# alu_share_arbiter

**alu_share_arbiter: the metal 1 layer**

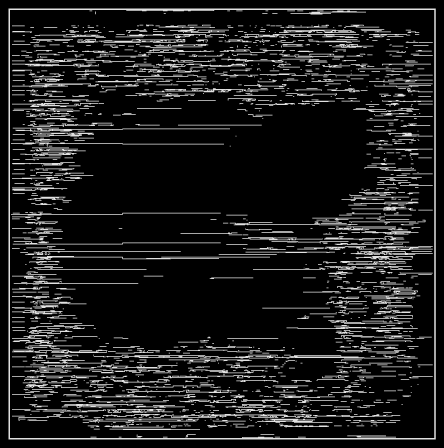
**alu_share_arbiter: routing congestion**

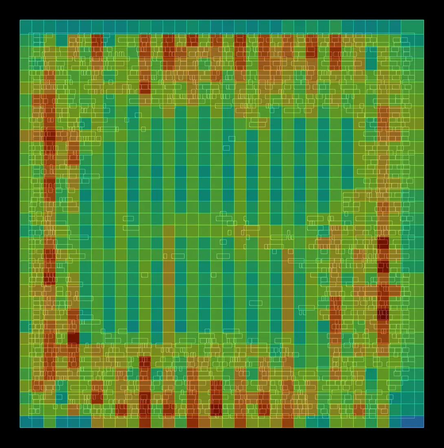
$ cat config.mk
export PLATFORM = sky130hd
export DESIGN_NAME = alu_share_arbiter
export DESIGN_NICKNAME = d
export VERILOG_FILES = /design/src/rtl/alu_share_arbiter.sv
export SDC_FILE = /design/constraint.sdc
export NUM_CORES = 1
export LEC_CHECK = 0
export CAP_MARGIN = 20
export CORE_AREA = 5 5 229 231
export DETAILED_ROUTE_END_ITERATION = 8
export DIE_AREA = 0 0 234 236
export SYNTH_ARGS = -nofsm -noshare
export SYNTH_HDL_FRONTEND = slang
export SYNTH_SLANG_ARGS = --single-unit
$ cat constraint.sdc
create_clock -name clk -period 4.5 [get_ports clk]
set_input_delay 0.675 -clock clk [delete_from_list [all_inputs] [get_ports clk]]
set_output_delay 0.675 -clock clk [all_outputs]
set_load 0.03 [all_outputs]
$ cat src/rtl/alu_share_arbiter.sv
// alu_share_arbiter: shares one combinational ALU between the integer execute
// stage (requester 0) and the address/branch-compare unit (requester 1).
// Requests are granted round-robin. The winning operands are registered, shown
// to the ALU for one cycle, and the result is registered and held until the
// owning requester takes it.
module alu_share_arbiter #(
    parameter int DATA_WIDTH = 64,
    parameter int TAG_WIDTH  = 4,
    parameter int CNT_WIDTH  = 16
) (
    input  logic                      clk,
    input  logic                      rst_n,
    input  logic [1:0]                req_valid,
    output logic [1:0]                req_ready,
    input  logic [2*DATA_WIDTH-1:0]   req_in1,
    input  logic [2*DATA_WIDTH-1:0]   req_in2,
    input  logic [7:0]                req_func3,
    input  logic [7:0]                req_func7,
    input  logic [2*TAG_WIDTH-1:0]    req_tag,
    output logic [DATA_WIDTH-1:0]     alu_in1,
    output logic [DATA_WIDTH-1:0]     alu_in2,
    output logic [3:0]                alu_func3,
    output logic [3:0]                alu_func7,
    input  logic [DATA_WIDTH-1:0]     alu_C,
    input  logic [3:0]                alu_flags,
    output logic [1:0]                rsp_valid,
    input  logic [1:0]                rsp_ready,
    output logic [DATA_WIDTH-1:0]     rsp_C,
    output logic [3:0]                rsp_flags,
    output logic [TAG_WIDTH-1:0]      rsp_tag,
    output logic                      busy,
    output logic [CNT_WIDTH-1:0]      op_count0,
    output logic [CNT_WIDTH-1:0]      op_count1
);

    typedef enum logic [1:0] {
        IDLE  = 2'd0,
        ISSUE = 2'd1,
        RESP  = 2'd2
    } state_t;

    state_t                 state;
    logic                   ptr;
    logic                   owner;
    logic [DATA_WIDTH-1:0]  op_in1;
    logic [DATA_WIDTH-1:0]  op_in2;
    logic [3:0]             op_func3;
    logic [3:0]             op_func7;
    logic [TAG_WIDTH-1:0]   op_tag;

    logic [1:0]             grant;
    logic                   sel;
    logic [DATA_WIDTH-1:0]  sel_in1;
    logic [DATA_WIDTH-1:0]  sel_in2;
    logic [3:0]             sel_func3;
    logic [3:0]             sel_func7;
    logic [TAG_WIDTH-1:0]   sel_tag;

    // Grant only in IDLE (and never while reset is held); a tie goes to the pointer.
    always_comb begin
        grant = 2'b00;
        if (state == IDLE && rst_n) begin
            case (req_valid)
                2'b01:   grant = 2'b01;
                2'b10:   grant = 2'b10;
                2'b11:   grant = ptr ? 2'b10 : 2'b01;
                default: grant = 2'b00;
            endcase
        end
    end

    assign sel = grant[1];

    // Pick the winning requester's operand slices for capture.
    always_comb begin
        sel_in1   = sel ? req_in1[2*DATA_WIDTH-1:DATA_WIDTH] : req_in1[DATA_WIDTH-1:0];
        sel_in2   = sel ? req_in2[2*DATA_WIDTH-1:DATA_WIDTH] : req_in2[DATA_WIDTH-1:0];
        sel_func3 = sel ? req_func3[7:4] : req_func3[3:0];
        sel_func7 = sel ? req_func7[7:4] : req_func7[3:0];
        sel_tag   = sel ? req_tag[2*TAG_WIDTH-1:TAG_WIDTH] : req_tag[TAG_WIDTH-1:0];
    end

    assign req_ready = grant;
    assign busy      = (state != IDLE);
    assign rsp_valid = (state == RESP) ? {owner, ~owner} : 2'b00;

    // The ALU only sees operands during ISSUE so its inputs stay quiet otherwise.
    assign alu_in1   = (state == ISSUE) ? op_in1   : '0;
    assign alu_in2   = (state == ISSUE) ? op_in2   : '0;
    assign alu_func3 = (state == ISSUE) ? op_func3 : '0;
    assign alu_func7 = (state == ISSUE) ? op_func7 : '0;

    // Arbitration FSM: capture on grant, sample the ALU in ISSUE, hold in RESP.
    always_ff @(posedge clk or negedge rst_n) begin
        if (!rst_n) begin
            state     <= IDLE;
            ptr       <= 1'b0;
            owner     <= 1'b0;
            op_in1    <= '0;
            op_in2    <= '0;
            op_func3  <= '0;
            op_func7  <= '0;
            op_tag    <= '0;
            rsp_C     <= '0;
            rsp_flags <= '0;
            rsp_tag   <= '0;
            op_count0 <= '0;
            op_count1 <= '0;
        end else begin
            case (state)
                IDLE: begin
                    if (grant != 2'b00) begin
                        op_in1   <= sel_in1;
                        op_in2   <= sel_in2;
                        op_func3 <= sel_func3;
                        op_func7 <= sel_func7;
                        op_tag   <= sel_tag;
                        owner    <= sel;
                        ptr      <= ~sel;
                        state    <= ISSUE;
                    end
                end
                ISSUE: begin
                    rsp_C     <= alu_C;
                    rsp_flags <= alu_flags;
                    rsp_tag   <= op_tag;
                    state     <= RESP;
                end
                RESP: begin
                    if (rsp_ready[owner]) begin
                        if (owner) begin
                            op_count1 <= op_count1 + CNT_WIDTH'(1);
                        end else begin
                            op_count0 <= op_count0 + CNT_WIDTH'(1);
                        end
                        state <= IDLE;
                    end
                end
                default: state <= IDLE;
            endcase
        end
    end

endmodule

==> results.txt <==
R2R depth = 6
Vias per cell = 4.302
Yosys chip area = 0.01115 mm2
Simple-Gate Area Share = 21.15%
Cell count in the Yosys report = 1,059
Register area share after synthesis = 55.64%
Power per cell area = 591.3 mW/mm2
Top sig layer = met5
Cell Area, Synth = 0.01115 mm2
Clkbuf count = 47
Root buf cell = clkbuf_16
Multiplexer share of the synthesized area = 7.269%
Post-synth top area cell = dfrtp_1
H-tree depth = 1
Leakage Power = 0.008119 uW
Tap Cells = 672
Clock transition at path regs = 0.06 ns
Clk ins delay skew pair = 0.57 ns
Status = complete, no violations
CTS tree = done
Final Instance Area = 0.01878 mm2
Flip-flops = 248
Placed Instances = 2,269
Top cells by instance count after synthesis = nand2_1 (296), dfrtp_1 (248), and2_1 (137), a22oi_1 (135), mux2_2 (72)
Clock Skew = 0.01412 ns
Dominant synthesized flop cell = dfrtp_1
Port bufs = 598
Pin count of the biggest net entering global routing = 147
Overflow after GRT = 0
Yosys aoi share = 9.771%
Synth flops = 248
CP max stage delay = 0.57 ns
Final Hold Slack = 0.4631 ns
## Picture notes: 'the metal 1 layer' of alu_share_arbiter
share of all routed wire = 40%
wire length on this layer = 17,300 um
nets with wire on the layer = 1,753
main direction = horizontal
longest straight run = 76.4 um
via count: 10,007
GR Layer Usage met1: 18.17%
final WL: 42,990 um

## Picture notes: 'routing congestion' of alu_share_arbiter
met2 GRT Util: 25.41%
Final Core Density: 37.67%
wire length per cell after detailed routing: 18.48 um

[where the power goes]
group          leakage, uW  switching [uW]  total (uW)  internal, uW
sequential         0.00306             611        3860          3250
combinational      0.00454            2630        4710          2080
clock             0.000518             993        2530          1540
[metal layers]
metal,vias to the layer above,global-route usage (%)
li1,4715,-
met1,4805,18.17
met2,418,25.41
met3,67,4.390
met4,2,3.399
met5,-,0
[cells in the final DEF, fill, tap and decap left out, drive strengths merged]
cell           instances
ha                     2
a21oi                 11
a22oi                135
and4b                  1
clkbuf                47
bufinv                 2
nand4bb                1
dlygate4sd3            1
a21o                   1
and2b                  1
nand2                296
xor2                   8
nor3                   2
nand2b                 2
nand4                  5
and3                   2
buf                   11
nor4                   5
and2                 137
dfrtp                248
nor2                  14
clkdlybuf4s50        595
nand4b                 1
or2b                   1
mux2                  72
nand3                 13
and4                   2
inv                    6
xnor2                 22
clkinv                 5
clkinvlp               1
o21ai                  2
nor3b                  1
or2                    1
[repair_timing]
item | CTS | global route
endpoints found under the hold margin | 36 | 0
setup buffers | 0 | 0
hold buffers | 1 | 0

# instr_encoder

**instr_encoder: the metal 1 layer**

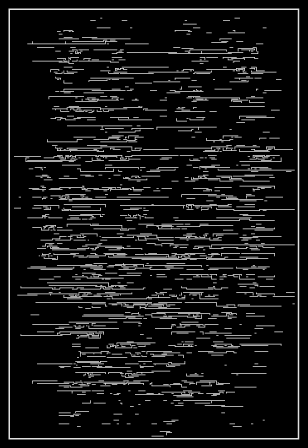
**config.mk**
```make
export PLATFORM = sky130hd
export DESIGN_NAME = instr_encoder
export DESIGN_NICKNAME = d
export VERILOG_FILES = /design/src/rtl/instr_encoder_pkg.sv /design/src/rtl/instr_encoder_packer.sv /design/src/rtl/instr_encoder.sv
export SDC_FILE = /design/constraint.sdc
export NUM_CORES = 1
export LEC_CHECK = 0
export ABC_CLOCK_PERIOD_IN_PS = 3990
export CAP_MARGIN = 25
export CORE_ASPECT_RATIO = 1.5
export CORE_UTILIZATION = 45
export CTS_CLUSTER_SIZE = 30
export DETAILED_ROUTE_END_ITERATION = 16
export PLACE_DENSITY_LB_ADDON = 0.3
export SYNTH_ARGS = -nofsm -noshare
export SYNTH_HDL_FRONTEND = slang
export SYNTH_SLANG_ARGS = --single-unit
export TNS_END_PERCENT = 5
```
**constraint.sdc**
```tcl
create_clock -name clk -period 3.99 [get_ports clk]
set_clock_uncertainty 0.05 [all_clocks]
set_input_delay 0.798 -clock clk [delete_from_list [all_inputs] [get_ports clk]]
set_output_delay 0.798 -clock clk [all_outputs]
set_load 0.005 [all_outputs]
```
**src/rtl/instr_encoder_pkg.sv**
```systemverilog
// Shared constants and types for the RV32I instruction encoder.
package instr_encoder_pkg;

    // Request format codes carried on in_type
    typedef enum logic [2:0] {
        FMT_R = 3'd0,
        FMT_I = 3'd1,
        FMT_B = 3'd2,
        FMT_J = 3'd3,
        FMT_S = 3'd4,
        FMT_L = 3'd5
    } fmt_t;

    // Occupancy of the two-entry output FIFO
    typedef enum logic [1:0] {
        FIFO_EMPTY = 2'd0,
        FIFO_ONE   = 2'd1,
        FIFO_FULL  = 2'd2
    } fifo_state_t;

    // One FIFO slot: encoded word plus its illegal flag
    typedef struct packed {
        logic [31:0] instr;
        logic        illegal;
    } fifo_entry_t;

    // Seven-bit major opcodes, same values as the main decoder uses
    localparam logic [6:0] OP_REG    = 7'b0110011;
    localparam logic [6:0] OP_IMM    = 7'b0010011;
    localparam logic [6:0] OP_LOAD   = 7'b0000011;
    localparam logic [6:0] OP_STORE  = 7'b0100011;
    localparam logic [6:0] OP_BRANCH = 7'b1100011;
    localparam logic [6:0] OP_JAL    = 7'b1101111;

    // funct3 values that affect legality or immediate layout
    localparam logic [2:0] F3_SLL  = 3'b001;
    localparam logic [2:0] F3_SR   = 3'b101;
    localparam logic [2:0] F3_S_HI = 3'b011;
    localparam logic [2:0] F3_LD   = 3'b011;
    localparam logic [2:0] F3_LWU  = 3'b110;
    localparam logic [2:0] F3_L7   = 3'b111;
    localparam logic [2:0] F3_B2   = 3'b010;
    localparam logic [2:0] F3_B3   = 3'b011;

    // Word emitted in place of an illegal request (ADDI x0,x0,0)
    localparam logic [31:0] NOP_WORD = 32'h0000_0013;

endpackage

```
**src/rtl/instr_encoder_packer.sv**
```systemverilog
// Combinational field packer: request fields in, RV32I word and illegal flag out.
module instr_packer
    import instr_encoder_pkg::*;
(
    input  logic [2:0]  fmt,
    input  logic [4:0]  rd,
    input  logic [4:0]  rs1,
    input  logic [4:0]  rs2,
    input  logic [2:0]  funct3,
    input  logic        funct7_5,
    input  logic [31:0] imm,
    output logic [31:0] word,
    output logic        illegal
);

    // Immediate bits above bit 20 never reach any field; range is not checked.
    logic unused_imm_hi;
    assign unused_imm_hi = ^imm[31:21];

    // Pack fields by format, flag illegal combinations, substitute NOP when illegal
    always_comb begin
        word    = NOP_WORD;
        illegal = 1'b0;
        case (fmt_t'(fmt))
            FMT_R: begin
                word = {1'b0, funct7_5, 5'b0, rs2, rs1, funct3, rd, OP_REG};
            end
            FMT_I: begin
                if (funct3 == F3_SLL || funct3 == F3_SR)
                    word = {1'b0, funct7_5, 5'b0, imm[4:0], rs1, funct3, rd, OP_IMM};
                else
                    word = {imm[11:0], rs1, funct3, rd, OP_IMM};
                if (funct3 == F3_SLL && funct7_5)
                    illegal = 1'b1;
            end
            FMT_L: begin
                word = {imm[11:0], rs1, funct3, rd, OP_LOAD};
                if (funct3 == F3_LD || funct3 == F3_LWU || funct3 == F3_L7)
                    illegal = 1'b1;
            end
            FMT_S: begin
                word = {imm[11:5], rs2, rs1, funct3, imm[4:0], OP_STORE};
                if (funct3 >= F3_S_HI)
                    illegal = 1'b1;
            end
            FMT_B: begin
                word = {imm[12], imm[10:5], rs2, rs1, funct3, imm[4:1], imm[11], OP_BRANCH};
                if (funct3 == F3_B2 || funct3 == F3_B3 || imm[0])
                    illegal = 1'b1;
            end
            FMT_J: begin
                word = {imm[20], imm[10:1], imm[11], imm[19:12], rd, OP_JAL};
                if (imm[0])
                    illegal = 1'b1;
            end
            default: begin
                illegal = 1'b1;
            end
        endcase
        if (illegal)
            word = NOP_WORD;
    end

endmodule

```
**src/rtl/instr_encoder.sv**
```systemverilog
// Instruction encoder: packs requests into RV32I words and queues them in a
// two-entry FIFO toward the downstream consumer, counting delivered words.
//
// state      | meaning
// FIFO_EMPTY | no word held, out_valid=0
// FIFO_ONE   | one word at the head, can still accept
// FIFO_FULL  | two words held, in_ready=0
module instr_encoder
    import instr_encoder_pkg::*;
#(
    parameter int CNT_W = 16
) (
    input  logic             clk,
    input  logic             reset,
    input  logic             in_valid,
    output logic             in_ready,
    input  logic [2:0]       in_type,
    input  logic [4:0]       in_rd,
    input  logic [4:0]       in_rs1,
    input  logic [4:0]       in_rs2,
    input  logic [2:0]       in_funct3,
    input  logic             in_funct7_5,
    input  logic [31:0]      in_imm,
    output logic             out_valid,
    input  logic             out_ready,
    output logic [31:0]      out_instr,
    output logic             out_illegal,
    output logic [CNT_W-1:0] count
);

    fifo_state_t state, state_next;
    fifo_entry_t head, tail, packed_req;
    logic        push, pop;

    instr_packer u_packer (
        .fmt      (in_type),
        .rd       (in_rd),
        .rs1      (in_rs1),
        .rs2      (in_rs2),
        .funct3   (in_funct3),
        .funct7_5 (in_funct7_5),
        .imm      (in_imm),
        .word     (packed_req.instr),
        .illegal  (packed_req.illegal)
    );

    assign in_ready    = (state != FIFO_FULL);
    assign out_valid   = (state != FIFO_EMPTY);
    assign out_instr   = head.instr;
    assign out_illegal = head.illegal;
    assign push        = in_valid && in_ready;
    assign pop         = out_valid && out_ready;

    // FIFO occupancy register
    always_ff @(posedge clk or posedge reset) begin
        if (reset)
            state <= FIFO_EMPTY;
        else
            state <= state_next;
    end

    // Occupancy next-state: push and pop together leave it unchanged
    always_comb begin
        state_next = state;
        case (state)
            FIFO_EMPTY: if (push) state_next = FIFO_ONE;
            FIFO_ONE: begin
                if (push && !pop)
                    state_next = FIFO_FULL;
                else if (pop && !push)
                    state_next = FIFO_EMPTY;
            end
            FIFO_FULL: if (pop) state_next = FIFO_ONE;
            default:   state_next = FIFO_EMPTY;
        endcase
    end

    // Slot storage: head always drives the outputs, tail shifts forward on pop
    always_ff @(posedge clk or posedge reset) begin
        if (reset) begin
            head <= '0;
            tail <= '0;
        end else begin
            case (state)
                FIFO_EMPTY: if (push) head <= packed_req;
                FIFO_ONE: begin
                    if (push && pop)
                        head <= packed_req;
                    else if (push)
                        tail <= packed_req;
                end
                FIFO_FULL: if (pop) head <= tail;
                default: ;
            endcase
        end
    end

    // Delivered-word counter, wraps naturally
    always_ff @(posedge clk or posedge reset) begin
        if (reset)
            count <= '0;
        else if (pop)
            count <= count + 1'b1;
    end

endmodule

```
==> results.txt <==
Status = complete, no violations
Leakage Power = 0.002266 uW
Ys async rst share = 100.0%
Unique cell types = 47
Total Routing Usage GR = 23.00%
Max-slew headroom = 58.47%
Synthesis Warnings = 0
Vias per cell = 5.531
Signal buffers = 110
Most frequent cell after synthesis = dfrtp_1
Final Core Density = 61.56%
Internal = 2358 uW
Root buf cell = clkbuf_16
Hold_buf cts = 0
R2R depth = 9
DRC Markers = 0
Initial antenna violation count = 0
Flip-flops = 80
Final WL = 10,130 um
I/O pins = 109
Critical R2R Launch = state[1]
Wire length per cell after detailed routing = 15.58 um
Final Hold Fails = 0
Layout cells sized above 1 = 7.963%
Post-synth top area cell = dfrtp_1
Final-stage net count = 598
Met3 Routed Length = 455 um
Setup crit end kind = flip-flop
Tap Cells = 110
Placed Instances = 634
Fraction of area in registers = 36.83%
Cell family with most CP delay = AND-OR/OR-AND gates
Placed Area = 0.005135 mm2
## Picture notes: 'the metal 1 layer' of instr_encoder
longest straight run = 23.0 um
main direction = horizontal
share of all routed wire = 40%

## layout by cell type, fill, tap and decap left out, types with 2 or more instances in the layout
cell type,Yosys,final
a21oi_1,11,11
a22oi_2,3,3
a31oi_1,17,17
a32oi_1,8,8
buf_4,2,13
clkbuf_1,15,2
clkbuf_16,0,9
clkbuf_8,0,2
clkdlybuf4s50_1,0,97
clkinv_2,0,3
dfrtp_1,80,80
ha_1,5,5
inv_1,14,13
mux2_2,3,3
mux2i_1,7,7
nand2_1,73,73
nand2b_1,5,5
nand3_1,31,31
nand4_1,12,12
nor2_1,44,44
nor2b_1,5,4
nor3_1,2,2
o21a_1,7,7
o21ai_0,27,27
o221ai_1,5,5
o22ai_1,4,4
o311ai_0,6,6
o31ai_1,10,10
or2_2,2,2
xnor2_1,14,14
## power by group through the flow
stage | Clock [uW] | Combinational (uW) | Sequential (uW)
2_1_floorplan | 0 | 702 | 1340
3_3_place_gp | 0 | 1310 | 1350
3_5_place_dp | 0 | 1340 | 1360
4_1_cts | 841 | 1350 | 1350
5_1_grt | 870 | 1480 | 1400
6_report | 825 | 1330 | 1350
## state kept, by name, summed over array words and instances, names as in the netlist
signal	count
state	2
tail	31
out_instr	30
out_illegal	1
count	16

# sad_min_tracker

**sad_min_tracker: the metal 1 layer**

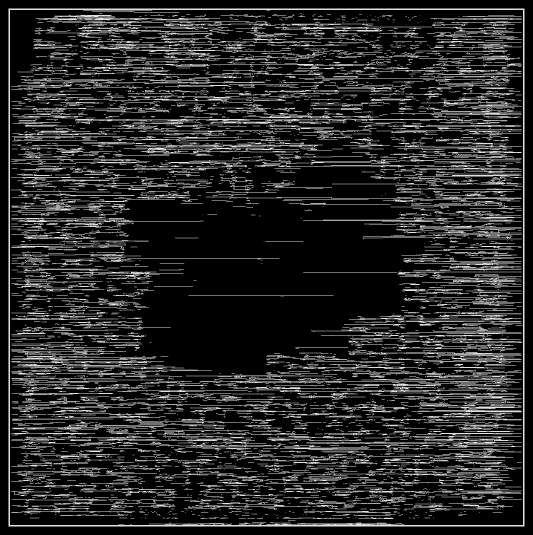
**sad_min_tracker: metal 2**

Scale bar: 100 um.
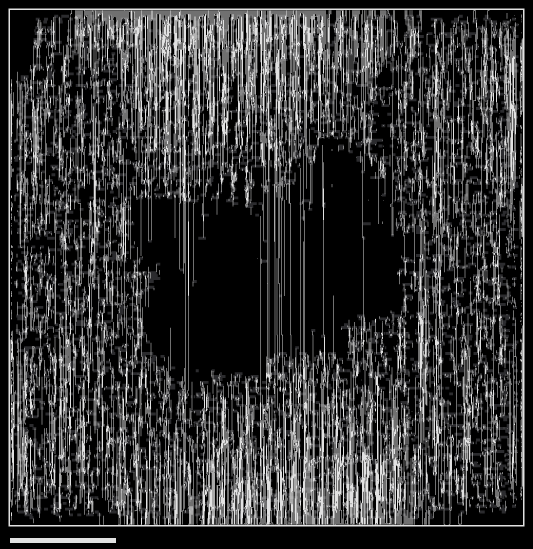
$ cat src/rtl/sad_min_tracker.sv
// Per-partition running-minimum SAD tracker over a search window of NUM_CAND candidates.
// Every lane keeps its own best SAD and the MV that produced it; done pulses when the window completes.
module sad_min_tracker #(
  parameter int NUM_PART  = 32,
  parameter int SAD_W     = 13,
  parameter int MV_W      = 12,
  parameter int NUM_CAND  = 64,
  parameter int TIE_FIRST = 1,
  localparam int CNT_W    = $clog2(NUM_CAND + 1)
) (
  input  logic                       clk,
  input  logic                       rst,
  input  logic                       start,
  input  logic                       in_valid,
  input  logic [NUM_PART*SAD_W-1:0]  sad_in,
  input  logic [MV_W-1:0]            mv_in,
  output logic                       busy,
  output logic                       done,
  output logic [CNT_W-1:0]           cand_cnt,
  output logic [NUM_PART*SAD_W-1:0]  min_sad,
  output logic [NUM_PART*MV_W-1:0]   min_mv
);

  typedef enum logic [1:0] {
    IDLE   = 2'd0,
    SEARCH = 2'd1,
    DONE   = 2'd2
  } state_t;

  state_t                      state_q, state_d;
  logic [CNT_W-1:0]            cnt_q, cnt_d;
  logic [NUM_PART*SAD_W-1:0]   min_sad_q, min_sad_d;
  logic [NUM_PART*MV_W-1:0]    min_mv_q, min_mv_d;
  logic                        busy_q, busy_d;
  logic                        done_q, done_d;
  logic [SAD_W-1:0]            lane_sad;
  logic [SAD_W-1:0]            lane_min;
  logic                        lane_upd;

  always_comb begin
    state_d   = state_q;
    cnt_d     = cnt_q;
    min_sad_d = min_sad_q;
    min_mv_d  = min_mv_q;
    lane_sad  = '0;
    lane_min  = '0;
    lane_upd  = 1'b0;

    // start wins in every state, including an abort mid-window and a restart in DONE
    if (start) begin
      state_d   = SEARCH;
      cnt_d     = '0;
      min_sad_d = '1;
      min_mv_d  = '0;
    end else begin
      case (state_q)
        IDLE: state_d = IDLE;
        SEARCH: begin
          if (in_valid) begin
            cnt_d = cnt_q + CNT_W'(1);
            for (int i = 0; i < NUM_PART; i++) begin
              lane_sad = sad_in[i*SAD_W +: SAD_W];
              lane_min = min_sad_q[i*SAD_W +: SAD_W];
              lane_upd = (TIE_FIRST != 0) ? (lane_sad < lane_min) : (lane_sad <= lane_min);
              if (lane_upd) begin
                min_sad_d[i*SAD_W +: SAD_W] = lane_sad;
                min_mv_d[i*MV_W +: MV_W]    = mv_in;
              end
            end
            if (cnt_d == CNT_W'(NUM_CAND)) state_d = DONE;
          end
        end
        DONE:    state_d = IDLE;
        default: state_d = IDLE;
      endcase
    end

    // status flags are registered copies of the next state
    busy_d = (state_d == SEARCH);
    done_d = (state_d == DONE);
  end

  always_ff @(posedge clk) begin
    if (rst) begin
      state_q   <= IDLE;
      cnt_q     <= '0;
      min_sad_q <= '1;
      min_mv_q  <= '0;
      busy_q    <= 1'b0;
      done_q    <= 1'b0;
    end else begin
      state_q   <= state_d;
      cnt_q     <= cnt_d;
      min_sad_q <= min_sad_d;
      min_mv_q  <= min_mv_d;
      busy_q    <= busy_d;
      done_q    <= done_d;
    end
  end

  assign busy     = busy_q;
  assign done     = done_q;
  assign cand_cnt = cnt_q;
  assign min_sad  = min_sad_q;
  assign min_mv   = min_mv_q;

endmodule

$ cat config.mk
export PLATFORM = sky130hd
export DESIGN_NAME = sad_min_tracker
export DESIGN_NICKNAME = d
export VERILOG_FILES = /design/src/rtl/sad_min_tracker.sv
export SDC_FILE = /design/constraint.sdc
export NUM_CORES = 2
export LEC_CHECK = 0
export ABC_AREA = 1
export CORE_AREA = 4 4 480 482
export CTS_BUF_LIST = sky130_fd_sc_hd__clkbuf_8
export DETAILED_ROUTE_END_ITERATION = 12
export DIE_AREA = 0 0 484 486
export HOLD_SLACK_MARGIN = 0.12
export PLACE_DENSITY_LB_ADDON = 0.05
export SLEW_MARGIN = 10
export SYNTH_ARGS = -nofsm -noshare
export SYNTH_HDL_FRONTEND = slang
export SYNTH_SLANG_ARGS = --single-unit
$ cat constraint.sdc
create_clock -name clk -period 5.5 [get_ports clk]
set_clock_uncertainty 0.15 [all_clocks]
set_input_delay 1.1 -clock clk [delete_from_list [all_inputs] [get_ports clk]]
set_output_delay 1.1 -clock clk [all_outputs]
set_load 0.03 [all_outputs]
==> results.txt <==
Status = complete, no violations
Post-synth EDFFs = 0
Hold crit path type = flip-flop to flip-flop
Cycle use final = 64.29%
Initial drt markers = 2,257
I/O pins = 1,241
Worst path slowest cell = clkdlybuf4s50_1
Inverter count = 582
Critical Path Start = cand_cnt[1]
Crit path max fanout = 6
H-tree depth = 4
Leakage Power = 0.02910 uW
CP max stage delay = 0.98 ns
Flip-flops = 811
Worst Tran Pin Value = 1.062 ns
Initial antenna violation count = 56
Pin count of the biggest net entering global routing = 91
Simple-Gate Area Share = 30.71%
Wire length per cell after detailed routing = 23.37 um
OpenROAD warning count = 27
DP Worst Slack = 1.020 ns
Cell count in the Yosys report = 5,768
Signal buffers = 1,339
Max-cap violations = 0
End of the worst hold path = min_mv[173]
Diode count = 17
Post-route total power = 15,450 uW
Die height = 486 um
Top class by area = logic gates
Placed Area = 0.05643 mm2
Yosys aoi share = 7.955%
# rows = 175
Final Hold Slack = 0.3268 ns
# fillers = 24,943
Clk sink count = 811
## Picture notes: 'the metal 1 layer' of sad_min_tracker
nets with wire on the layer = 7,164
share of all routed wire = 41%
wire length on this layer = 95.1 mm
longest straight run = 144 um
final WL: 234,300 um
via count: 42,787

## Picture notes: 'metal 2' of sad_min_tracker
nets with wire on the layer = 5,743
share of all routed wire = 48%
wire length on this layer = 112 mm
main direction = vertical

[cell usage after synthesis, types with 2 or more instances]
master,number
nand3_1,1355
nand2_1,1069
dfxtp_1,811
inv_1,580
a21oi_1,545
nor2_1,487
ha_1,386
clkbuf_1,198
o21ai_0,105
buf_4,103
buf_1,60
buf_2,52
buf_6,4
inv_2,2
nor2_2,2
nor3_1,2
o211ai_1,2
[metal layers]
| layer | vias to the layer above | part of all wire [%] | global-route usage [%] | routed length, um |
|---|---|---|---|---|
| li1 | 21217 | - | - | - |
| met1 | 19966 | 41 | 22.18 | 95120 |
| met2 | 1284 | 48 | 32.86 | 112200 |
| met3 | 280 | 9.0 | 7.655 | 21140 |
| met4 | 40 | 2.4 | 4.670 | 5655 |
| met5 | - | 0.11 | 0 | 260 |
[state kept, by name, indices dropped and copies added (netlist names)]
signal	flops
busy	1
cand_cnt	7
done	1
min_mv	384
min_sad	416
state_q	2
[power breakdown]
part           leakage (uW)  internal (uW)  switching [uW]
combinational        0.0204           1010            1600
clock               0.00205           3530            3120
sequential          0.00660           6060             128
total                0.0291          10600            4850

# pipe_skid_stage_flat

**pipe_skid_stage_flat: the metal 1 layer**

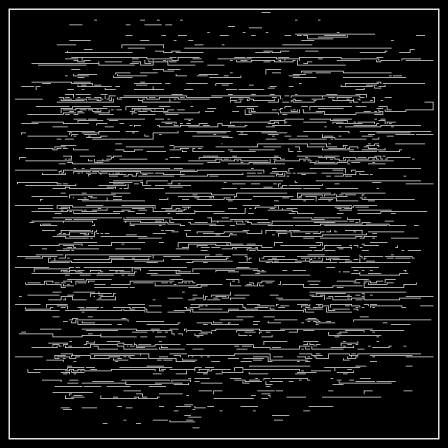
**pipe_skid_stage_flat: metal 2**

Scale bar: 20 um.
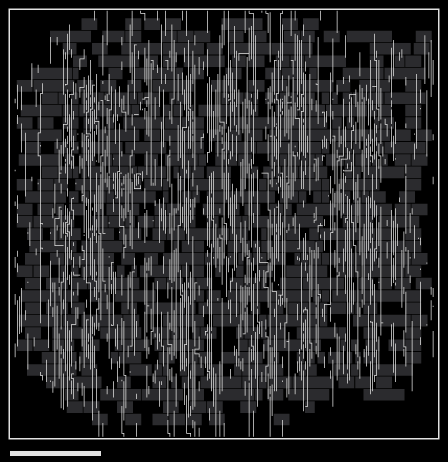
## src/rtl/pipe_skid_stage_pkg.sv

```systemverilog
// Shared definitions for the pipeline stage registers: NOP opcodes, bundle
// field layouts for ID/EX, EX/MEM and MEM/WB, per-stage bubbles, state codes.
package pipe_skid_stage_pkg;

    localparam logic [3:0] ALU_NOP_OP = 4'h0;
    localparam logic [1:0] MEM_NOP_OP = 2'b00;
    localparam logic       ZERO       = 1'b0;

    // ID/EX: {op_a, op_b, alu_op, mem_op, wb_en, wb_reg}
    localparam int IDEX_OPA_W    = 16;
    localparam int IDEX_OPB_W    = 16;
    localparam int IDEX_ALU_W    = 4;
    localparam int IDEX_MEM_W    = 2;
    localparam int IDEX_WBEN_W   = 1;
    localparam int IDEX_WBREG_W  = 5;
    localparam int IDEX_WBREG_LO = 0;
    localparam int IDEX_WBEN_LO  = IDEX_WBREG_LO + IDEX_WBREG_W;
    localparam int IDEX_MEM_LO   = IDEX_WBEN_LO + IDEX_WBEN_W;
    localparam int IDEX_ALU_LO   = IDEX_MEM_LO + IDEX_MEM_W;
    localparam int IDEX_OPB_LO   = IDEX_ALU_LO + IDEX_ALU_W;
    localparam int IDEX_OPA_LO   = IDEX_OPB_LO + IDEX_OPB_W;
    localparam int IDEX_W        = IDEX_OPA_LO + IDEX_OPA_W;

    // EX/MEM: {result, store_data, mem_op, wb_en, wb_reg}
    localparam int EXMEM_RES_W    = 16;
    localparam int EXMEM_STD_W    = 16;
    localparam int EXMEM_MEM_W    = 2;
    localparam int EXMEM_WBEN_W   = 1;
    localparam int EXMEM_WBREG_W  = 5;
    localparam int EXMEM_WBREG_LO = 0;
    localparam int EXMEM_WBEN_LO  = EXMEM_WBREG_LO + EXMEM_WBREG_W;
    localparam int EXMEM_MEM_LO   = EXMEM_WBEN_LO + EXMEM_WBEN_W;
    localparam int EXMEM_STD_LO   = EXMEM_MEM_LO + EXMEM_MEM_W;
    localparam int EXMEM_RES_LO   = EXMEM_STD_LO + EXMEM_STD_W;
    localparam int EXMEM_W        = EXMEM_RES_LO + EXMEM_RES_W;

    // MEM/WB: {wb_data, wb_en, wb_reg}
    localparam int MEMWB_DATA_W   = 16;
    localparam int MEMWB_WBEN_W   = 1;
    localparam int MEMWB_WBREG_W  = 5;
    localparam int MEMWB_WBREG_LO = 0;
    localparam int MEMWB_WBEN_LO  = MEMWB_WBREG_LO + MEMWB_WBREG_W;
    localparam int MEMWB_DATA_LO  = MEMWB_WBEN_LO + MEMWB_WBEN_W;
    localparam int MEMWB_W        = MEMWB_DATA_LO + MEMWB_DATA_W;

    // Bubbles: no ALU work, no memory access, register write disabled.
    localparam logic [IDEX_W-1:0]  IDEX_NOP  = {16'h0, 16'h0, ALU_NOP_OP, MEM_NOP_OP, ZERO, 5'h0};
    localparam logic [EXMEM_W-1:0] EXMEM_NOP = {16'h0, 16'h0, MEM_NOP_OP, ZERO, 5'h0};
    localparam logic [MEMWB_W-1:0] MEMWB_NOP = {16'h0, ZERO, 5'h0};

    // Encoding doubles as the occupancy count.
    typedef enum logic [1:0] {
        ST_EMPTY = 2'd0,
        ST_ONE   = 2'd1,
        ST_FULL  = 2'd2
    } state_e;

endpackage

```

## src/rtl/pipe_skid_stage_if.sv

```systemverilog
// Valid/ready/data handshake bundle between pipeline stages.
interface pipe_skid_stage_if #(
    parameter int DATA_W = 44
) ();
    logic              valid;
    logic              ready;
    logic [DATA_W-1:0] data;

    modport master (output valid, output data, input ready);
    modport slave  (input valid, input data, output ready);
endinterface

```

## src/rtl/pipe_skid_stage.sv

```systemverilog
// Flow-controlled stage register with a 2-entry skid buffer; in_ready comes
// from registered state only, so back-pressure never forms a combinational path.
module pipe_skid_stage
    import pipe_skid_stage_pkg::*;
#(
    parameter int                DATA_W    = IDEX_W,
    parameter logic [DATA_W-1:0] NOP_VALUE = IDEX_NOP
) (
    input  logic                clk,
    input  logic                rst,
    input  logic                flush_i,
    pipe_skid_stage_if.slave    up_if,
    pipe_skid_stage_if.master   dn_if,
    output logic [1:0]          occupancy_o
);

    state_e            state_q, state_d;
    logic [DATA_W-1:0] main_q, main_d;
    logic [DATA_W-1:0] skid_q, skid_d;
    logic              in_ready_q;
    logic              in_fire, out_fire, out_valid;

    assign out_valid = (state_q != ST_EMPTY);
    assign in_fire   = up_if.valid & in_ready_q;
    assign out_fire  = out_valid & dn_if.ready;

    always_comb begin
        state_d = state_q;
        main_d  = main_q;
        skid_d  = skid_q;
        if (flush_i) begin
            // Anything accepted this cycle is dropped; an out_fire has already
            // been sampled downstream, so emptying everything is correct.
            state_d = ST_EMPTY;
            main_d  = NOP_VALUE;
            skid_d  = NOP_VALUE;
        end else begin
            unique case (state_q)
                ST_EMPTY: begin
                    if (in_fire) begin
                        state_d = ST_ONE;
                        main_d  = up_if.data;
                    end
                end
                ST_ONE: begin
                    if (in_fire && out_fire) begin
                        main_d = up_if.data;
                    end else if (in_fire) begin
                        state_d = ST_FULL;
                        skid_d  = up_if.data;
                    end else if (out_fire) begin
                        state_d = ST_EMPTY;
                        main_d  = NOP_VALUE;
                    end
                end
                ST_FULL: begin
                    if (out_fire) begin
                        state_d = ST_ONE;
                        main_d  = skid_q;
                        skid_d  = NOP_VALUE;
                    end
                end
                default: begin
                    state_d = ST_EMPTY;
                    main_d  = NOP_VALUE;
                    skid_d  = NOP_VALUE;
                end
            endcase
        end
    end

    always_ff @(posedge clk or posedge rst) begin
        if (rst) begin
            state_q    <= ST_EMPTY;
            main_q     <= NOP_VALUE;
            skid_q     <= NOP_VALUE;
            in_ready_q <= 1'b0;
        end else begin
            state_q    <= state_d;
            main_q     <= main_d;
            skid_q     <= skid_d;
            in_ready_q <= (state_d != ST_FULL);
        end
    end

    assign up_if.ready = in_ready_q;
    assign dn_if.valid = out_valid;
    assign dn_if.data  = main_q;
    assign occupancy_o = state_q;

endmodule
```

## src/flat_wrapper.sv

```systemverilog
// flat-port wrapper written by rule: the top's interface ports become plain ports
module pipe_skid_stage_flat import pipe_skid_stage_pkg::*;
#(
    parameter int                DATA_W    = IDEX_W,
    parameter logic [DATA_W-1:0] NOP_VALUE = IDEX_NOP
)
  (clk, rst, flush_i, occupancy_o, up_if_valid, up_if_data, up_if_ready, dn_if_valid, dn_if_data, dn_if_ready);
  pipe_skid_stage_if #(.DATA_W(DATA_W)) up_if_i ();
  pipe_skid_stage_if #(.DATA_W(DATA_W)) dn_if_i ();
  input  logic clk;
  input  logic rst;
  input  logic flush_i;
  output logic [1:0] occupancy_o;
  input wire logic [$bits(up_if_i.valid)-1:0] up_if_valid;
  input wire logic [$bits(up_if_i.data)-1:0] up_if_data;
  output wire logic [$bits(up_if_i.ready)-1:0] up_if_ready;
  output wire logic [$bits(dn_if_i.valid)-1:0] dn_if_valid;
  output wire logic [$bits(dn_if_i.data)-1:0] dn_if_data;
  input wire logic [$bits(dn_if_i.ready)-1:0] dn_if_ready;
  assign up_if_i.valid = up_if_valid;
  assign up_if_i.data = up_if_data;
  assign up_if_ready = up_if_i.ready;
  assign dn_if_valid = dn_if_i.valid;
  assign dn_if_data = dn_if_i.data;
  assign dn_if_i.ready = dn_if_ready;
  pipe_skid_stage #(.DATA_W(DATA_W), .NOP_VALUE(NOP_VALUE)) u_core (.clk(clk), .rst(rst), .flush_i(flush_i), .up_if(up_if_i), .dn_if(dn_if_i), .occupancy_o(occupancy_o));
endmodule
```

## config.mk

```make
export PLATFORM = sky130hd
export DESIGN_NAME = pipe_skid_stage_flat
export DESIGN_NICKNAME = d
export VERILOG_FILES = /design/src/rtl/pipe_skid_stage_pkg.sv /design/src/rtl/pipe_skid_stage_if.sv /design/src/rtl/pipe_skid_stage.sv /design/src/flat_wrapper.sv
export SDC_FILE = /design/constraint.sdc
export NUM_CORES = 1
export LEC_CHECK = 0
export CAP_MARGIN = 5
export CORE_UTILIZATION = 56
export DETAILED_ROUTE_END_ITERATION = 7
export GPL_TIMING_DRIVEN = 0
export PLACE_DENSITY = 0.91
export SLEW_MARGIN = 10
export SYNTH_ARGS = -nofsm -noshare
export SYNTH_HDL_FRONTEND = slang
export SYNTH_SLANG_ARGS = --single-unit
```

## constraint.sdc

```tcl
create_clock -name clk -period 6.93 [get_ports clk]
set_clock_uncertainty 0.15 [all_clocks]
set_input_delay 1.0395 -clock clk [delete_from_list [all_inputs] [get_ports clk]]
set_output_delay 1.0395 -clock clk [all_outputs]
set_load 0.05 [all_outputs]
```

==> results.txt <==
Status = complete, no violations
Placed Instances = 670
Final Hold Slack = 0.3613 ns
Cell family with most CP delay = buffers and inverters
Final WS setup = 3.793 ns
CTS resizes = 0
Die width = 94.23 um
Buffering overhead = 20.92%
Worst IR Drop VDD = 0.1017 mV
Nets at Floorplan = 518
Inverter count = 2
Fa+ha+maj area frac = 0%
H-tree depth = 3
Worst Path Buf+Inv = 3
Count of final setup violators = 0
Reg2Reg Setup Slack = 5.03 ns
Setup crit end kind = primary output
Core Region = 0.008217 mm2
Total Routing Usage GR = 28.34%
Max-cap violations = 0
Ys async rst share = 100.0%
Final-stage net count = 625
WS Path Type = flip-flop to primary output
# rows = 33
Logic share of the area = 36.26%
Root buf cell = clkbuf_8
Overflow after GRT = 0
Multi-input gates = 330
Clk buf depth = 2
I/O pins = 97
# fillers = 603
Dominant synthesized flop cell = dfrtp_1
CTS Buf Count = 9
Vias per cell = 5.937
Mean Syn Cell Area = 10.16 um2
Initial antenna violation count = 0
Worst path slowest cell = clkdlybuf4s50_1
Post-route ant nets = 0
Leakage Power = 0.002483 uW
Notes on 'the metal 1 layer' of pipe_skid_stage_flat above:
nets with wire on the layer = 558
main direction = horizontal
wire length on this layer = 5,280 um
share of all routed wire = 44%
via count: 4,073
GR Layer Usage met1: 38.50%
final WL: 11,890 um

Notes on 'metal 2' of pipe_skid_stage_flat above:
longest straight run = 39.8 um
share of all routed wire = 48%
met2 GRT Util: 45.17%

==> cells by family after synthesis <==
logic type / Yosys count
AND/OR/NAND/NOR: 146
AND-OR/OR-AND: 139
flip-flops: 91
buffers and inverters: 48
multiplexers: 44
XOR/XNOR: 1
==> report_power, final <==
group | switching (uW) | internal (uW)
clock | 194 | 130
combinational | 212 | 129
sequential | 18.2 | 560
total | 424 | 819
==> per-layer routing <==
layer  vias to the layer above  GRT usage, %  routed length, um
li1                       1880             -                  -
met1                      2021         38.50               5277
met2                       149         45.17               5710
met3                        23         4.288                664
met4                         0         11.79                240
met5                         -             0                  0
==> cell usage after synthesis, types with 3 or more instances <==
cell / instances
dfrtp_1: 91
o21ai_0: 62
nand2_1: 45
a22o_1: 44
mux2i_1: 44
nand2b_1: 44
nand3_1: 28
o21ai_1: 22
nand3_2: 16
buf_4: 15
buf_2: 13
clkbuf_1: 12
o21ai_2: 5
nor2_1: 4
buf_6: 3
==> sequential cells by signal, indices dropped and copies added (netlist names) <==
name / cells
u_core.up_if.ready: 1
u_core.dn_if.data: 44
u_core.occupancy_o: 2
u_core.skid_q: 44

# osfm_reorder_pipe

**osfm_reorder_pipe: M3 wires**

Scale bar: 20 um.
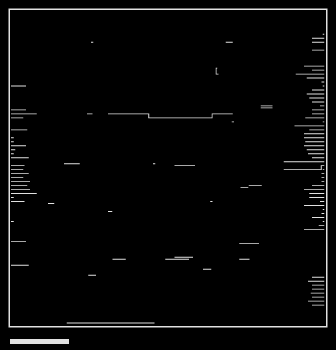
==> src/rtl/osfm_pkg.sv <==
// Shared types and geometry helpers for the OSFM/JFM partial-product reorder stage.
// Geometry is derived from the operand width, so no per-width tables are needed.
package osfm_pkg;

   typedef enum logic [1:0] {
      MODE_EXACT = 2'd0,
      MODE_ROUND = 2'd1,
      MODE_SHIFT = 2'd2,
      MODE_JFM   = 2'd3
   } mode_e;

   function automatic int rows(input int bw);
      return bw / 2;
   endfunction

   function automatic int ncol(input int bw);
      return 2 * bw;
   endfunction

   function automatic int depth(input int bw);
      return bw / 2 + 3;
   endfunction

   // Slots above the partial-product rows: correction, constant ones, rounding.
   function automatic int slot_corr(input int r);
      return r;
   endfunction

   function automatic int slot_one(input int r);
      return r + 1;
   endfunction

   function automatic int slot_rnd(input int r);
      return r + 2;
   endfunction

endpackage

==> src/rtl/osfm_reorder_map.sv <==
// Combinational mapping of one beat (rows, correction bits, hint, mode) onto the
// column-major pyramid consumed by the compressor tree.
module osfm_reorder_map
   import osfm_pkg::*;
#(
   parameter int BITWIDTH   = 8,
   parameter int TRUNC_COLS = 0,
   parameter int SHIFT_DIST = 1,
   localparam int ROWS  = rows(BITWIDTH),
   localparam int NCOL  = ncol(BITWIDTH),
   localparam int DEPTH = depth(BITWIDTH)
) (
   input  logic [ROWS-1:0][BITWIDTH:0]  pp_array,
   input  logic [ROWS-1:0]              corr,
   input  logic [1:0]                   shift_possible,
   input  mode_e                        mode,
   output logic [NCOL-1:0][DEPTH-1:0]   pp_reord
);

   localparam int SLOT_CORR = slot_corr(ROWS);
   localparam int SLOT_ONE  = slot_one(ROWS);
   localparam int SLOT_RND  = slot_rnd(ROWS);

   logic [NCOL-1:0][DEPTH-1:0] body;
   logic [NCOL-1:0]            rnd;

   always_comb begin
      body = '0;
      for (int i = 0; i < ROWS; i++) begin
         for (int j = 0; j <= BITWIDTH; j++) begin
            body[j+2*i][i] = pp_array[i][j];
         end
         body[2*i][SLOT_CORR] = corr[i] & (mode != MODE_JFM);
      end
      // Sign-extension constants for the Booth rows.
      body[BITWIDTH][SLOT_ONE] = 1'b1;
      for (int i = 0; i < ROWS - 1; i++) begin
         body[BITWIDTH+1+2*i][SLOT_ONE] = 1'b1;
      end
      for (int c = 0; c < TRUNC_COLS; c++) begin
         body[c] = '0;
      end

      rnd = '0;
      case (mode)
         MODE_ROUND, MODE_JFM: rnd[BITWIDTH-1] = 1'b1;
         MODE_SHIFT: begin
            rnd[BITWIDTH-1-SHIFT_DIST] = ~(shift_possible[1] | shift_possible[0]);
            rnd[BITWIDTH-1]            = shift_possible[1] ^ shift_possible[0];
            rnd[BITWIDTH-1+SHIFT_DIST] = shift_possible[1] & shift_possible[0];
         end
         default: ;
      endcase

      // Rounding bits sit outside the truncated region and bypass the mask.
      pp_reord = body;
      for (int c = 0; c < NCOL; c++) begin
         pp_reord[c][SLOT_RND] = rnd[c];
      end
   end

endmodule

==> src/rtl/osfm_reorder_pipe.sv <==
// Registered reorder stage: maps each accepted beat and buffers it in a
// two-entry (output + skid) valid/ready pipeline with one cycle of latency.
module osfm_reorder_pipe
   import osfm_pkg::*;
#(
   parameter int BITWIDTH   = 8,
   parameter int TRUNC_COLS = 0,
   parameter int SHIFT_DIST = 1,
   localparam int ROWS  = rows(BITWIDTH),
   localparam int NCOL  = ncol(BITWIDTH),
   localparam int DEPTH = depth(BITWIDTH)
) (
   input  logic                         clk,
   input  logic                         rst_n,
   input  logic                         in_valid,
   output logic                         in_ready,
   input  logic [ROWS-1:0][BITWIDTH:0]  pp_array,
   input  logic [ROWS-1:0]              corr,
   input  logic [1:0]                   shift_possible,
   input  logic [1:0]                   mode,
   output logic                         out_valid,
   input  logic                         out_ready,
   output logic [NCOL-1:0][DEPTH-1:0]   pp_reord
);

   logic [NCOL-1:0][DEPTH-1:0] mapped;
   logic [NCOL-1:0][DEPTH-1:0] skid;
   logic                       skid_full;
   logic                       accept;
   logic                       drain;
   logic                       skid_full_nxt;

   osfm_reorder_map #(
      .BITWIDTH   (BITWIDTH),
      .TRUNC_COLS (TRUNC_COLS),
      .SHIFT_DIST (SHIFT_DIST)
   ) u_map (
      .pp_array       (pp_array),
      .corr           (corr),
      .shift_possible (shift_possible),
      .mode           (mode_e'(mode)),
      .pp_reord       (mapped)
   );

   // Handshake: a beat enters on in_valid & in_ready and leaves on
   // out_valid & out_ready; in_ready is registered as "skid not full next cycle".
   assign accept        = in_valid & in_ready;
   assign drain         = out_valid & out_ready;
   assign skid_full_nxt = skid_full ? ~drain : (accept & out_valid & ~drain);

   always_ff @(posedge clk or negedge rst_n) begin
      if (!rst_n) begin
         pp_reord  <= '0;
         out_valid <= 1'b0;
         skid      <= '0;
         skid_full <= 1'b0;
         in_ready  <= 1'b0;
      end else begin
         if (skid_full) begin
            if (drain) begin
               pp_reord  <= skid;
               skid_full <= 1'b0;
            end
         end else if (accept) begin
            if (!out_valid || drain) begin
               pp_reord  <= mapped;
               out_valid <= 1'b1;
            end else begin
               skid      <= mapped;
               skid_full <= 1'b1;
            end
         end else if (drain) begin
            out_valid <= 1'b0;
         end
         in_ready <= ~skid_full_nxt;
      end
   end

endmodule
==> config.mk <==
export PLATFORM = sky130hd
export DESIGN_NAME = osfm_reorder_pipe
export DESIGN_NICKNAME = d
export VERILOG_FILES = /design/src/rtl/osfm_pkg.sv /design/src/rtl/osfm_reorder_map.sv /design/src/rtl/osfm_reorder_pipe.sv
export SDC_FILE = /design/constraint.sdc
export NUM_CORES = 1
export LEC_CHECK = 0
export ABC_AREA = 1
export CAP_MARGIN = 20
export CORE_MARGIN = 4
export CORE_UTILIZATION = 45
export CTS_BUF_LIST = sky130_fd_sc_hd__clkbuf_16
export CTS_CLUSTER_DIAMETER = 60
export CTS_CLUSTER_SIZE = 16
export DETAILED_ROUTE_END_ITERATION = 8
export PLACE_DENSITY = 0.88
export SLEW_MARGIN = 20
export SYNTH_ARGS = -nofsm -noshare
export SYNTH_HDL_FRONTEND = slang
export SYNTH_SLANG_ARGS = --single-unit
==> constraint.sdc <==
create_clock -name clk -period 3.4 [get_ports clk]
set_input_delay 0.68 -clock clk [delete_from_list [all_inputs] [get_ports clk]]
set_output_delay 0.68 -clock clk [all_outputs]
set_load 0.01 [all_outputs]
==> results.txt <==
Status = complete, no violations
CTS resizes = 0
Yosys aoi share = 13.10%
Multi-input gates = 373
Initial Util = 46.15%
Cell count in the Yosys report = 529
Xor+xnor area frac = 0%
Top class by area = registers
Storage element area = 0.002277 mm2
Sequential cell fraction of total power = 50.0%
Overflow after GRT = 0
Flip-flops = 91
Yosys chip area = 0.004491 mm2
Hold_buf cts = 0
Diode count = 0
Logic share of the area = 30.04%
Max-cap violations = 0
Layout cells sized above 1 = 6.852%
Initial drt markers = 203
Number of iterations in the first detailed-routing pass = 4
Fa+ha+maj area frac = 0.5573%
Final-stage net count = 658
Register area share after synthesis = 50.71%
Clock buf/inv share = 5.200%
Post-synth EDFFs = 0
Post-Synthesis Cells = 529
Post-synth top area cell = dfrtp_1
Sequential power = 1080 uW
Pin count of the biggest net entering global routing = 92
Tap Cells = 133
Mean Syn Cell Area = 8.489 um2
Core Region = 0.009729 mm2
Worst Tran Pin Value = 0.8156 ns
Post-route ant nets = 0
About 'M3 wires' of osfm_reorder_pipe:
share of all routed wire = 5.3%
longest straight run = 29.7 um
wire length on this layer = 480 um
main direction = horizontal
met3 Usage GRT: 2.879%
final WL: 9098 um
via count: 3,426

[critical path, cell delays in order (launching register included)]
cell and delay [ns]:
dfrtp_1 0.77, inv_2 0.35, nand2_1 0.21, nand2_2 0.39, buf_12 0.36, nand2_1 0.07, o21ai_1 0.06
[metrics by stage]
stage,area (um2),cells,hold WS [ns],setup WS (ns),utilization (%)
after detailed placement,5220,730,0.4522,0.8361,53.65
final,5510,746,0.4046,1.017,56.64
after global placement,5220,730,0.4489,0.9270,53.65
after CTS,5507,746,0.4687,1.030,56.60
after floorplan,4731,593,0.3844,1.917,-
after global routing,5510,746,0.4814,0.7399,56.64
[state kept, by name, summed over array words and instances (netlist names)]
signal	count
skid	44
out_valid	1
skid_full	1
pp_reord	44
in_ready	1
[Yosys cell counts (3+ instances only)]
master	instances
o21ai_0	57
buf_4	69
inv_1	33
or2_2	11
dfrtp_1	91
nand3_1	14
buf_2	14
nor2_1	3
buf_6	5
o21ai_1	43
o21ai_2	10
clkbuf_1	7
nand2_1	163
[per-layer routing]
layer / track usage (%) / part of all wire (%)
met5: 0 / 0
met2: 28.29 / 51
met3: 2.879 / 5.3
met1: 18.72 / 42
met4: 8.206 / 2.0

# multicycle_sequencer

### src/rtl/control_signals.sv
// Shared types for the multi-cycle sequencer: state encoding, fault codes and PC step.
package control_signals;

  typedef enum logic [2:0] {
    FETCH     = 3'd0,
    DECODE    = 3'd1,
    EXECUTE   = 3'd2,
    MEM       = 3'd3,
    WRITEBACK = 3'd4,
    HALT      = 3'd5
  } seq_state_t;

  typedef enum logic [1:0] {
    FLT_NONE     = 2'b00,
    FLT_FETCH_TO = 2'b01,
    FLT_ILLEGAL  = 2'b10,
    FLT_DATA_TO  = 2'b11
  } fault_code_t;

  localparam int unsigned PC_STEP = 4;

endpackage

### src/rtl/bus_timeout_counter.sv
// Counts consecutive un-acked bus wait cycles; expired pulses on the cycle the count hits MEM_TIMEOUT.
module bus_timeout_counter #(
  parameter int unsigned MEM_TIMEOUT = 16
) (
  input  logic clk_in,
  input  logic reset,
  input  logic clear,
  input  logic tick,
  output logic expired
);

  localparam int unsigned CW      = (MEM_TIMEOUT > 0) ? $clog2(MEM_TIMEOUT + 1) : 1;
  localparam logic [CW-1:0] LIMIT = CW'(MEM_TIMEOUT);
  localparam bit ENABLED          = (MEM_TIMEOUT > 0);

  logic [CW-1:0] cnt_q, cnt_d, cnt_inc;

  assign cnt_inc = cnt_q + CW'(1);
  // tick is only raised when no ack arrived, so an ack on the limit cycle never expires
  assign expired = ENABLED && tick && (cnt_inc == LIMIT);

  always_comb begin
    cnt_d = cnt_q;
    if (clear || !ENABLED) cnt_d = '0;
    else if (tick)         cnt_d = cnt_inc;
  end

  always_ff @(posedge clk_in or posedge reset) begin
    if (reset) cnt_q <= '0;
    else       cnt_q <= cnt_d;
  end

endmodule

### src/rtl/multicycle_sequencer.sv
// Multi-cycle control sequencer: owns PC and retire count, walks each instruction
// through FETCH/DECODE/EXECUTE/MEM/WRITEBACK with req/ack memory handshakes.
module multicycle_sequencer
  import control_signals::*;
#(
  parameter int unsigned      XLEN         = 32,
  parameter logic [XLEN-1:0]  RESET_VECTOR = '0,
  parameter int unsigned      MEM_TIMEOUT  = 16,
  parameter int unsigned      CNT_W        = 32
) (
  input  logic             clk_in,
  input  logic             reset,
  output logic             imem_req,
  output logic [XLEN-1:0]  imem_addr,
  input  logic             imem_ack,
  output logic             ir_write,
  input  logic             dec_illegal,
  input  logic             dec_is_load,
  input  logic             dec_is_store,
  input  logic             dec_writes_rd,
  input  logic             dec_is_branch,
  input  logic             dec_is_jump,
  input  logic             branch_taken_in,
  input  logic [XLEN-1:0]  target_in,
  output logic             dmem_req,
  output logic             dmem_we,
  input  logic             dmem_ack,
  output logic             reg_write_en,
  output logic [XLEN-1:0]  pc_out,
  output logic [2:0]       state_out,
  output logic [CNT_W-1:0] instret_out,
  output logic             halted_out,
  output logic [1:0]       fault_code_out
);

  seq_state_t  state_q, state_d;
  fault_code_t fault_q, fault_d;
  logic [XLEN-1:0]  pc_q, pc_d;
  logic [CNT_W-1:0] instret_q, instret_d;
  logic retire, redirect;
  logic to_tick, to_clear, to_expired;

  assign to_tick  = ((state_q == FETCH) && !imem_ack) || ((state_q == MEM) && !dmem_ack);
  assign to_clear = (state_d != state_q);

  bus_timeout_counter #(.MEM_TIMEOUT(MEM_TIMEOUT)) u_timeout (
    .clk_in  (clk_in),
    .reset   (reset),
    .clear   (to_clear),
    .tick    (to_tick),
    .expired (to_expired)
  );

  always_ff @(posedge clk_in or posedge reset) begin
    if (reset) begin
      state_q   <= FETCH;
      fault_q   <= FLT_NONE;
      pc_q      <= RESET_VECTOR;
      instret_q <= '0;
    end else begin
      state_q   <= state_d;
      fault_q   <= fault_d;
      pc_q      <= pc_d;
      instret_q <= instret_d;
    end
  end

  always_comb begin
    state_d = state_q;
    fault_d = fault_q;
    retire  = 1'b0;
    case (state_q)
      FETCH: begin
        if (imem_ack)        state_d = DECODE;
        else if (to_expired) begin state_d = HALT; fault_d = FLT_FETCH_TO; end
      end
      DECODE: begin
        if (dec_illegal) begin state_d = HALT; fault_d = FLT_ILLEGAL; end
        else             state_d = EXECUTE;
      end
      EXECUTE: begin
        if (dec_is_load || dec_is_store) state_d = MEM;
        else if (dec_writes_rd)          state_d = WRITEBACK;
        else begin state_d = FETCH; retire = 1'b1; end
      end
      MEM: begin
        if (dmem_ack) begin
          if (dec_is_store) begin state_d = FETCH; retire = 1'b1; end
          else            state_d = WRITEBACK;
        end else if (to_expired) begin
          state_d = HALT; fault_d = FLT_DATA_TO;
        end
      end
      WRITEBACK: begin state_d = FETCH; retire = 1'b1; end
      HALT:      state_d = HALT;
      default:   state_d = FETCH;
    endcase

    // decoder/ALU inputs are held by the IR, so they are still valid at retire
    redirect  = dec_is_jump || (dec_is_branch && branch_taken_in);
    pc_d      = pc_q;
    instret_d = instret_q;
    if (retire) begin
      pc_d      = redirect ? {target_in[XLEN-1:2], 2'b00} : pc_q + XLEN'(PC_STEP);
      instret_d = instret_q + CNT_W'(1);
    end
  end

  always_comb begin
    imem_req     = 1'b0;
    ir_write     = 1'b0;
    dmem_req     = 1'b0;
    dmem_we      = 1'b0;
    reg_write_en = 1'b0;
    halted_out   = 1'b0;
    case (state_q)
      FETCH:     begin imem_req = 1'b1; ir_write = imem_ack; end
      MEM:       begin dmem_req = 1'b1; dmem_we = dec_is_store; end
      WRITEBACK: reg_write_en = 1'b1;
      HALT:      halted_out = 1'b1;
      default:   ;
    endcase
  end

  assign imem_addr      = pc_q;
  assign pc_out         = pc_q;
  assign state_out      = state_q;
  assign instret_out    = instret_q;
  assign fault_code_out = fault_q;

endmodule

### config.mk
export PLATFORM = sky130hd
export DESIGN_NAME = multicycle_sequencer
export DESIGN_NICKNAME = d
export VERILOG_FILES = /design/src/rtl/control_signals.sv /design/src/rtl/bus_timeout_counter.sv /design/src/rtl/multicycle_sequencer.sv
export SDC_FILE = /design/constraint.sdc
export NUM_CORES = 1
export LEC_CHECK = 0
export ABC_AREA = 1
export CELL_PAD_IN_SITES_DETAIL_PLACEMENT = 0
export CELL_PAD_IN_SITES_GLOBAL_PLACEMENT = 2
export CORE_ASPECT_RATIO = 1.5
export CORE_UTILIZATION = 27
export DETAILED_ROUTE_END_ITERATION = 10
export PLACE_DENSITY_LB_ADDON = 0.1
export SLEW_MARGIN = 20
export SYNTH_ARGS = -nofsm -noshare
export SYNTH_HDL_FRONTEND = slang
export SYNTH_HIERARCHICAL = 1
export SYNTH_SLANG_ARGS = --single-unit
export TNS_END_PERCENT = 20
### constraint.sdc
create_clock -name clk_in -period 4.08 [get_ports clk_in]
set_input_delay 0.612 -clock clk_in [delete_from_list [all_inputs] [get_ports clk_in]]
set_output_delay 0.612 -clock clk_in [all_outputs]
set_load 0.05 [all_outputs]
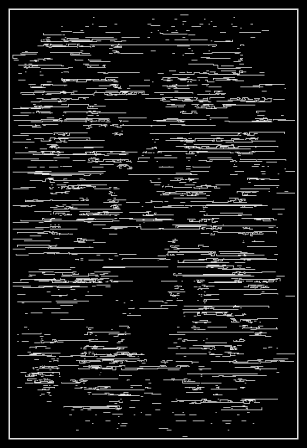
**Above:** multicycle_sequencer (the metal 1 layer).
longest straight run = 51.5 um
main direction = horizontal
share of all routed wire = 40%
nets with wire on the layer = 852

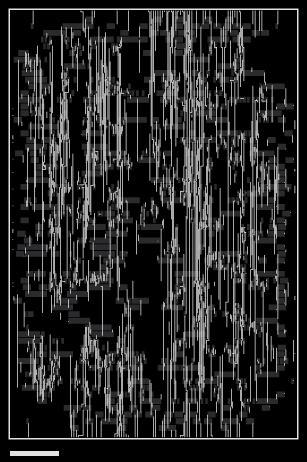
**Above:** multicycle_sequencer (metal 2).
Scale bar: 20 um.
longest straight run = 82.0 um
wire length on this layer = 9,280 um
share of all routed wire = 53%

==> results.txt <==
Logic area = 0.002838 mm2
Top sig layer = met4
Post-Synthesis Cells = 827
Cell count in the Yosys report = 827
HP Start = u_timeout/cnt_q[4]
Hold path depth = 2
Internal = 2440 uW
Met3 Usage GRT = 3.427%
Crit path top cell by count = clkdlybuf4s50_1
Post-route ant nets = 0
R2R depth = 18
Top cell excl fill/tap = nand2_1
Via count = 5,360
GR Layer Usage met1 = 19.91%
Worst Tran Pin Value = 0.9364 ns
Cell Area, Synth = 0.005315 mm2
Register area share after synthesis = 33.90%
Storage element area = 0.001802 mm2
Most frequent cell after synthesis = nand2_1
Reg2Reg Setup Slack = 1.56 ns
Hold crit path type = flip-flop to flip-flop
Unique cell types = 39
Hold_buf cts = 0
Final WS setup = 1.199 ns
Crit path time final = 2.881 ns
Clock Skew = 0.01109 ns
Reg2Reg Capture Point = u_timeout/cnt_q[0]
Top cells by instance count after synthesis = nand2_1 (308), nor2_1 (141), inv_1 (77), dfrtp_1 (72), nand3_1 (55)
CP max stage delay = 0.83 ns
Die width = 116.6 um
CTS tree = done
Final WL = 17,560 um
Worst Path Buf+Inv = 3
Initial antenna violation count = 1
Status = complete, no violations
Sequential cell fraction of total power = 23.9%
Critical R2R Launch = state_out[0]
Met3 Routed Length = 697 um
Post-route total power = 5310 uW
Clk ins delay skew pair = 0.35 ns
Post-synth top area cell = dfrtp_1
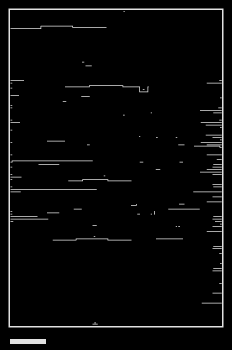
**Above:** multicycle_sequencer (M3 wires).
Scale bar: 20 um.
nets with wire on the layer = 89
longest straight run = 47.1 um
share of all routed wire = 4.0%
main direction = horizontal

==> cells by family after synthesis <==
group / Yosys count / synth area share (%)
buf+inv: 131 / 13.14
xor+xnor: 18 / 2.966
fa+ha+maj: 4 / 0.9417
other cells: 1 / 0.07055
simple gates: 545 / 42.77
compound gates: 56 / 6.215
flops: 72 / 33.90
==> power groups by stage <==
stage | Sequential, uW | Clock [uW] | Combinational, uW
3_3_place_gp | 1280 | 0 | 3160
4_1_cts | 1280 | 942 | 3180
6_report | 1270 | 902 | 3140
3_5_place_dp | 1290 | 0 | 3170
2_1_floorplan | 1830 | 0 | 1790
5_1_grt | 1320 | 963 | 3370
==> flip-flops by register name (all words and copies together), names as in the netlist <==
signal / cells
instret_out: 32
fault_code_out: 2
u_timeout/cnt_q: 5
imem_addr: 30
state_out: 3
==> area by class of cell <==
class / instances / share of cell area [%]
antenna: 1 / 0.03541
clock buffer: 12 / 3.630
clock inverter: 4 / 1.080
inverter: 79 / 4.214
multi-input combinational: 627 / 40.16
sequential: 72 / 25.50
tap: 256 / 4.533
timing repair buffer: 147 / 20.86
==> tightest hold or removal path: cells and delay by family (launching register included) <==
kind	cells	cell delay [ns]
and+or+nand+nor	2	0.12
DFF	1	0.36

# mult_shift_add_ctrl_flat

--- config.mk ---
export PLATFORM = sky130hd
export DESIGN_NAME = mult_shift_add_ctrl_flat
export DESIGN_NICKNAME = d
export VERILOG_FILES = /design/src/rtl/mult_pkg.sv /design/src/rtl/mult_shift_add_ctrl_if.sv /design/src/rtl/mult_bit_counter.sv /design/src/rtl/mult_shift_add_ctrl.sv /design/src/flat_wrapper.sv
export SDC_FILE = /design/constraint.sdc
export NUM_CORES = 1
export LEC_CHECK = 0
export CAP_MARGIN = 20
export CORE_AREA = 2 2 39 41
export DETAILED_ROUTE_END_ITERATION = 16
export DIE_AREA = 0 0 41 43
export GPL_TIMING_DRIVEN = 0
export PLACE_DENSITY = 0.69
export SETUP_SLACK_MARGIN = 0.3
export SLEW_MARGIN = 20
export SYNTH_ARGS = -nofsm -noshare
export SYNTH_HDL_FRONTEND = slang
export SYNTH_HIERARCHICAL = 1
export SYNTH_SLANG_ARGS = --single-unit
--- constraint.sdc ---
create_clock -name clk -period 3.7 [get_ports clk]
set_input_delay 0.37 -clock clk [delete_from_list [all_inputs] [get_ports clk]]
set_output_delay 0.37 -clock clk [all_outputs]
set_load 0.05 [all_outputs]
--- src/rtl/mult_pkg.sv ---
// Shared types and configuration helpers for the shift-add multiplier controller.
package mult_pkg;

  typedef enum logic [1:0] {
    IDLE = 2'd0,
    LOAD = 2'd1,
    CALC = 2'd2,
    DONE = 2'd3
  } state_t;

  localparam int WIDTH_DEF = 4;

  // True when a cnt_w-bit counter can reach the last iteration index.
  function automatic bit cnt_w_fits(input int width, input int cnt_w);
    return (2 ** cnt_w) > (width - 1);
  endfunction

endpackage

--- src/rtl/mult_shift_add_ctrl_if.sv ---
// Handshake and datapath-control bundle between the multiplier system side and its controller.
// align_shift exists only when MULT_EARLY_TERM_EN is defined.
interface mult_shift_add_ctrl_if #(
  parameter int CNT_W = 4
);
  logic             start;
  logic             b_lsb;
  logic             b_rest_zero;
  logic             ld_a;
  logic             ld_b;
  logic             clr_p;
  logic             add_en;
  logic             shift_en;
  logic             busy;
  logic             done;
  logic [CNT_W-1:0] bit_idx;
`ifdef MULT_EARLY_TERM_EN
  logic [CNT_W-1:0] align_shift;
`endif

  modport master (
    output start, b_lsb, b_rest_zero,
`ifdef MULT_EARLY_TERM_EN
    input  align_shift,
`endif
    input  ld_a, ld_b, clr_p, add_en, shift_en, busy, done, bit_idx
  );

  modport slave (
    input  start, b_lsb, b_rest_zero,
`ifdef MULT_EARLY_TERM_EN
    output align_shift,
`endif
    output ld_a, ld_b, clr_p, add_en, shift_en, busy, done, bit_idx
  );

endinterface

--- src/rtl/mult_bit_counter.sv ---
// Iteration counter: synchronous clear has priority over enable; tc flags index WIDTH-1.
module mult_bit_counter #(
  parameter int WIDTH = 4,
  parameter int CNT_W = 4
) (
  input  logic             clk,
  input  logic             rst,
  input  logic             clr,
  input  logic             en,
  output logic [CNT_W-1:0] cnt,
  output logic             tc
);

  logic [CNT_W-1:0] cnt_r;

  // Iteration index register.
  always_ff @(posedge clk or posedge rst) begin
    if (rst) begin
      cnt_r <= {CNT_W{1'b0}};
    end else if (clr) begin
      cnt_r <= {CNT_W{1'b0}};
    end else if (en) begin
      cnt_r <= cnt_r + {{(CNT_W-1){1'b0}}, 1'b1};
    end else begin
      cnt_r <= cnt_r;
    end
  end

  assign cnt = cnt_r;
  assign tc  = (cnt_r == CNT_W'(WIDTH - 1));

endmodule

--- src/rtl/mult_shift_add_ctrl.sv ---
// Shift-add multiplier controller: IDLE -> LOAD -> CALC (one bit per cycle) -> DONE.
// Define MULT_EARLY_TERM_EN to stop once the remaining multiplier bits are zero.
module mult_shift_add_ctrl
  import mult_pkg::*;
#(
  parameter int WIDTH = WIDTH_DEF,
  parameter int CNT_W = 4
) (
  input logic                  clk,
  input logic                  rst,
  mult_shift_add_ctrl_if.slave bus
);

  if (!cnt_w_fits(WIDTH, CNT_W)) begin : g_bad_cfg
    $error("CNT_W too small for WIDTH");
  end

  state_t           state_r;
  logic             load_r;
  logic             shift_r;
  logic             busy_r;
  logic             done_r;
  logic             tc_s;
  logic             early_s;
  logic             last_s;
  logic             cnt_clr_s;
  logic             cnt_en_s;
  logic [CNT_W-1:0] bit_idx_s;

`ifdef MULT_EARLY_TERM_EN
  logic [CNT_W-1:0] align_r;
  assign early_s         = bus.b_rest_zero;
  assign bus.align_shift = align_r;
`else
  assign early_s = 1'b0;
`endif

  assign last_s    = tc_s | early_s;
  assign cnt_clr_s = (state_r == LOAD) | ((state_r == CALC) & last_s);
  assign cnt_en_s  = (state_r == CALC);

  mult_bit_counter #(
    .WIDTH (WIDTH),
    .CNT_W (CNT_W)
  ) u_cnt (
    .clk (clk),
    .rst (rst),
    .clr (cnt_clr_s),
    .en  (cnt_en_s),
    .cnt (bit_idx_s),
    .tc  (tc_s)
  );

  // State register; outputs are registered from the state being entered.
  always_ff @(posedge clk or posedge rst) begin
    if (rst) begin
      state_r <= IDLE;
      load_r  <= 1'b0;
      shift_r <= 1'b0;
      busy_r  <= 1'b0;
      done_r  <= 1'b0;
`ifdef MULT_EARLY_TERM_EN
      align_r <= {CNT_W{1'b0}};
`endif
    end else begin
      load_r  <= 1'b0;
      shift_r <= 1'b0;
      busy_r  <= 1'b0;
      done_r  <= 1'b0;
`ifdef MULT_EARLY_TERM_EN
      align_r <= {CNT_W{1'b0}};
`endif
      case (state_r)
        IDLE: begin
          if (bus.start) begin
            state_r <= LOAD;
            load_r  <= 1'b1;
            busy_r  <= 1'b1;
          end else begin
            state_r <= IDLE;
          end
        end
        LOAD: begin
          state_r <= CALC;
          shift_r <= 1'b1;
          busy_r  <= 1'b1;
        end
        CALC: begin
          busy_r <= 1'b1;
          if (last_s) begin
            state_r <= DONE;
            done_r  <= 1'b1;
`ifdef MULT_EARLY_TERM_EN
            align_r <= CNT_W'(WIDTH - 1) - bit_idx_s;
`endif
          end else begin
            state_r <= CALC;
            shift_r <= 1'b1;
          end
        end
        DONE: begin
          state_r <= IDLE;
        end
        default: begin
          state_r <= IDLE;
        end
      endcase
    end
  end

  assign bus.ld_a     = load_r;
  assign bus.ld_b     = load_r;
  assign bus.clr_p    = load_r;
  assign bus.shift_en = shift_r;
  assign bus.busy     = busy_r;
  assign bus.done     = done_r;
  assign bus.bit_idx  = bit_idx_s;
  // Mealy add: the ternary keeps an unknown b_lsb from leaking outside CALC.
  assign bus.add_en   = (state_r == CALC) ? bus.b_lsb : 1'b0;

endmodule

--- src/flat_wrapper.sv ---
// flat-port wrapper written by rule: the top's interface ports become plain ports
module mult_shift_add_ctrl_flat import mult_pkg::*;
#(
  parameter int WIDTH = WIDTH_DEF,
  parameter int CNT_W = 4
)
  (clk, rst, bus_start, bus_b_lsb, bus_b_rest_zero, bus_ld_a, bus_ld_b, bus_clr_p, bus_add_en, bus_shift_en, bus_busy, bus_done, bus_bit_idx);
  mult_shift_add_ctrl_if #(.CNT_W(CNT_W)) bus_i ();
  input logic clk;
  input logic rst;
  input wire logic [$bits(bus_i.start)-1:0] bus_start;
  input wire logic [$bits(bus_i.b_lsb)-1:0] bus_b_lsb;
  input wire logic [$bits(bus_i.b_rest_zero)-1:0] bus_b_rest_zero;
  output wire logic [$bits(bus_i.ld_a)-1:0] bus_ld_a;
  output wire logic [$bits(bus_i.ld_b)-1:0] bus_ld_b;
  output wire logic [$bits(bus_i.clr_p)-1:0] bus_clr_p;
  output wire logic [$bits(bus_i.add_en)-1:0] bus_add_en;
  output wire logic [$bits(bus_i.shift_en)-1:0] bus_shift_en;
  output wire logic [$bits(bus_i.busy)-1:0] bus_busy;
  output wire logic [$bits(bus_i.done)-1:0] bus_done;
  output wire logic [$bits(bus_i.bit_idx)-1:0] bus_bit_idx;
  assign bus_i.start = bus_start;
  assign bus_i.b_lsb = bus_b_lsb;
  assign bus_i.b_rest_zero = bus_b_rest_zero;
  assign bus_ld_a = bus_i.ld_a;
  assign bus_ld_b = bus_i.ld_b;
  assign bus_clr_p = bus_i.clr_p;
  assign bus_add_en = bus_i.add_en;
  assign bus_shift_en = bus_i.shift_en;
  assign bus_busy = bus_i.busy;
  assign bus_done = bus_i.done;
  assign bus_bit_idx = bus_i.bit_idx;
  mult_shift_add_ctrl #(.WIDTH(WIDTH), .CNT_W(CNT_W)) u_core (.clk(clk), .rst(rst), .bus(bus_i));
endmodule
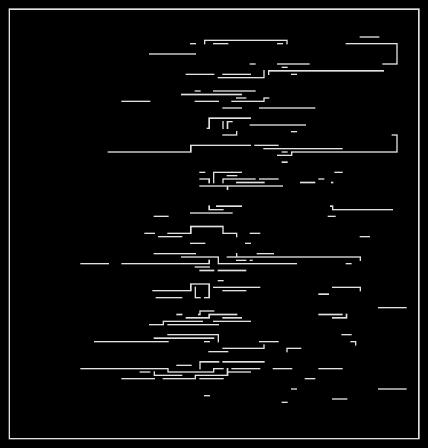
**Above:** mult_shift_add_ctrl_flat (the metal 1 layer).
longest straight run = 13.3 um
wire length on this layer = 387 um
GR Layer Usage met1: 15.13%
final WL: 826 um

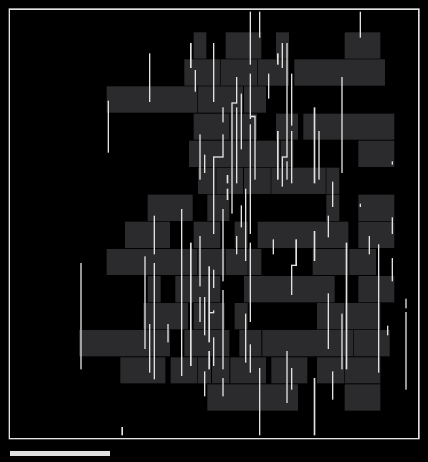
**Above:** mult_shift_add_ctrl_flat (metal 2).
Scale bar: 10 um.
longest straight run = 16.7 um
nets with wire on the layer = 60
via count: 364
met2 GRT Util: 17.81%

-- cell usage after synthesis, types with 2 or more instances --
cell     count  share of area [%]
dfrtp_1     10                 49
ha_1         7                 17
inv_1        5                3.7
nor2_1       4                2.9
a21oi_1      2                1.9
buf_4        2                2.9
nand2_1      2                1.5
nor2b_1      2                2.4
-- worst max-delay path, delay by kind of cell (launching register included) --
kind / cells / cell delay [ns]
buf+inv: 2 / 0.93
flops: 1 / 0.40
fa+ha+maj: 1 / 0.21
simple gates: 1 / 0.14
-- per-layer routing --
| metal | GRT usage, % | vias up |
|---|---|---|
| met4 | 10.00 | 0 |
| met1 | 15.13 | 168 |
| li1 | - | 183 |
| met3 | 3.141 | 2 |
| met2 | 17.81 | 11 |
| met5 | 0 | - |
-- state kept, by name, indices dropped and copies added, names as in the netlist --
register and count:
u_core/bus.done 1, u_core/state_r 2, u_core/bus.busy 1, u_core/u_cnt/cnt 4
u_core/bus.clr_p 1, u_core/bus.shift_en 1
==> results.txt <==
Status = complete, no violations
Req. time, crit path = 3.33 ns
Signal buffers = 16
Met3 Routed Length = 37 um
Dominant synthesized flop cell = dfrtp_1
Cell Chain, Critical Path = inv_1 > ha_1 > and2_2 > clkdlybuf4s50_1
Reg2Reg Setup Slack = 2.06 ns
Most common logic cells in the final layout = clkdlybuf4s50_1 (14), dfrtp_1 (10), ha_1 (7)
Hold crit path type = input port to async pin
Post-CTS setup buffers = 0
Unique cell types = 20
Placed Instances = 76
RSZ-0062 raised after global routing = no
CTS Buf Count = 3
# rows = 14
Top sig layer = met4
Crit path max fanout = 4
Final WS setup = 1.398 ns
Final-stage net count = 77
Chip area = 0.001763 mm2
Dominant kind of combinational cell = adder cells
Logic share of the area = 33.03%
Top class by area = registers
Area Overhead vs Synth = 35.52%
Initial Util = 37.16%
Initial antenna violation count = 0
Setup crit end kind = primary output
DP Worst Slack = 1.610 ns
Clk ins delay skew pair = 0.26 ns
Placed Area = 674.4 um2
Clk sink count = 10
Met1 Routed Length = 386 um
H-tree depth = 1
Critical Path Start = u_core/state_r[0]
Synth flops = 10
Port bufs = 14
Fa+ha+maj area frac = 17.03%
Total Routing Usage GR = 12.54%
Nets at Floorplan = 58
CTS tree = done
Cycle use final = 62.21%

# part_2_edge_capture_q

## src/rtl/part_2_pkg.sv

```systemverilog
// Shared types for the partition-2 edge-capture feeder: joined channel
// vector, queued capture entry and the output-side state encoding.
package part_2_pkg;

    localparam int N_CH   = 3;
    localparam int DATA_W = 8;
    localparam int VW     = DATA_W + 1;
    localparam int SEQ_W  = 16;

    // One channel as presented to the initiator: {wen, data}.
    typedef logic [VW-1:0]      chan_vec_t;

    // All channels joined, channel k at bits [k*VW +: VW].
    typedef logic [N_CH*VW-1:0] joined_vec_t;

    typedef struct packed {
        joined_vec_t      vec;
        logic [SEQ_W-1:0] seq;
    } capture_entry_t;

    // Output-side state constants, kept as plain vectors for older code.
    localparam logic [0:0] S_EMPTY = 1'b0;
    localparam logic [0:0] S_HAVE  = 1'b1;

    typedef enum logic [0:0] {
        OUT_EMPTY = S_EMPTY,
        OUT_HAVE  = S_HAVE
    } out_state_e;

endpackage

```

## src/rtl/part_2_sync_fifo.sv

```systemverilog
// Single-clock FIFO of capture entries with a registered head.
//
// state     | meaning
// ----------+-----------------------------------------------------------
// OUT_EMPTY | nothing queued, valid_o low, head_o holds last/reset value
// OUT_HAVE  | at least one entry queued, head_o is the oldest entry
//
// The head register is loaded on the same edge that changes the queue, so
// a freshly pushed entry shows up one cycle after the push and the next
// entry shows up one cycle after a pop. No bypass from wdata_i to head_o.
module part_2_sync_fifo
    import part_2_pkg::*;
#(
    parameter type entry_t = capture_entry_t,
    parameter int  DEPTH   = 4
) (
    input  logic                     clk_i,
    input  logic                     rst_ni,
    input  logic                     push_i,
    input  entry_t                   wdata_i,
    input  logic                     pop_i,
    output logic                     valid_o,
    output entry_t                   head_o,
    output logic                     full_o,
    output logic [$clog2(DEPTH):0]   count_o
);

    localparam int AW = $clog2(DEPTH);
    localparam int CW = AW + 1;

    entry_t          mem_q [DEPTH];
    entry_t          head_q;
    logic [AW:0]     wr_ptr_q;
    logic [AW:0]     rd_ptr_q;
    logic [AW-1:0]   rd_next_idx;
    out_state_e      state_q;
    out_state_e      state_d;
    logic            do_pop;
    logic            do_push;

    assign valid_o     = (state_q == OUT_HAVE);
    assign head_o      = head_q;
    assign count_o     = wr_ptr_q - rd_ptr_q;
    assign full_o      = (wr_ptr_q[AW] != rd_ptr_q[AW]) &&
                         (wr_ptr_q[AW-1:0] == rd_ptr_q[AW-1:0]);
    assign do_pop      = pop_i & valid_o;
    // A full queue still takes a push when the head leaves on the same edge.
    assign do_push     = push_i & (~full_o | do_pop);
    assign rd_next_idx = rd_ptr_q[AW-1:0] + 1'b1;

    // Output-side state: becomes HAVE on any push, EMPTY once the last entry leaves.
    always_comb begin
        state_d = state_q;
        case (state_q)
            OUT_EMPTY: if (do_push) state_d = OUT_HAVE;
            OUT_HAVE:  if (do_pop && !do_push && (count_o == CW'(1))) state_d = OUT_EMPTY;
            default:   state_d = OUT_EMPTY;
        endcase
    end

    // State register and read/write pointers; pointers wrap through the extra MSB.
    always_ff @(posedge clk_i or negedge rst_ni) begin
        if (!rst_ni) begin
            state_q  <= OUT_EMPTY;
            wr_ptr_q <= '0;
            rd_ptr_q <= '0;
        end else begin
            state_q <= state_d;
            if (do_push) wr_ptr_q <= wr_ptr_q + 1'b1;
            if (do_pop)  rd_ptr_q <= rd_ptr_q + 1'b1;
        end
    end

    // Storage array; contents are don't-care until written, so no reset.
    always_ff @(posedge clk_i) begin
        if (do_push) mem_q[wr_ptr_q[AW-1:0]] <= wdata_i;
    end

    // Head register: next stored entry on a pop, incoming entry when the queue runs dry.
    always_ff @(posedge clk_i or negedge rst_ni) begin
        if (!rst_ni) begin
            head_q <= '0;
        end else if (do_pop) begin
            if (count_o > CW'(1)) begin
                head_q <= mem_q[rd_next_idx];
            end else if (do_push) begin
                head_q <= wdata_i;
            end
        end else if ((state_q == OUT_EMPTY) && do_push) begin
            head_q <= wdata_i;
        end
    end

endmodule

```

## src/rtl/part_2_edge_capture_q.sv

```systemverilog
// Partition-2 edge capture queue: watches the selected mission clock as a
// data signal, snapshots the exported {wen, data} channels on each rising
// edge, tags each snapshot with a sequence number and queues it for the
// initiator. Requests a mission-clock freeze before the queue overflows.
module part_2_edge_capture_q
    import part_2_pkg::*;
#(
    parameter int N_CH        = 3,
    parameter int DATA_W      = 8,
    parameter int DEPTH       = 4,
    parameter int SYNC_STAGES = 2,
    parameter int SEQ_W       = 16
) (
    input  logic                          clk_i,
    input  logic                          rst_ni,
    input  logic                          clk_h_i,
    input  logic                          freeze_i,
    input  logic [N_CH-1:0]               wen_i,
    input  logic [N_CH*DATA_W-1:0]        data_i,
    output logic                          vec_valid_o,
    input  logic                          vec_ready_i,
    output logic [N_CH*(DATA_W+1)-1:0]    vec_data_o,
    output logic [SEQ_W-1:0]              vec_seq_o,
    output logic                          freeze_req_o,
    output logic                          overflow_o,
    output logic [7:0]                    spurious_cnt_o
);

    localparam int CH_W = DATA_W + 1;
    localparam int CW   = $clog2(DEPTH) + 1;

    typedef struct packed {
        logic [N_CH*CH_W-1:0] vec;
        logic [SEQ_W-1:0]     seq;
    } cap_entry_t;

    logic [SYNC_STAGES-1:0] sync_q;
    logic [SYNC_STAGES-1:0] sync_vld_q;
    logic                   level_d_q;
    logic                   armed_q;
    logic                   level_s;
    logic                   cap_edge;
    logic                   live_edge;
    logic                   pop;
    logic                   push;
    logic                   drop;
    logic [N_CH*CH_W-1:0]   joined;
    cap_entry_t             wr_entry;
    cap_entry_t             head;
    logic                   fifo_full;
    logic [CW-1:0]          fifo_count;
    logic [CW-1:0]          count_next;
    logic [SEQ_W-1:0]       seq_q;
    logic                   freeze_req_q;
    logic                   overflow_q;
    logic [7:0]             spur_q;

    // Channel inputs are sampled raw on the capture cycle; the producer keeps
    // them stable across the mission clock edge.
    for (genvar k = 0; k < N_CH; k++) begin : g_join
        assign joined[k*CH_W +: CH_W] = {wen_i[k], data_i[k*DATA_W +: DATA_W]};
    end

    assign level_s   = sync_q[SYNC_STAGES-1];
    // armed_q blocks the edge that reset-cleared sync zeros would otherwise
    // fake when the mission clock is already high at reset release.
    assign cap_edge  = level_s & ~level_d_q & armed_q;
    assign live_edge = cap_edge & ~freeze_i;
    assign pop       = vec_valid_o & vec_ready_i;
    assign push      = live_edge & (~fifo_full | pop);
    assign drop      = live_edge & fifo_full & ~pop;
    assign count_next = fifo_count + CW'(push) - CW'(pop);

    assign wr_entry.vec = joined;
    assign wr_entry.seq = seq_q;

    // Synchronizer chain plus a parallel marker of which stages hold real samples.
    always_ff @(posedge clk_i or negedge rst_ni) begin
        if (!rst_ni) begin
            sync_q     <= '0;
            sync_vld_q <= '0;
            level_d_q  <= 1'b0;
            armed_q    <= 1'b0;
        end else begin
            sync_q[0]     <= clk_h_i;
            sync_vld_q[0] <= 1'b1;
            for (int i = 1; i < SYNC_STAGES; i++) begin
                sync_q[i]     <= sync_q[i-1];
                sync_vld_q[i] <= sync_vld_q[i-1];
            end
            level_d_q <= level_s;
            if (sync_vld_q[SYNC_STAGES-1] && !level_s) armed_q <= 1'b1;
        end
    end

    // Sequence tag advances on every non-frozen edge, dropped or not, so drops leave a gap.
    always_ff @(posedge clk_i or negedge rst_ni) begin
        if (!rst_ni) begin
            seq_q <= '0;
        end else if (live_edge) begin
            seq_q <= seq_q + 1'b1;
        end
    end

    // Freeze request follows the post-update fill level; overflow and spurious count are status.
    always_ff @(posedge clk_i or negedge rst_ni) begin
        if (!rst_ni) begin
            freeze_req_q <= 1'b0;
            overflow_q   <= 1'b0;
            spur_q       <= '0;
        end else begin
            freeze_req_q <= (count_next >= CW'(DEPTH - 1));
            if (drop) overflow_q <= 1'b1;
            if (cap_edge && freeze_i && (spur_q != 8'hFF)) spur_q <= spur_q + 8'd1;
        end
    end

    part_2_sync_fifo #(
        .entry_t (cap_entry_t),
        .DEPTH   (DEPTH)
    ) u_fifo (
        .clk_i   (clk_i),
        .rst_ni  (rst_ni),
        .push_i  (push),
        .wdata_i (wr_entry),
        .pop_i   (vec_ready_i),
        .valid_o (vec_valid_o),
        .head_o  (head),
        .full_o  (fifo_full),
        .count_o (fifo_count)
    );

    assign vec_data_o     = head.vec;
    assign vec_seq_o      = head.seq;
    assign freeze_req_o   = freeze_req_q;
    assign overflow_o     = overflow_q;
    assign spurious_cnt_o = spur_q;

endmodule

```

## config.mk

```make
export PLATFORM = sky130hd
export DESIGN_NAME = part_2_edge_capture_q
export DESIGN_NICKNAME = d
export VERILOG_FILES = /design/src/rtl/part_2_pkg.sv /design/src/rtl/part_2_sync_fifo.sv /design/src/rtl/part_2_edge_capture_q.sv
export SDC_FILE = /design/constraint.sdc
export NUM_CORES = 1
export LEC_CHECK = 0
export CAP_MARGIN = 20
export CORE_ASPECT_RATIO = 2
export CORE_UTILIZATION = 45
export DETAILED_ROUTE_END_ITERATION = 12
export GPL_ROUTABILITY_DRIVEN = 0
export PLACE_DENSITY_LB_ADDON = 0.08
export SLEW_MARGIN = 5
export SYNTH_ARGS = -nofsm -noshare
export SYNTH_HDL_FRONTEND = slang
export SYNTH_SLANG_ARGS = --single-unit
```

## constraint.sdc

```tcl
create_clock -name clk_i -period 3.6 [get_ports clk_i]
set_input_delay 0.54 -clock clk_i [delete_from_list [all_inputs] [get_ports clk_i]]
set_output_delay 0.54 -clock clk_i [all_outputs]
set_load 0.02 [all_outputs]
```

==> results.txt <==
Status = complete, but fails checks
Violated checks = hold timing
Hold_buf cts = 0
Synth flops = 254
# fillers = 1,791
Post-CTS setup buffers = 0
Unique cell types = 38
Post-Synthesis Cells = 584
Net Switching = 3480 uW
Max-cap violations = 0
Clk ins delay skew pair = 0.51 ns
CTS tree = done
Initial Util = 46.25%
Multi-input gates = 288
Port bufs = 85
Via count = 5,430
Cell count in the Yosys report = 584
GR Layer Usage met1 = 24.06%
Worst setup path endpoint = u_fifo.head_o[20]
Post-synth top area cell = edfxtp_1
Root buf cell = clkbuf_16
Xor+xnor area frac = 2.770%
Logic share of the area = 21.72%
Final Instance Area = 0.01210 mm2
Signal buffers = 105
Met2 GRT Util = 38.31%
Max reg flops = 172
First-pass GRT wire length = 34,500 um
OpenROAD warning count = 30
Final Hold Fails = 6
Dominant synthesized flop cell = edfxtp_1
Fraction of area in registers = 59.65%
Clock Skew = 0.007520 ns
Crit path max fanout = 24
Dominant kind of combinational cell = multiplexers
Final Hold Slack = -0.01237 ns
Layer with the highest usage = met2
Yosys aoi share = 6.875%
Cycle use final = 84.85%
Clk pwr share = 23.3%
Vias in the first global route = 6,099
## layer usage
| layer | vias to the layer above | share of wire (%) | wire length (um) |
|---|---|---|---|
| met5 | - | 0 | 0 |
| met3 | 27 | 2.6 | 573 |
| met1 | 2850 | 39 | 8412 |
| li1 | 2446 | - | - |
| met2 | 107 | 57 | 12400 |
| met4 | 0 | 2.0 | 434 |
## placed cells by master, fill, tap and decap left out, types with 2 or more instances in the layout
cell,count
a21o_1,2
a21oi_1,43
a2bb2oi_1,43
and2_1,2
and2_2,4
and3_1,3
buf_12,7
buf_4,13
bufinv_16,4
clkbuf_16,23
clkdlybuf4s50_1,84
clkinv_1,4
clkinv_2,4
clkinvlp_4,3
dfrtp_1,81
edfxtp_1,172
fa_1,2
ha_1,11
inv_1,11
mux4_2,43
nand2_1,64
nand3_1,5
nand4_1,3
nor2_1,7
nor3_1,5
nor4_1,2
o21ai_0,3
xnor2_1,14
xor2_1,15
## worst max-delay path, cell delays in order (launching register included)
cell and delay (ns):
dfrtp_1 0.40, inv_1 0.16, ha_1 0.18, inv_1 0.05, fa_1 0.37, xor3_1 0.26
ha_1 0.28, or3_2 0.78, buf_12 0.27, a2bb2oi_1 0.16
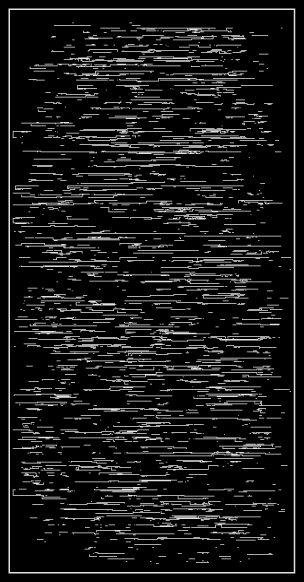
**Above:** part_2_edge_capture_q (the metal 1 layer).
wire length on this layer = 8,410 um
nets with wire on the layer = 668
longest straight run = 41.4 um
main direction = horizontal
share of all routed wire = 39%

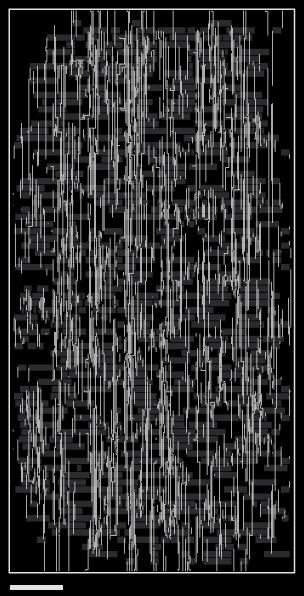
**Above:** part_2_edge_capture_q (metal 2).
Scale bar: 20 um.
share of all routed wire = 57%
nets with wire on the layer = 646
longest straight run = 52.7 um
wire length on this layer = 12,400 um


# pwm_to_frequency

## src/rtl/pwm_pkg.sv

```systemverilog
// Shared definitions for the tone generator and the tone measurement paths.
package pwm_pkg;

   localparam int FREQ_W   = 12;
   localparam int CLK_HZ   = 25_000_000;
   localparam int FREQ_MAX = 2**FREQ_W - 1;

   typedef enum logic {IDLE, GATE} state_t;

endpackage

```

## src/rtl/edge_sync.sv

```systemverilog
// Two-flop synchroniser for an asynchronous input plus a one-clock rising-edge pulse.
module edge_sync (
   input  logic clk,
   input  logic rst,
   input  logic d_async,
   output logic q_sync,
   output logic rise
);

   logic s1_p0, s2_p1, s3_p2;

   always_ff @(posedge clk or negedge rst) begin
      if (!rst) begin
         s1_p0 <= 1'b0;
         s2_p1 <= 1'b0;
         s3_p2 <= 1'b0;
      end else begin
         s1_p0 <= d_async;
         s2_p1 <= s1_p0;
         s3_p2 <= s2_p1;
      end
   end

   assign q_sync = s2_p1;
   assign rise   = s2_p1 & ~s3_p2;

endmodule

```

## src/rtl/pwm_to_frequency.sv

```systemverilog
// Frequency meter: counts rising edges of sig_in over back-to-back gate windows.
module pwm_to_frequency #(
   parameter int CLK_HZ      = pwm_pkg::CLK_HZ,
   parameter int GATE_CYCLES = CLK_HZ,
   parameter int FREQ_W      = pwm_pkg::FREQ_W
) (
   input  logic              clk,
   input  logic              rst,
   input  logic              en,
   input  logic              sig_in,
   output logic [FREQ_W-1:0] frequency,
   output logic              freq_valid,
   output logic              overflow,
   output logic              no_signal
);
   import pwm_pkg::*;

   localparam int               TW      = $clog2(GATE_CYCLES);
   localparam int               CNT_W   = FREQ_W + 1;
   localparam logic [TW-1:0]    T_LAST  = TW'(GATE_CYCLES - 1);
   localparam logic [CNT_W-1:0] CNT_SAT = CNT_W'(1) << FREQ_W;

   if (GATE_CYCLES < 2) begin : g_gate_chk
      $error("GATE_CYCLES must be at least 2");
   end

   // Any total with the top bit set is beyond the result range and clamps to all ones.
   function automatic logic [FREQ_W-1:0] sat_freq(input logic [CNT_W-1:0] t);
      return t[FREQ_W] ? {FREQ_W{1'b1}} : t[FREQ_W-1:0];
   endfunction

   state_t           state;
   logic [TW-1:0]    timer;
   logic [CNT_W-1:0] edge_cnt;
   logic [CNT_W-1:0] total;
   logic             rise;
   logic             unused_sig_lvl;

   edge_sync u_sync (
      .clk     (clk),
      .rst     (rst),
      .d_async (sig_in),
      .q_sync  (unused_sig_lvl),
      .rise    (rise)
   );

   // An edge landing in the terminal cycle still belongs to the closing window.
   assign total = edge_cnt + CNT_W'(rise);

   always_ff @(posedge clk or negedge rst) begin
      if (!rst) begin
         state      <= IDLE;
         timer      <= '0;
         edge_cnt   <= '0;
         frequency  <= '0;
         freq_valid <= 1'b0;
         overflow   <= 1'b0;
         no_signal  <= 1'b0;
      end else begin
         freq_valid <= 1'b0;
         case (state)
            IDLE: begin
               timer    <= '0;
               edge_cnt <= '0;
               if (en) state <= GATE;
            end
            GATE: begin
               if (timer == T_LAST) begin
                  frequency  <= sat_freq(total);
                  overflow   <= total[FREQ_W];
                  no_signal  <= (total == '0);
                  freq_valid <= 1'b1;
                  timer      <= '0;
                  edge_cnt   <= '0;
                  if (!en) state <= IDLE;
               end else if (!en) begin
                  state    <= IDLE;
                  timer    <= '0;
                  edge_cnt <= '0;
               end else begin
                  timer <= timer + 1'b1;
                  if (rise && edge_cnt != CNT_SAT) edge_cnt <= edge_cnt + 1'b1;
               end
            end
         endcase
      end
   end

endmodule

```

## config.mk

```make
export PLATFORM = sky130hd
export DESIGN_NAME = pwm_to_frequency
export DESIGN_NICKNAME = d
export VERILOG_FILES = /design/src/rtl/pwm_pkg.sv /design/src/rtl/edge_sync.sv /design/src/rtl/pwm_to_frequency.sv
export SDC_FILE = /design/constraint.sdc
export NUM_CORES = 1
export LEC_CHECK = 0
export CAP_MARGIN = 10
export CORE_ASPECT_RATIO = 0.6
export CORE_UTILIZATION = 45
export DETAILED_ROUTE_END_ITERATION = 8
export GPL_ROUTABILITY_DRIVEN = 0
export PLACE_DENSITY = 0.69
export SKIP_LAST_GASP = 1
export SYNTH_ARGS = -nofsm -noshare
export SYNTH_HDL_FRONTEND = slang
export SYNTH_SLANG_ARGS = --single-unit
```

## constraint.sdc

```tcl
create_clock -name clk -period 3.09 [get_ports clk]
set_clock_uncertainty 0.15 [all_clocks]
set_input_delay 0.309 -clock clk [delete_from_list [all_inputs] [get_ports clk]]
set_output_delay 0.309 -clock clk [all_outputs]
set_load 0.02 [all_outputs]
```

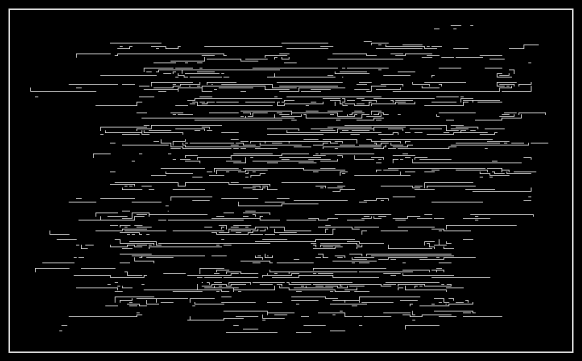
**Above:** pwm_to_frequency (the metal 1 layer).
share of all routed wire = 55%
nets with wire on the layer = 294
longest straight run = 29.0 um
main direction = horizontal
final WL: 5649 um
via count: 2,117
GR Layer Usage met1: 28.60%

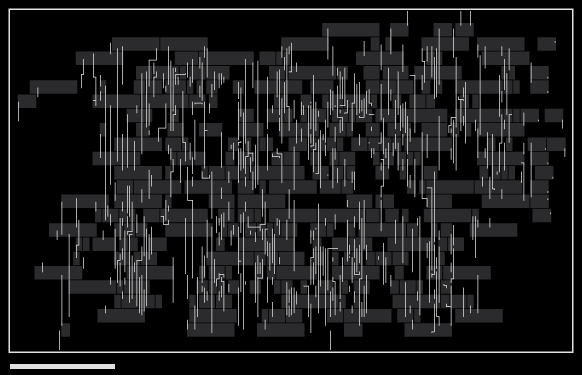
**Above:** pwm_to_frequency (metal 2).
Scale bar: 20 um.
nets with wire on the layer = 247
share of all routed wire = 39%
wire length on this layer = 2,180 um
met2 GRT Util: 22.26%

==> results.txt <==
Status = complete, no violations
Clkbuf count = 10
CP max stage delay = 0.37 ns
Hold crit path type = input port to async pin
Fa+ha+maj area frac = 2.525%
Xor+xnor area frac = 13.26%
Yosys chip area = 0.002973 mm2
Final slew viol count = 0
Initial antenna violation count = 0
Register area share after synthesis = 47.98%
Req. time, crit path = 3.19 ns
Reg2Reg Setup Slack = 0.65 ns
Worst Tran Pin Value = 1.057 ns
Total Routing Usage GR = 18.36%
CTS resizes = 0
Clock transition at path regs = 0.07 ns
Vias per cell = 5.214
[Yosys cell counts, types with 2 or more instances]
cell type / n / area, um2
xnor2_1: 21 / 183.9
ha_1: 6 / 75.07
or3_1: 2 / 12.51
nor4_1: 3 / 18.77
nand3_1: 22 / 110.1
and3_2: 2 / 15.01
xor2_1: 24 / 210.2
nor4b_1: 2 / 17.52
nand3b_1: 2 / 15.01
nor2_1: 60 / 225.2
nand4_1: 8 / 50.05
clkbuf_1: 3 / 11.26
buf_6: 6 / 67.56
buf_4: 7 / 52.55
and2_1: 3 / 18.77
and4_1: 5 / 43.79
nor3_1: 5 / 25.02
inv_1: 5 / 18.77
nand2_1: 18 / 67.56
and3_1: 12 / 75.07
dfrtp_1: 57 / 1426
a21oi_1: 11 / 55.05
[report_power, final]
part / internal [uW] / switching, uW
Clock: 450 / 298
Sequential: 751 / 3.50
Combinational: 9.70 / 29.2
Total: 1210 / 331
[metal layers]
layer  global-route usage (%)  routed length, um  up-vias
li1                         -                  -     1051
met1                    28.60               3121     1018
met5                        0                  0        -
met3                    6.338                306        2
met2                    22.26               2179       46
met4                    7.192                 41        0

# actuator_power_scheduler

===== config.mk =====
export PLATFORM = sky130hd
export DESIGN_NAME = actuator_power_scheduler
export DESIGN_NICKNAME = d
export VERILOG_FILES = /design/src/rtl/actuator_power_scheduler.sv
export SDC_FILE = /design/constraint.sdc
export NUM_CORES = 1
export LEC_CHECK = 0
export CAP_MARGIN = 20
export CORE_MARGIN = 2
export CORE_UTILIZATION = 50
export CTS_CLUSTER_SIZE = 24
export DETAILED_ROUTE_END_ITERATION = 8
export GPL_TIMING_DRIVEN = 0
export PLACE_DENSITY_LB_ADDON = 0.1
export SLEW_MARGIN = 20
export SYNTH_ARGS = -nofsm -noshare
export SYNTH_HDL_FRONTEND = slang
export SYNTH_SLANG_ARGS = --single-unit

===== constraint.sdc =====
create_clock -name clk_i -period 9.8 [get_ports clk_i]
set_input_delay 2.45 -clock clk_i [delete_from_list [all_inputs] [get_ports clk_i]]
set_output_delay 2.45 -clock clk_i [all_outputs]
set_load 0.03 [all_outputs]

===== src/rtl/actuator_power_scheduler.sv =====
// actuator_power_scheduler
//   Shares the actuator power rail among N_ACT loads (pump, heater, cooler, light,
//   dehumidifier). It limits how many loads are on at once and enforces minimum on
//   and off times. The heater and cooler are never on together. Every load drops
//   when a fault is raised.
//
// Ports
//   clk_i          system clock
//   rst_i          synchronous reset, active-high
//   ena_i          low freezes every register, including the prescaler and timers
//   req_i          level requests, bit i = actuator i (index 0 has the highest priority)
//   fault_in_i     level fault; while high, all grants are forced off and none are issued
//   grant_o        registered actuator enables
//   active_cnt_o   registered popcount of grant_o
//   pending_o      registered req & ~grant (requested but not powered)
//   tick_o         one-cycle strobe every TICK_DIV enabled cycles
module actuator_power_scheduler #(
    parameter int unsigned N_ACT         = 5,
    parameter int unsigned MAX_ON        = 2,
    parameter int unsigned TICK_DIV      = 25000,
    parameter int unsigned MIN_ON_TICKS  = 4,
    parameter int unsigned MIN_OFF_TICKS = 4,
    parameter int unsigned HEAT_IDX      = 1,
    parameter int unsigned COOL_IDX      = 2
) (
    input  logic             clk_i,
    input  logic             rst_i,
    input  logic             ena_i,
    input  logic [N_ACT-1:0] req_i,
    input  logic             fault_in_i,
    output logic [N_ACT-1:0] grant_o,
    output logic [2:0]       active_cnt_o,
    output logic [N_ACT-1:0] pending_o,
    output logic             tick_o
);

    localparam int unsigned MaxTicks = (MIN_ON_TICKS > MIN_OFF_TICKS) ? MIN_ON_TICKS
                                                                      : MIN_OFF_TICKS;
    localparam int unsigned TimerW   = (MaxTicks < 1) ? 1 : $clog2(MaxTicks + 1);
    localparam int unsigned PrescW   = (TICK_DIV < 2) ? 1 : $clog2(TICK_DIV);
    localparam int unsigned CntW     = $clog2(N_ACT + 1);

    localparam logic [TimerW-1:0] OnLoad   = TimerW'(MIN_ON_TICKS);
    localparam logic [TimerW-1:0] OffLoad  = TimerW'(MIN_OFF_TICKS);
    localparam logic [TimerW-1:0] TimerOne = TimerW'(1);
    localparam logic [PrescW-1:0] PrescMax = PrescW'(TICK_DIV - 1);
    localparam logic [CntW-1:0]   Cap      = CntW'(MAX_ON);

    typedef enum logic [1:0] {
        StOffIdle,
        StOnLock,
        StOnRun,
        StOffLock
    } act_state_e;

    act_state_e        state_q [N_ACT];
    act_state_e        state_d [N_ACT];
    logic [TimerW-1:0] timer_q [N_ACT];
    logic [TimerW-1:0] timer_d [N_ACT];

    logic [PrescW-1:0] presc_q, presc_d;
    logic [N_ACT-1:0]  grant_q, grant_d;
    logic [N_ACT-1:0]  pending_q, pending_d;
    logic [CntW-1:0]   cnt_q, cnt_d;

    logic              tick;
    logic [N_ACT-1:0]  on_now;
    logic [N_ACT-1:0]  turn_off;
    logic [N_ACT-1:0]  cand;
    logic [N_ACT-1:0]  sel;
    logic [CntW-1:0]   keep_cnt;
    logic [CntW-1:0]   sel_cnt;
    logic              heat_cand;

    assign tick = (presc_q == PrescMax);

    // State register
    always_ff @(posedge clk_i) begin
        if (rst_i) begin
            for (int unsigned i = 0; i < N_ACT; i++) begin
                state_q[i] <= StOffIdle;
                timer_q[i] <= '0;
            end
            presc_q   <= '0;
            grant_q   <= '0;
            pending_q <= '0;
            cnt_q     <= '0;
        end else if (ena_i) begin
            for (int unsigned i = 0; i < N_ACT; i++) begin
                state_q[i] <= state_d[i];
                timer_q[i] <= timer_d[i];
            end
            presc_q   <= presc_d;
            grant_q   <= grant_d;
            pending_q <= pending_d;
            cnt_q     <= cnt_d;
        end
    end

    // Next state: per-actuator timers and turn-offs, then the arbiter
    always_comb begin
        presc_d   = tick ? '0 : presc_q + 1'b1;
        on_now    = '0;
        turn_off  = '0;
        cand      = '0;
        sel       = '0;
        keep_cnt  = '0;
        sel_cnt   = '0;
        heat_cand = 1'b0;

        for (int unsigned i = 0; i < N_ACT; i++) begin
            state_d[i] = state_q[i];
            timer_d[i] = timer_q[i];
            on_now[i]  = (state_q[i] == StOnLock) || (state_q[i] == StOnRun);

            case (state_q[i])
                StOnLock: begin
                    // Fault overrides the minimum on-time.
                    if (fault_in_i) begin
                        turn_off[i] = 1'b1;
                    end else if (tick) begin
                        if (timer_q[i] <= TimerOne) begin
                            state_d[i] = StOnRun;
                            timer_d[i] = '0;
                        end else begin
                            timer_d[i] = timer_q[i] - TimerOne;
                        end
                    end
                end
                StOnRun: begin
                    if (fault_in_i || !req_i[i]) begin
                        turn_off[i] = 1'b1;
                    end
                end
                StOffLock: begin
                    // Lockout keeps counting during a fault; requests are ignored.
                    if (tick) begin
                        if (timer_q[i] <= TimerOne) begin
                            state_d[i] = StOffIdle;
                            timer_d[i] = '0;
                        end else begin
                            timer_d[i] = timer_q[i] - TimerOne;
                        end
                    end
                end
                default: ;
            endcase

            if (turn_off[i]) begin
                if (MIN_OFF_TICKS == 0) begin
                    state_d[i] = StOffIdle;
                    timer_d[i] = '0;
                end else begin
                    state_d[i] = StOffLock;
                    timer_d[i] = OffLoad;
                end
            end
        end

        // Slots freed by this cycle's turn-offs are reusable immediately.
        for (int unsigned i = 0; i < N_ACT; i++) begin
            keep_cnt = keep_cnt + CntW'(on_now[i] & ~turn_off[i]);
        end

        heat_cand = (state_q[HEAT_IDX] == StOffIdle) && req_i[HEAT_IDX] && !fault_in_i;

        // Exclusion uses the pre-turn-off state, so the cooler waits one cycle
        // after the heater's grant drops (and vice versa).
        sel_cnt = keep_cnt;
        for (int unsigned i = 0; i < N_ACT; i++) begin
            cand[i] = (state_q[i] == StOffIdle) && req_i[i] && !fault_in_i;
            if (i == COOL_IDX && (on_now[HEAT_IDX] || heat_cand)) begin
                cand[i] = 1'b0;
            end
            if (i == HEAT_IDX && on_now[COOL_IDX]) begin
                cand[i] = 1'b0;
            end
            if (cand[i] && (sel_cnt < Cap)) begin
                sel[i]  = 1'b1;
                sel_cnt = sel_cnt + 1'b1;
                if (MIN_ON_TICKS == 0) begin
                    state_d[i] = StOnRun;
                    timer_d[i] = '0;
                end else begin
                    state_d[i] = StOnLock;
                    timer_d[i] = OnLoad;
                end
            end
        end
    end

    // Outputs: registered copies of the next-state decode
    always_comb begin
        grant_d = '0;
        cnt_d   = '0;
        for (int unsigned i = 0; i < N_ACT; i++) begin
            grant_d[i] = (state_d[i] == StOnLock) || (state_d[i] == StOnRun);
            cnt_d      = cnt_d + CntW'(grant_d[i]);
        end
        pending_d = req_i & ~grant_d;
    end

    assign grant_o      = grant_q;
    assign pending_o    = pending_q;
    assign active_cnt_o = 3'(cnt_q);
    assign tick_o       = tick;

endmodule


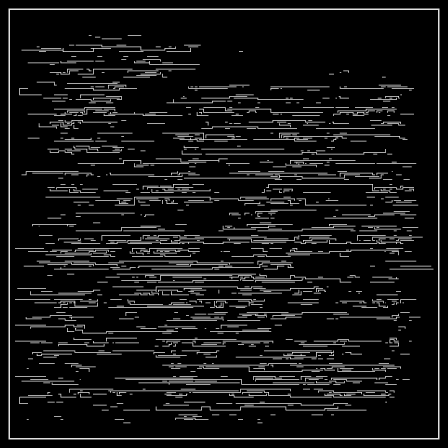
**Above:** actuator_power_scheduler (the metal 1 layer).
wire length on this layer = 4,140 um
main direction = horizontal

==> results.txt <==
Number of iterations in the first detailed-routing pass = 5
Crit path top cell by count = inv_1
Clock buf/inv share = 2.055%
Layout cells sized above 1 = 5.011%
Die width = 90.96 um
Mean Syn Cell Area = 8.793 um2
Status = complete, no violations
Area Overhead vs Synth = 11.12%
RSZ-0062 raised after global routing = no
Setup crit end kind = flip-flop
H-tree depth = 2
End of the worst hold path = pending_o[0]
Critical Path Start = fault_in_i
Chip area = 0.008274 mm2
Multi-input gates = 322
Post-CTS setup buffers = 0
Routability congestion estimate = 0.8368
Clk buf depth = 2
CP arrival = 8.98 ns
DP HPWL = 6714 um
Final-stage net count = 507
Root buf cell = clkbuf_8
Top cell excl fill/tap = nor2_1
Top sig layer = met4
Initial antenna violation count = 0
Met1 Routed Length = 4142 um
OpenROAD warning count = 47
==> cells by family after synthesis <==
| group | Yosys count | share of synthesized area, % |
|---|---|---|
| AND/OR/NAND/NOR | 148 | 19.89 |
| AND-OR/OR-AND | 106 | 18.99 |
| buffers and inverters | 55 | 5.493 |
| flip-flops | 53 | 34.68 |
| adder cells (fa/ha/maj) | 40 | 14.03 |
| XOR/XNOR | 16 | 3.706 |
| multiplexers | 12 | 3.210 |
==> flip-flops by register name (all words and copies together), names as in the netlist <==
register      cells
active_cnt_o      3
pending_o         5
presc_q          15
grant_o           5
timer_q          15
state_q          10
==> per-stage QoR <==
stage	util [%]	hold slack [ns]	setup slack [ns]	area, um2	total power, uW
2_1_floorplan	-	0.4817	1.995	3781	456.3
3_3_place_gp	56.43	0.4240	0.8129	4115	512.2
3_5_place_dp	56.43	0.4378	0.7213	4115	523.2
4_1_cts	57.62	0.4519	1.036	4202	649.9
5_1_grt	57.62	0.4754	0.5355	4202	689.9
6_report	57.62	0.4492	1.014	4202	644.8
==> report_power, final <==
group / total [uW] / internal, uW / switching, uW
Sequential: 271 / 254 / 17.1
Clock: 127 / 51.2 / 76.0
Combinational: 246 / 99.2 / 147

# pc_unit_flat

## src/rtl/cpu_pkg.sv

```systemverilog
// Shared next-PC select and jump-kind codes for pc_unit and control_unit.
// No ports; constants only.
package cpu_pkg;

    localparam logic [2:0] PCS_INC = 3'b000;
    localparam logic [2:0] PCS_BR  = 3'b010;
    localparam logic [2:0] PCS_ILL = 3'b100;
    localparam logic [2:0] PCS_JMP = 3'b110;

    localparam logic [1:0] JK_JMP = 2'b00;
    localparam logic [1:0] JK_JSR = 2'b01;
    localparam logic [1:0] JK_RTS = 2'b11;

endpackage

```

## src/rtl/pc_unit_if.sv

```systemverilog
// Control/status bundle between control_unit (master) and pc_unit (slave).
// Inputs: pc_en, pcsrc, jkind, offset, target, clr_err; status back: pc, stack state, flags.
interface pc_unit_if #(
    parameter int PC_W  = 8,
    parameter int OFF_W = 6,
    parameter int DW    = 3
);
    logic             pc_en;
    logic [2:0]       pcsrc;
    logic [1:0]       jkind;
    logic [OFF_W-1:0] offset;
    logic [PC_W-1:0]  target;
    logic             clr_err;
    logic [PC_W-1:0]  pc;
    logic [PC_W-1:0]  pc_plus1;
    logic [DW-1:0]    depth;
    logic             empty;
    logic             full;
    logic             ovf;
    logic             unf;
    logic             illegal;

    modport master (
        output pc_en, pcsrc, jkind, offset, target, clr_err,
        input  pc, pc_plus1, depth, empty, full, ovf, unf, illegal
    );

    modport slave (
        input  pc_en, pcsrc, jkind, offset, target, clr_err,
        output pc, pc_plus1, depth, empty, full, ovf, unf, illegal
    );
endinterface

```

## src/rtl/ret_stack.sv

```systemverilog
// Circular return-address stack: DEPTH x PC_W, newest entry at ptr-1.
// Ports: push/pop/din in; top, depth, full, empty, ovf_evt, unf_evt out.
module ret_stack #(
    parameter int PC_W  = 8,
    parameter int DEPTH = 4,
    parameter int AW    = $clog2(DEPTH),
    parameter int DW    = AW + 1
) (
    input  logic            clk,
    input  logic            rst_n,
    input  logic            push,
    input  logic            pop,
    input  logic [PC_W-1:0] din,
    output logic [PC_W-1:0] top,
    output logic [DW-1:0]   depth,
    output logic            full,
    output logic            empty,
    output logic            ovf_evt,
    output logic            unf_evt
);

    logic [PC_W-1:0] mem [DEPTH];
    logic [AW-1:0]   ptr;
    logic [DW-1:0]   cnt;

    assign depth   = cnt;
    assign full    = (cnt == DW'(DEPTH));
    assign empty   = (cnt == '0);
    assign top     = mem[ptr - AW'(1)];
    assign ovf_evt = push & full;
    assign unf_evt = pop & empty;

    // Contents are don't-care after reset, so the array has no reset.
    always_ff @(posedge clk) begin
        if (push)
            mem[ptr] <= din;
    end

    // A push while full overwrites the oldest slot: the pointer still
    // advances but the count saturates at DEPTH.
    always_ff @(posedge clk or negedge rst_n) begin
        if (!rst_n) begin
            ptr <= '0;
            cnt <= '0;
        end else if (push) begin
            ptr <= ptr + AW'(1);
            if (!full)
                cnt <= cnt + DW'(1);
        end else if (pop && !empty) begin
            ptr <= ptr - AW'(1);
            cnt <= cnt - DW'(1);
        end
    end

endmodule

```

## src/rtl/pc_unit.sv

```systemverilog
// Program counter stage: next-PC mux, PC register, return stack, sticky errors.
// Ports: clk, rst_n, bus (pc_unit_if.slave) carrying controls in and PC/status out.
module pc_unit
    import cpu_pkg::*;
#(
    parameter int PC_W      = 8,
    parameter int OFF_W     = 6,
    parameter int DEPTH     = 4,
    parameter int RESET_VEC = 0,
    parameter int DW        = $clog2(DEPTH) + 1
) (
    input  logic       clk,
    input  logic       rst_n,
    pc_unit_if.slave   bus
);

    logic [PC_W-1:0] pc_q;
    logic [PC_W-1:0] pc_inc;
    logic [PC_W-1:0] pc_nxt;
    logic [PC_W-1:0] sext_off;
    logic [PC_W-1:0] top;
    logic [DW-1:0]   depth;
    logic            is_jsr;
    logic            is_rts;
    logic            ill_evt;
    logic            push;
    logic            pop;
    logic            full;
    logic            empty;
    logic            ovf_evt;
    logic            unf_evt;
    logic            ovf_q;
    logic            unf_q;
    logic            ill_q;

    assign pc_inc   = pc_q + PC_W'(1);
    assign sext_off = {{(PC_W-OFF_W){bus.offset[OFF_W-1]}}, bus.offset};

    always_comb begin
        pc_nxt  = pc_inc;
        is_jsr  = 1'b0;
        is_rts  = 1'b0;
        ill_evt = 1'b0;
        unique case (bus.pcsrc)
            PCS_INC, PCS_INC | 3'b001: pc_nxt = pc_inc;
            PCS_BR,  PCS_BR  | 3'b001: pc_nxt = pc_q + sext_off;
            PCS_ILL, PCS_ILL | 3'b001: ill_evt = 1'b1;
            PCS_JMP, PCS_JMP | 3'b001: begin
                unique case (bus.jkind)
                    JK_JMP: pc_nxt = bus.target;
                    JK_JSR: begin
                        is_jsr = 1'b1;
                        pc_nxt = bus.target;
                    end
                    JK_RTS: begin
                        is_rts = 1'b1;
                        // Underflowing return falls through to pc+1.
                        pc_nxt = empty ? pc_inc : top;
                    end
                    default: ill_evt = 1'b1;
                endcase
            end
            default: ill_evt = 1'b1;
        endcase
    end

    assign push = bus.pc_en & is_jsr;
    assign pop  = bus.pc_en & is_rts;

    ret_stack #(
        .PC_W  (PC_W),
        .DEPTH (DEPTH)
    ) u_stack (
        .clk     (clk),
        .rst_n   (rst_n),
        .push    (push),
        .pop     (pop),
        .din     (pc_inc),
        .top     (top),
        .depth   (depth),
        .full    (full),
        .empty   (empty),
        .ovf_evt (ovf_evt),
        .unf_evt (unf_evt)
    );

    // Clear is honoured even while stalled; a same-cycle event wins.
    always_ff @(posedge clk or negedge rst_n) begin
        if (!rst_n) begin
            pc_q  <= PC_W'(RESET_VEC);
            ovf_q <= 1'b0;
            unf_q <= 1'b0;
            ill_q <= 1'b0;
        end else begin
            if (bus.pc_en)
                pc_q <= pc_nxt;
            ovf_q <= (ovf_q & ~bus.clr_err) | ovf_evt;
            unf_q <= (unf_q & ~bus.clr_err) | unf_evt;
            ill_q <= (ill_q & ~bus.clr_err) | (bus.pc_en & ill_evt);
        end
    end

    assign bus.pc       = pc_q;
    assign bus.pc_plus1 = pc_inc;
    assign bus.depth    = depth;
    assign bus.empty    = empty;
    assign bus.full     = full;
    assign bus.ovf      = ovf_q;
    assign bus.unf      = unf_q;
    assign bus.illegal  = ill_q;

endmodule
```

## src/flat_wrapper.sv

```systemverilog
// flat-port wrapper written by rule: the top's interface ports become plain ports
module pc_unit_flat import cpu_pkg::*;
#(
    parameter int PC_W      = 8,
    parameter int OFF_W     = 6,
    parameter int DEPTH     = 4,
    parameter int RESET_VEC = 0,
    parameter int DW        = $clog2(DEPTH) + 1
)
  (clk, rst_n, bus_pc_en, bus_pcsrc, bus_jkind, bus_offset, bus_target, bus_clr_err, bus_pc, bus_pc_plus1, bus_depth, bus_empty, bus_full, bus_ovf, bus_unf, bus_illegal);
  pc_unit_if #(.PC_W(PC_W), .OFF_W(OFF_W), .DW(DW)) bus_i ();
  input  logic clk;
  input  logic rst_n;
  input wire logic [$bits(bus_i.pc_en)-1:0] bus_pc_en;
  input wire logic [$bits(bus_i.pcsrc)-1:0] bus_pcsrc;
  input wire logic [$bits(bus_i.jkind)-1:0] bus_jkind;
  input wire logic [$bits(bus_i.offset)-1:0] bus_offset;
  input wire logic [$bits(bus_i.target)-1:0] bus_target;
  input wire logic [$bits(bus_i.clr_err)-1:0] bus_clr_err;
  output wire logic [$bits(bus_i.pc)-1:0] bus_pc;
  output wire logic [$bits(bus_i.pc_plus1)-1:0] bus_pc_plus1;
  output wire logic [$bits(bus_i.depth)-1:0] bus_depth;
  output wire logic [$bits(bus_i.empty)-1:0] bus_empty;
  output wire logic [$bits(bus_i.full)-1:0] bus_full;
  output wire logic [$bits(bus_i.ovf)-1:0] bus_ovf;
  output wire logic [$bits(bus_i.unf)-1:0] bus_unf;
  output wire logic [$bits(bus_i.illegal)-1:0] bus_illegal;
  assign bus_i.pc_en = bus_pc_en;
  assign bus_i.pcsrc = bus_pcsrc;
  assign bus_i.jkind = bus_jkind;
  assign bus_i.offset = bus_offset;
  assign bus_i.target = bus_target;
  assign bus_i.clr_err = bus_clr_err;
  assign bus_pc = bus_i.pc;
  assign bus_pc_plus1 = bus_i.pc_plus1;
  assign bus_depth = bus_i.depth;
  assign bus_empty = bus_i.empty;
  assign bus_full = bus_i.full;
  assign bus_ovf = bus_i.ovf;
  assign bus_unf = bus_i.unf;
  assign bus_illegal = bus_i.illegal;
  pc_unit #(.PC_W(PC_W), .OFF_W(OFF_W), .DEPTH(DEPTH), .RESET_VEC(RESET_VEC), .DW(DW)) u_core (.clk(clk), .rst_n(rst_n), .bus(bus_i));
endmodule
```

## config.mk

```make
export PLATFORM = sky130hd
export DESIGN_NAME = pc_unit_flat
export DESIGN_NICKNAME = d
export VERILOG_FILES = /design/src/rtl/cpu_pkg.sv /design/src/rtl/pc_unit_if.sv /design/src/rtl/ret_stack.sv /design/src/rtl/pc_unit.sv /design/src/flat_wrapper.sv
export SDC_FILE = /design/constraint.sdc
export NUM_CORES = 1
export LEC_CHECK = 0
export CAP_MARGIN = 20
export CORE_MARGIN = 4
export CORE_UTILIZATION = 28
export DETAILED_ROUTE_END_ITERATION = 12
export SLEW_MARGIN = 25
export SYNTH_ARGS = -nofsm -noshare
export SYNTH_HDL_FRONTEND = slang
export SYNTH_HIERARCHICAL = 1
export SYNTH_SLANG_ARGS = --single-unit
export TNS_END_PERCENT = 100
```

## constraint.sdc

```tcl
create_clock -name clk -period 2.3 [get_ports clk]
set_input_delay 0.46 -clock clk [delete_from_list [all_inputs] [get_ports clk]]
set_output_delay 0.46 -clock clk [all_outputs]
set_load 0.02 [all_outputs]
```

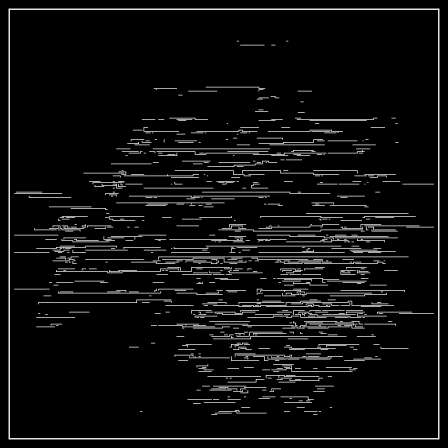
**Above:** pc_unit_flat (the metal 1 layer).
main direction = horizontal
nets with wire on the layer = 327
longest straight run = 63.0 um
share of all routed wire = 46%

==> results.txt <==
Status = complete, no violations
Critical R2R Launch = u_core/u_stack/ptr[1]
Most frequent cell after synthesis = edfxtp_1
Ys async rst share = 33.33%
Hold_buf cts = 0
Port bufs = 45
Post-synth EDFFs = 32
Pin count of the biggest net entering global routing = 17
Total Routing Usage GR = 12.77%
Post-synth top area cell = edfxtp_1
Top sig layer = met4
Clk ins delay skew pair = 0.31 ns
Clk sink count = 48
Register area share after synthesis = 48.61%
Post-route total power = 4077 uW
Worst Tran Pin Value = 0.4069 ns
Diode count = 0
Vias in the first global route = 2,222
Post-route ant nets = 0
Clk buf depth = 2
DP HPWL = 5504 um
Vias per cell = 4.888
Setup crit end kind = primary output
Dominant kind of combinational cell = AND-OR/OR-AND gates
Die width = 108.0 um
Multiplexer share of the synthesized area = 8.222%
CTS Buf Count = 5
Final slew viol count = 0
Routability congestion estimate = 0.8152
First-pass GRT wire length = 11,390 um
Crit path max fanout = 7
Unique cell types = 55
Count of final setup violators = 0
Cell area leaders = edfxtp_1 (34%), dfrtp_1 (14%), mux4_2 (6.4%)
Nets at Floorplan = 276
Max-slew headroom = 72.81%
CP arrival = 1.77 ns
Hold crit path type = input port to async pin
Leakage Power = 0.001509 uW
I/O pins = 47
# fillers = 977
Final-stage net count = 368
Overflow after GRT = 0
Clock Skew = 0.01306 ns
Via count = 2,273
critical path: stages (launching register included):
cell and delay (ns):
dfrtp_1 0.40, ha_1 0.42, clkdlybuf4s50_1 0.65
layout make-up:
type	count	share of cell area (%)
Clock buffer	5	1.790
Clock inverter	3	1.237
Inverter	10	0.9766
Multi-Input combinational cell	170	34.99
Sequential cell	48	35.42
Tap cell	133	4.329
Timing Repair Buffer	96	21.26
registers in the layout, summed over array words and instances, names as in the netlist:
register / count
u_core/bus.illegal: 1
u_core/u_stack/ptr: 2
u_core/u_stack/mem: 32
u_core/bus.unf: 1
u_core/u_stack/depth: 3
u_core/bus.pc: 8
u_core/bus.ovf: 1
what timing repair did:
item	in CTS	in global routing
hold endpoints to repair	0	0
endpoints found under the setup margin	8	6
setup buffers	1	2
pin swaps	1	3
resized	18	10
where the power goes:
part	switching (uW)	total, uW	internal (uW)
Sequential	81.9	1180	1100
Combinational	1170	2270	1100
Clock	299	626	328
Total	1550	4080	2530
cell families (layout without fill, tap and decap cells):
kind of cell | after synthesis | count (layout)
simple gates | 64 | 64
xor+xnor | 8 | 8
flops | 48 | 48
buf+inv | 21 | 114
fa+ha+maj | 14 | 14
mux | 13 | 13
compound gates | 71 | 71


==> screenshots <==
M3 wires.
shot_01.png
Scale bar: 20 um.
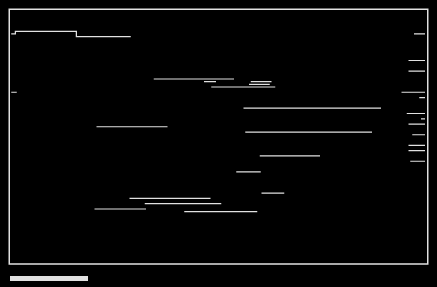
shot_02.png
Scale bar: 100 um.
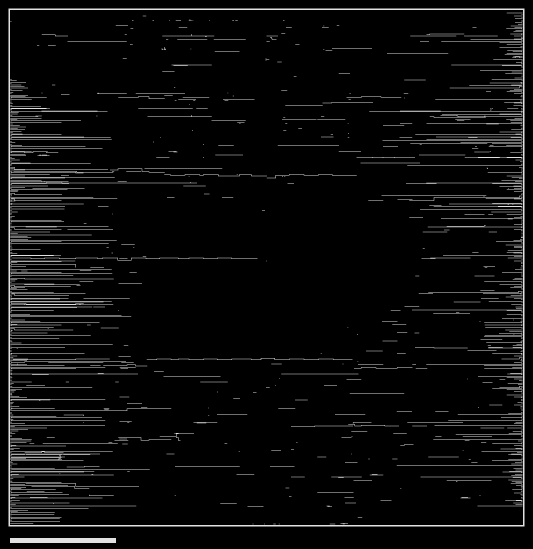
shot_03.png
Scale bar: 10 um.
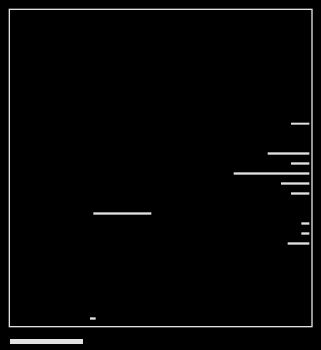
shot_04.png
Scale bar: 20 um.
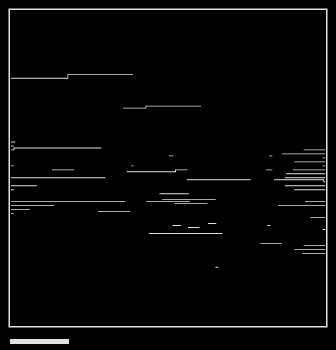
shot_05.png
Scale bar: 20 um.
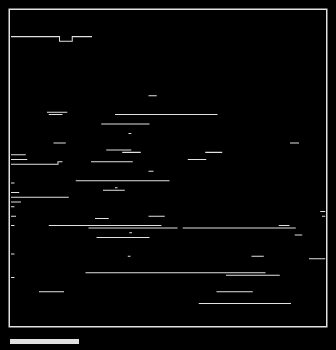
shot_03.png: mult_shift_add_ctrl_flat
shot_05.png: actuator_power_scheduler
shot_02.png: sad_min_tracker
shot_01.png: pwm_to_frequency
shot_04.png: pc_unit_flat

Key to shot_03.png:
main direction = horizontal
wire length on this layer = 37.6 um


==> screenshots <==
Routing congestion.
Plate I
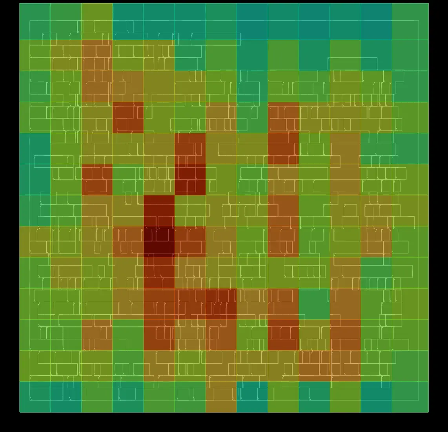
Plate II
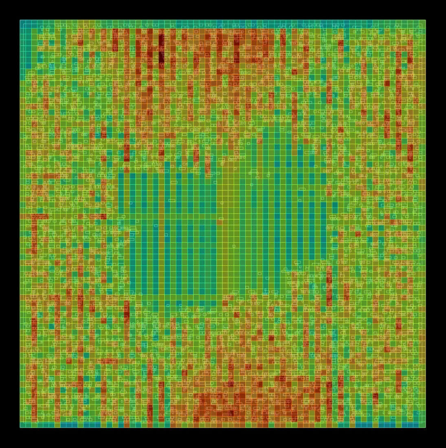
Plate III
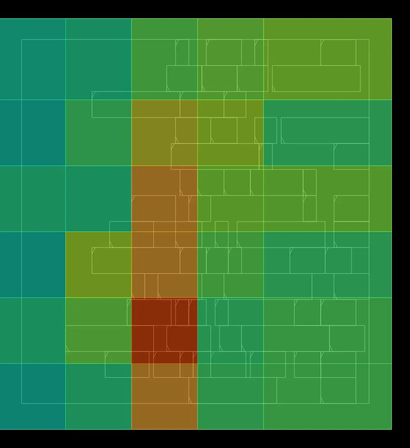
Plate IV
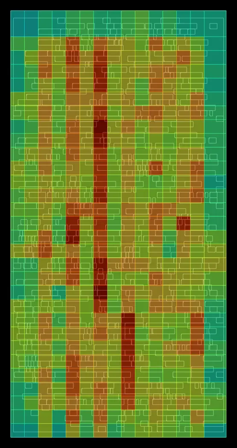
Plate V
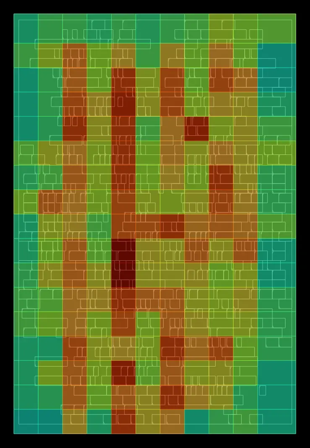
Plate VI
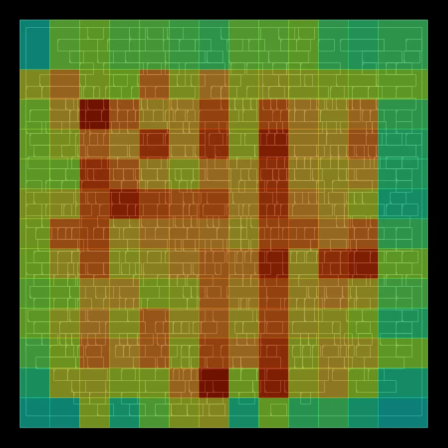
pipe_skid_stage_flat is Plate VI.
sad_min_tracker is Plate II.
instr_encoder is Plate V.
actuator_power_scheduler is Plate I.
part_2_edge_capture_q is Plate IV.
mult_shift_add_ctrl_flat is Plate III.
The one with the lowest utilization is Plate II.
The one with the highest track usage is Plate VI.

Power and IR drop assume default switching activity.
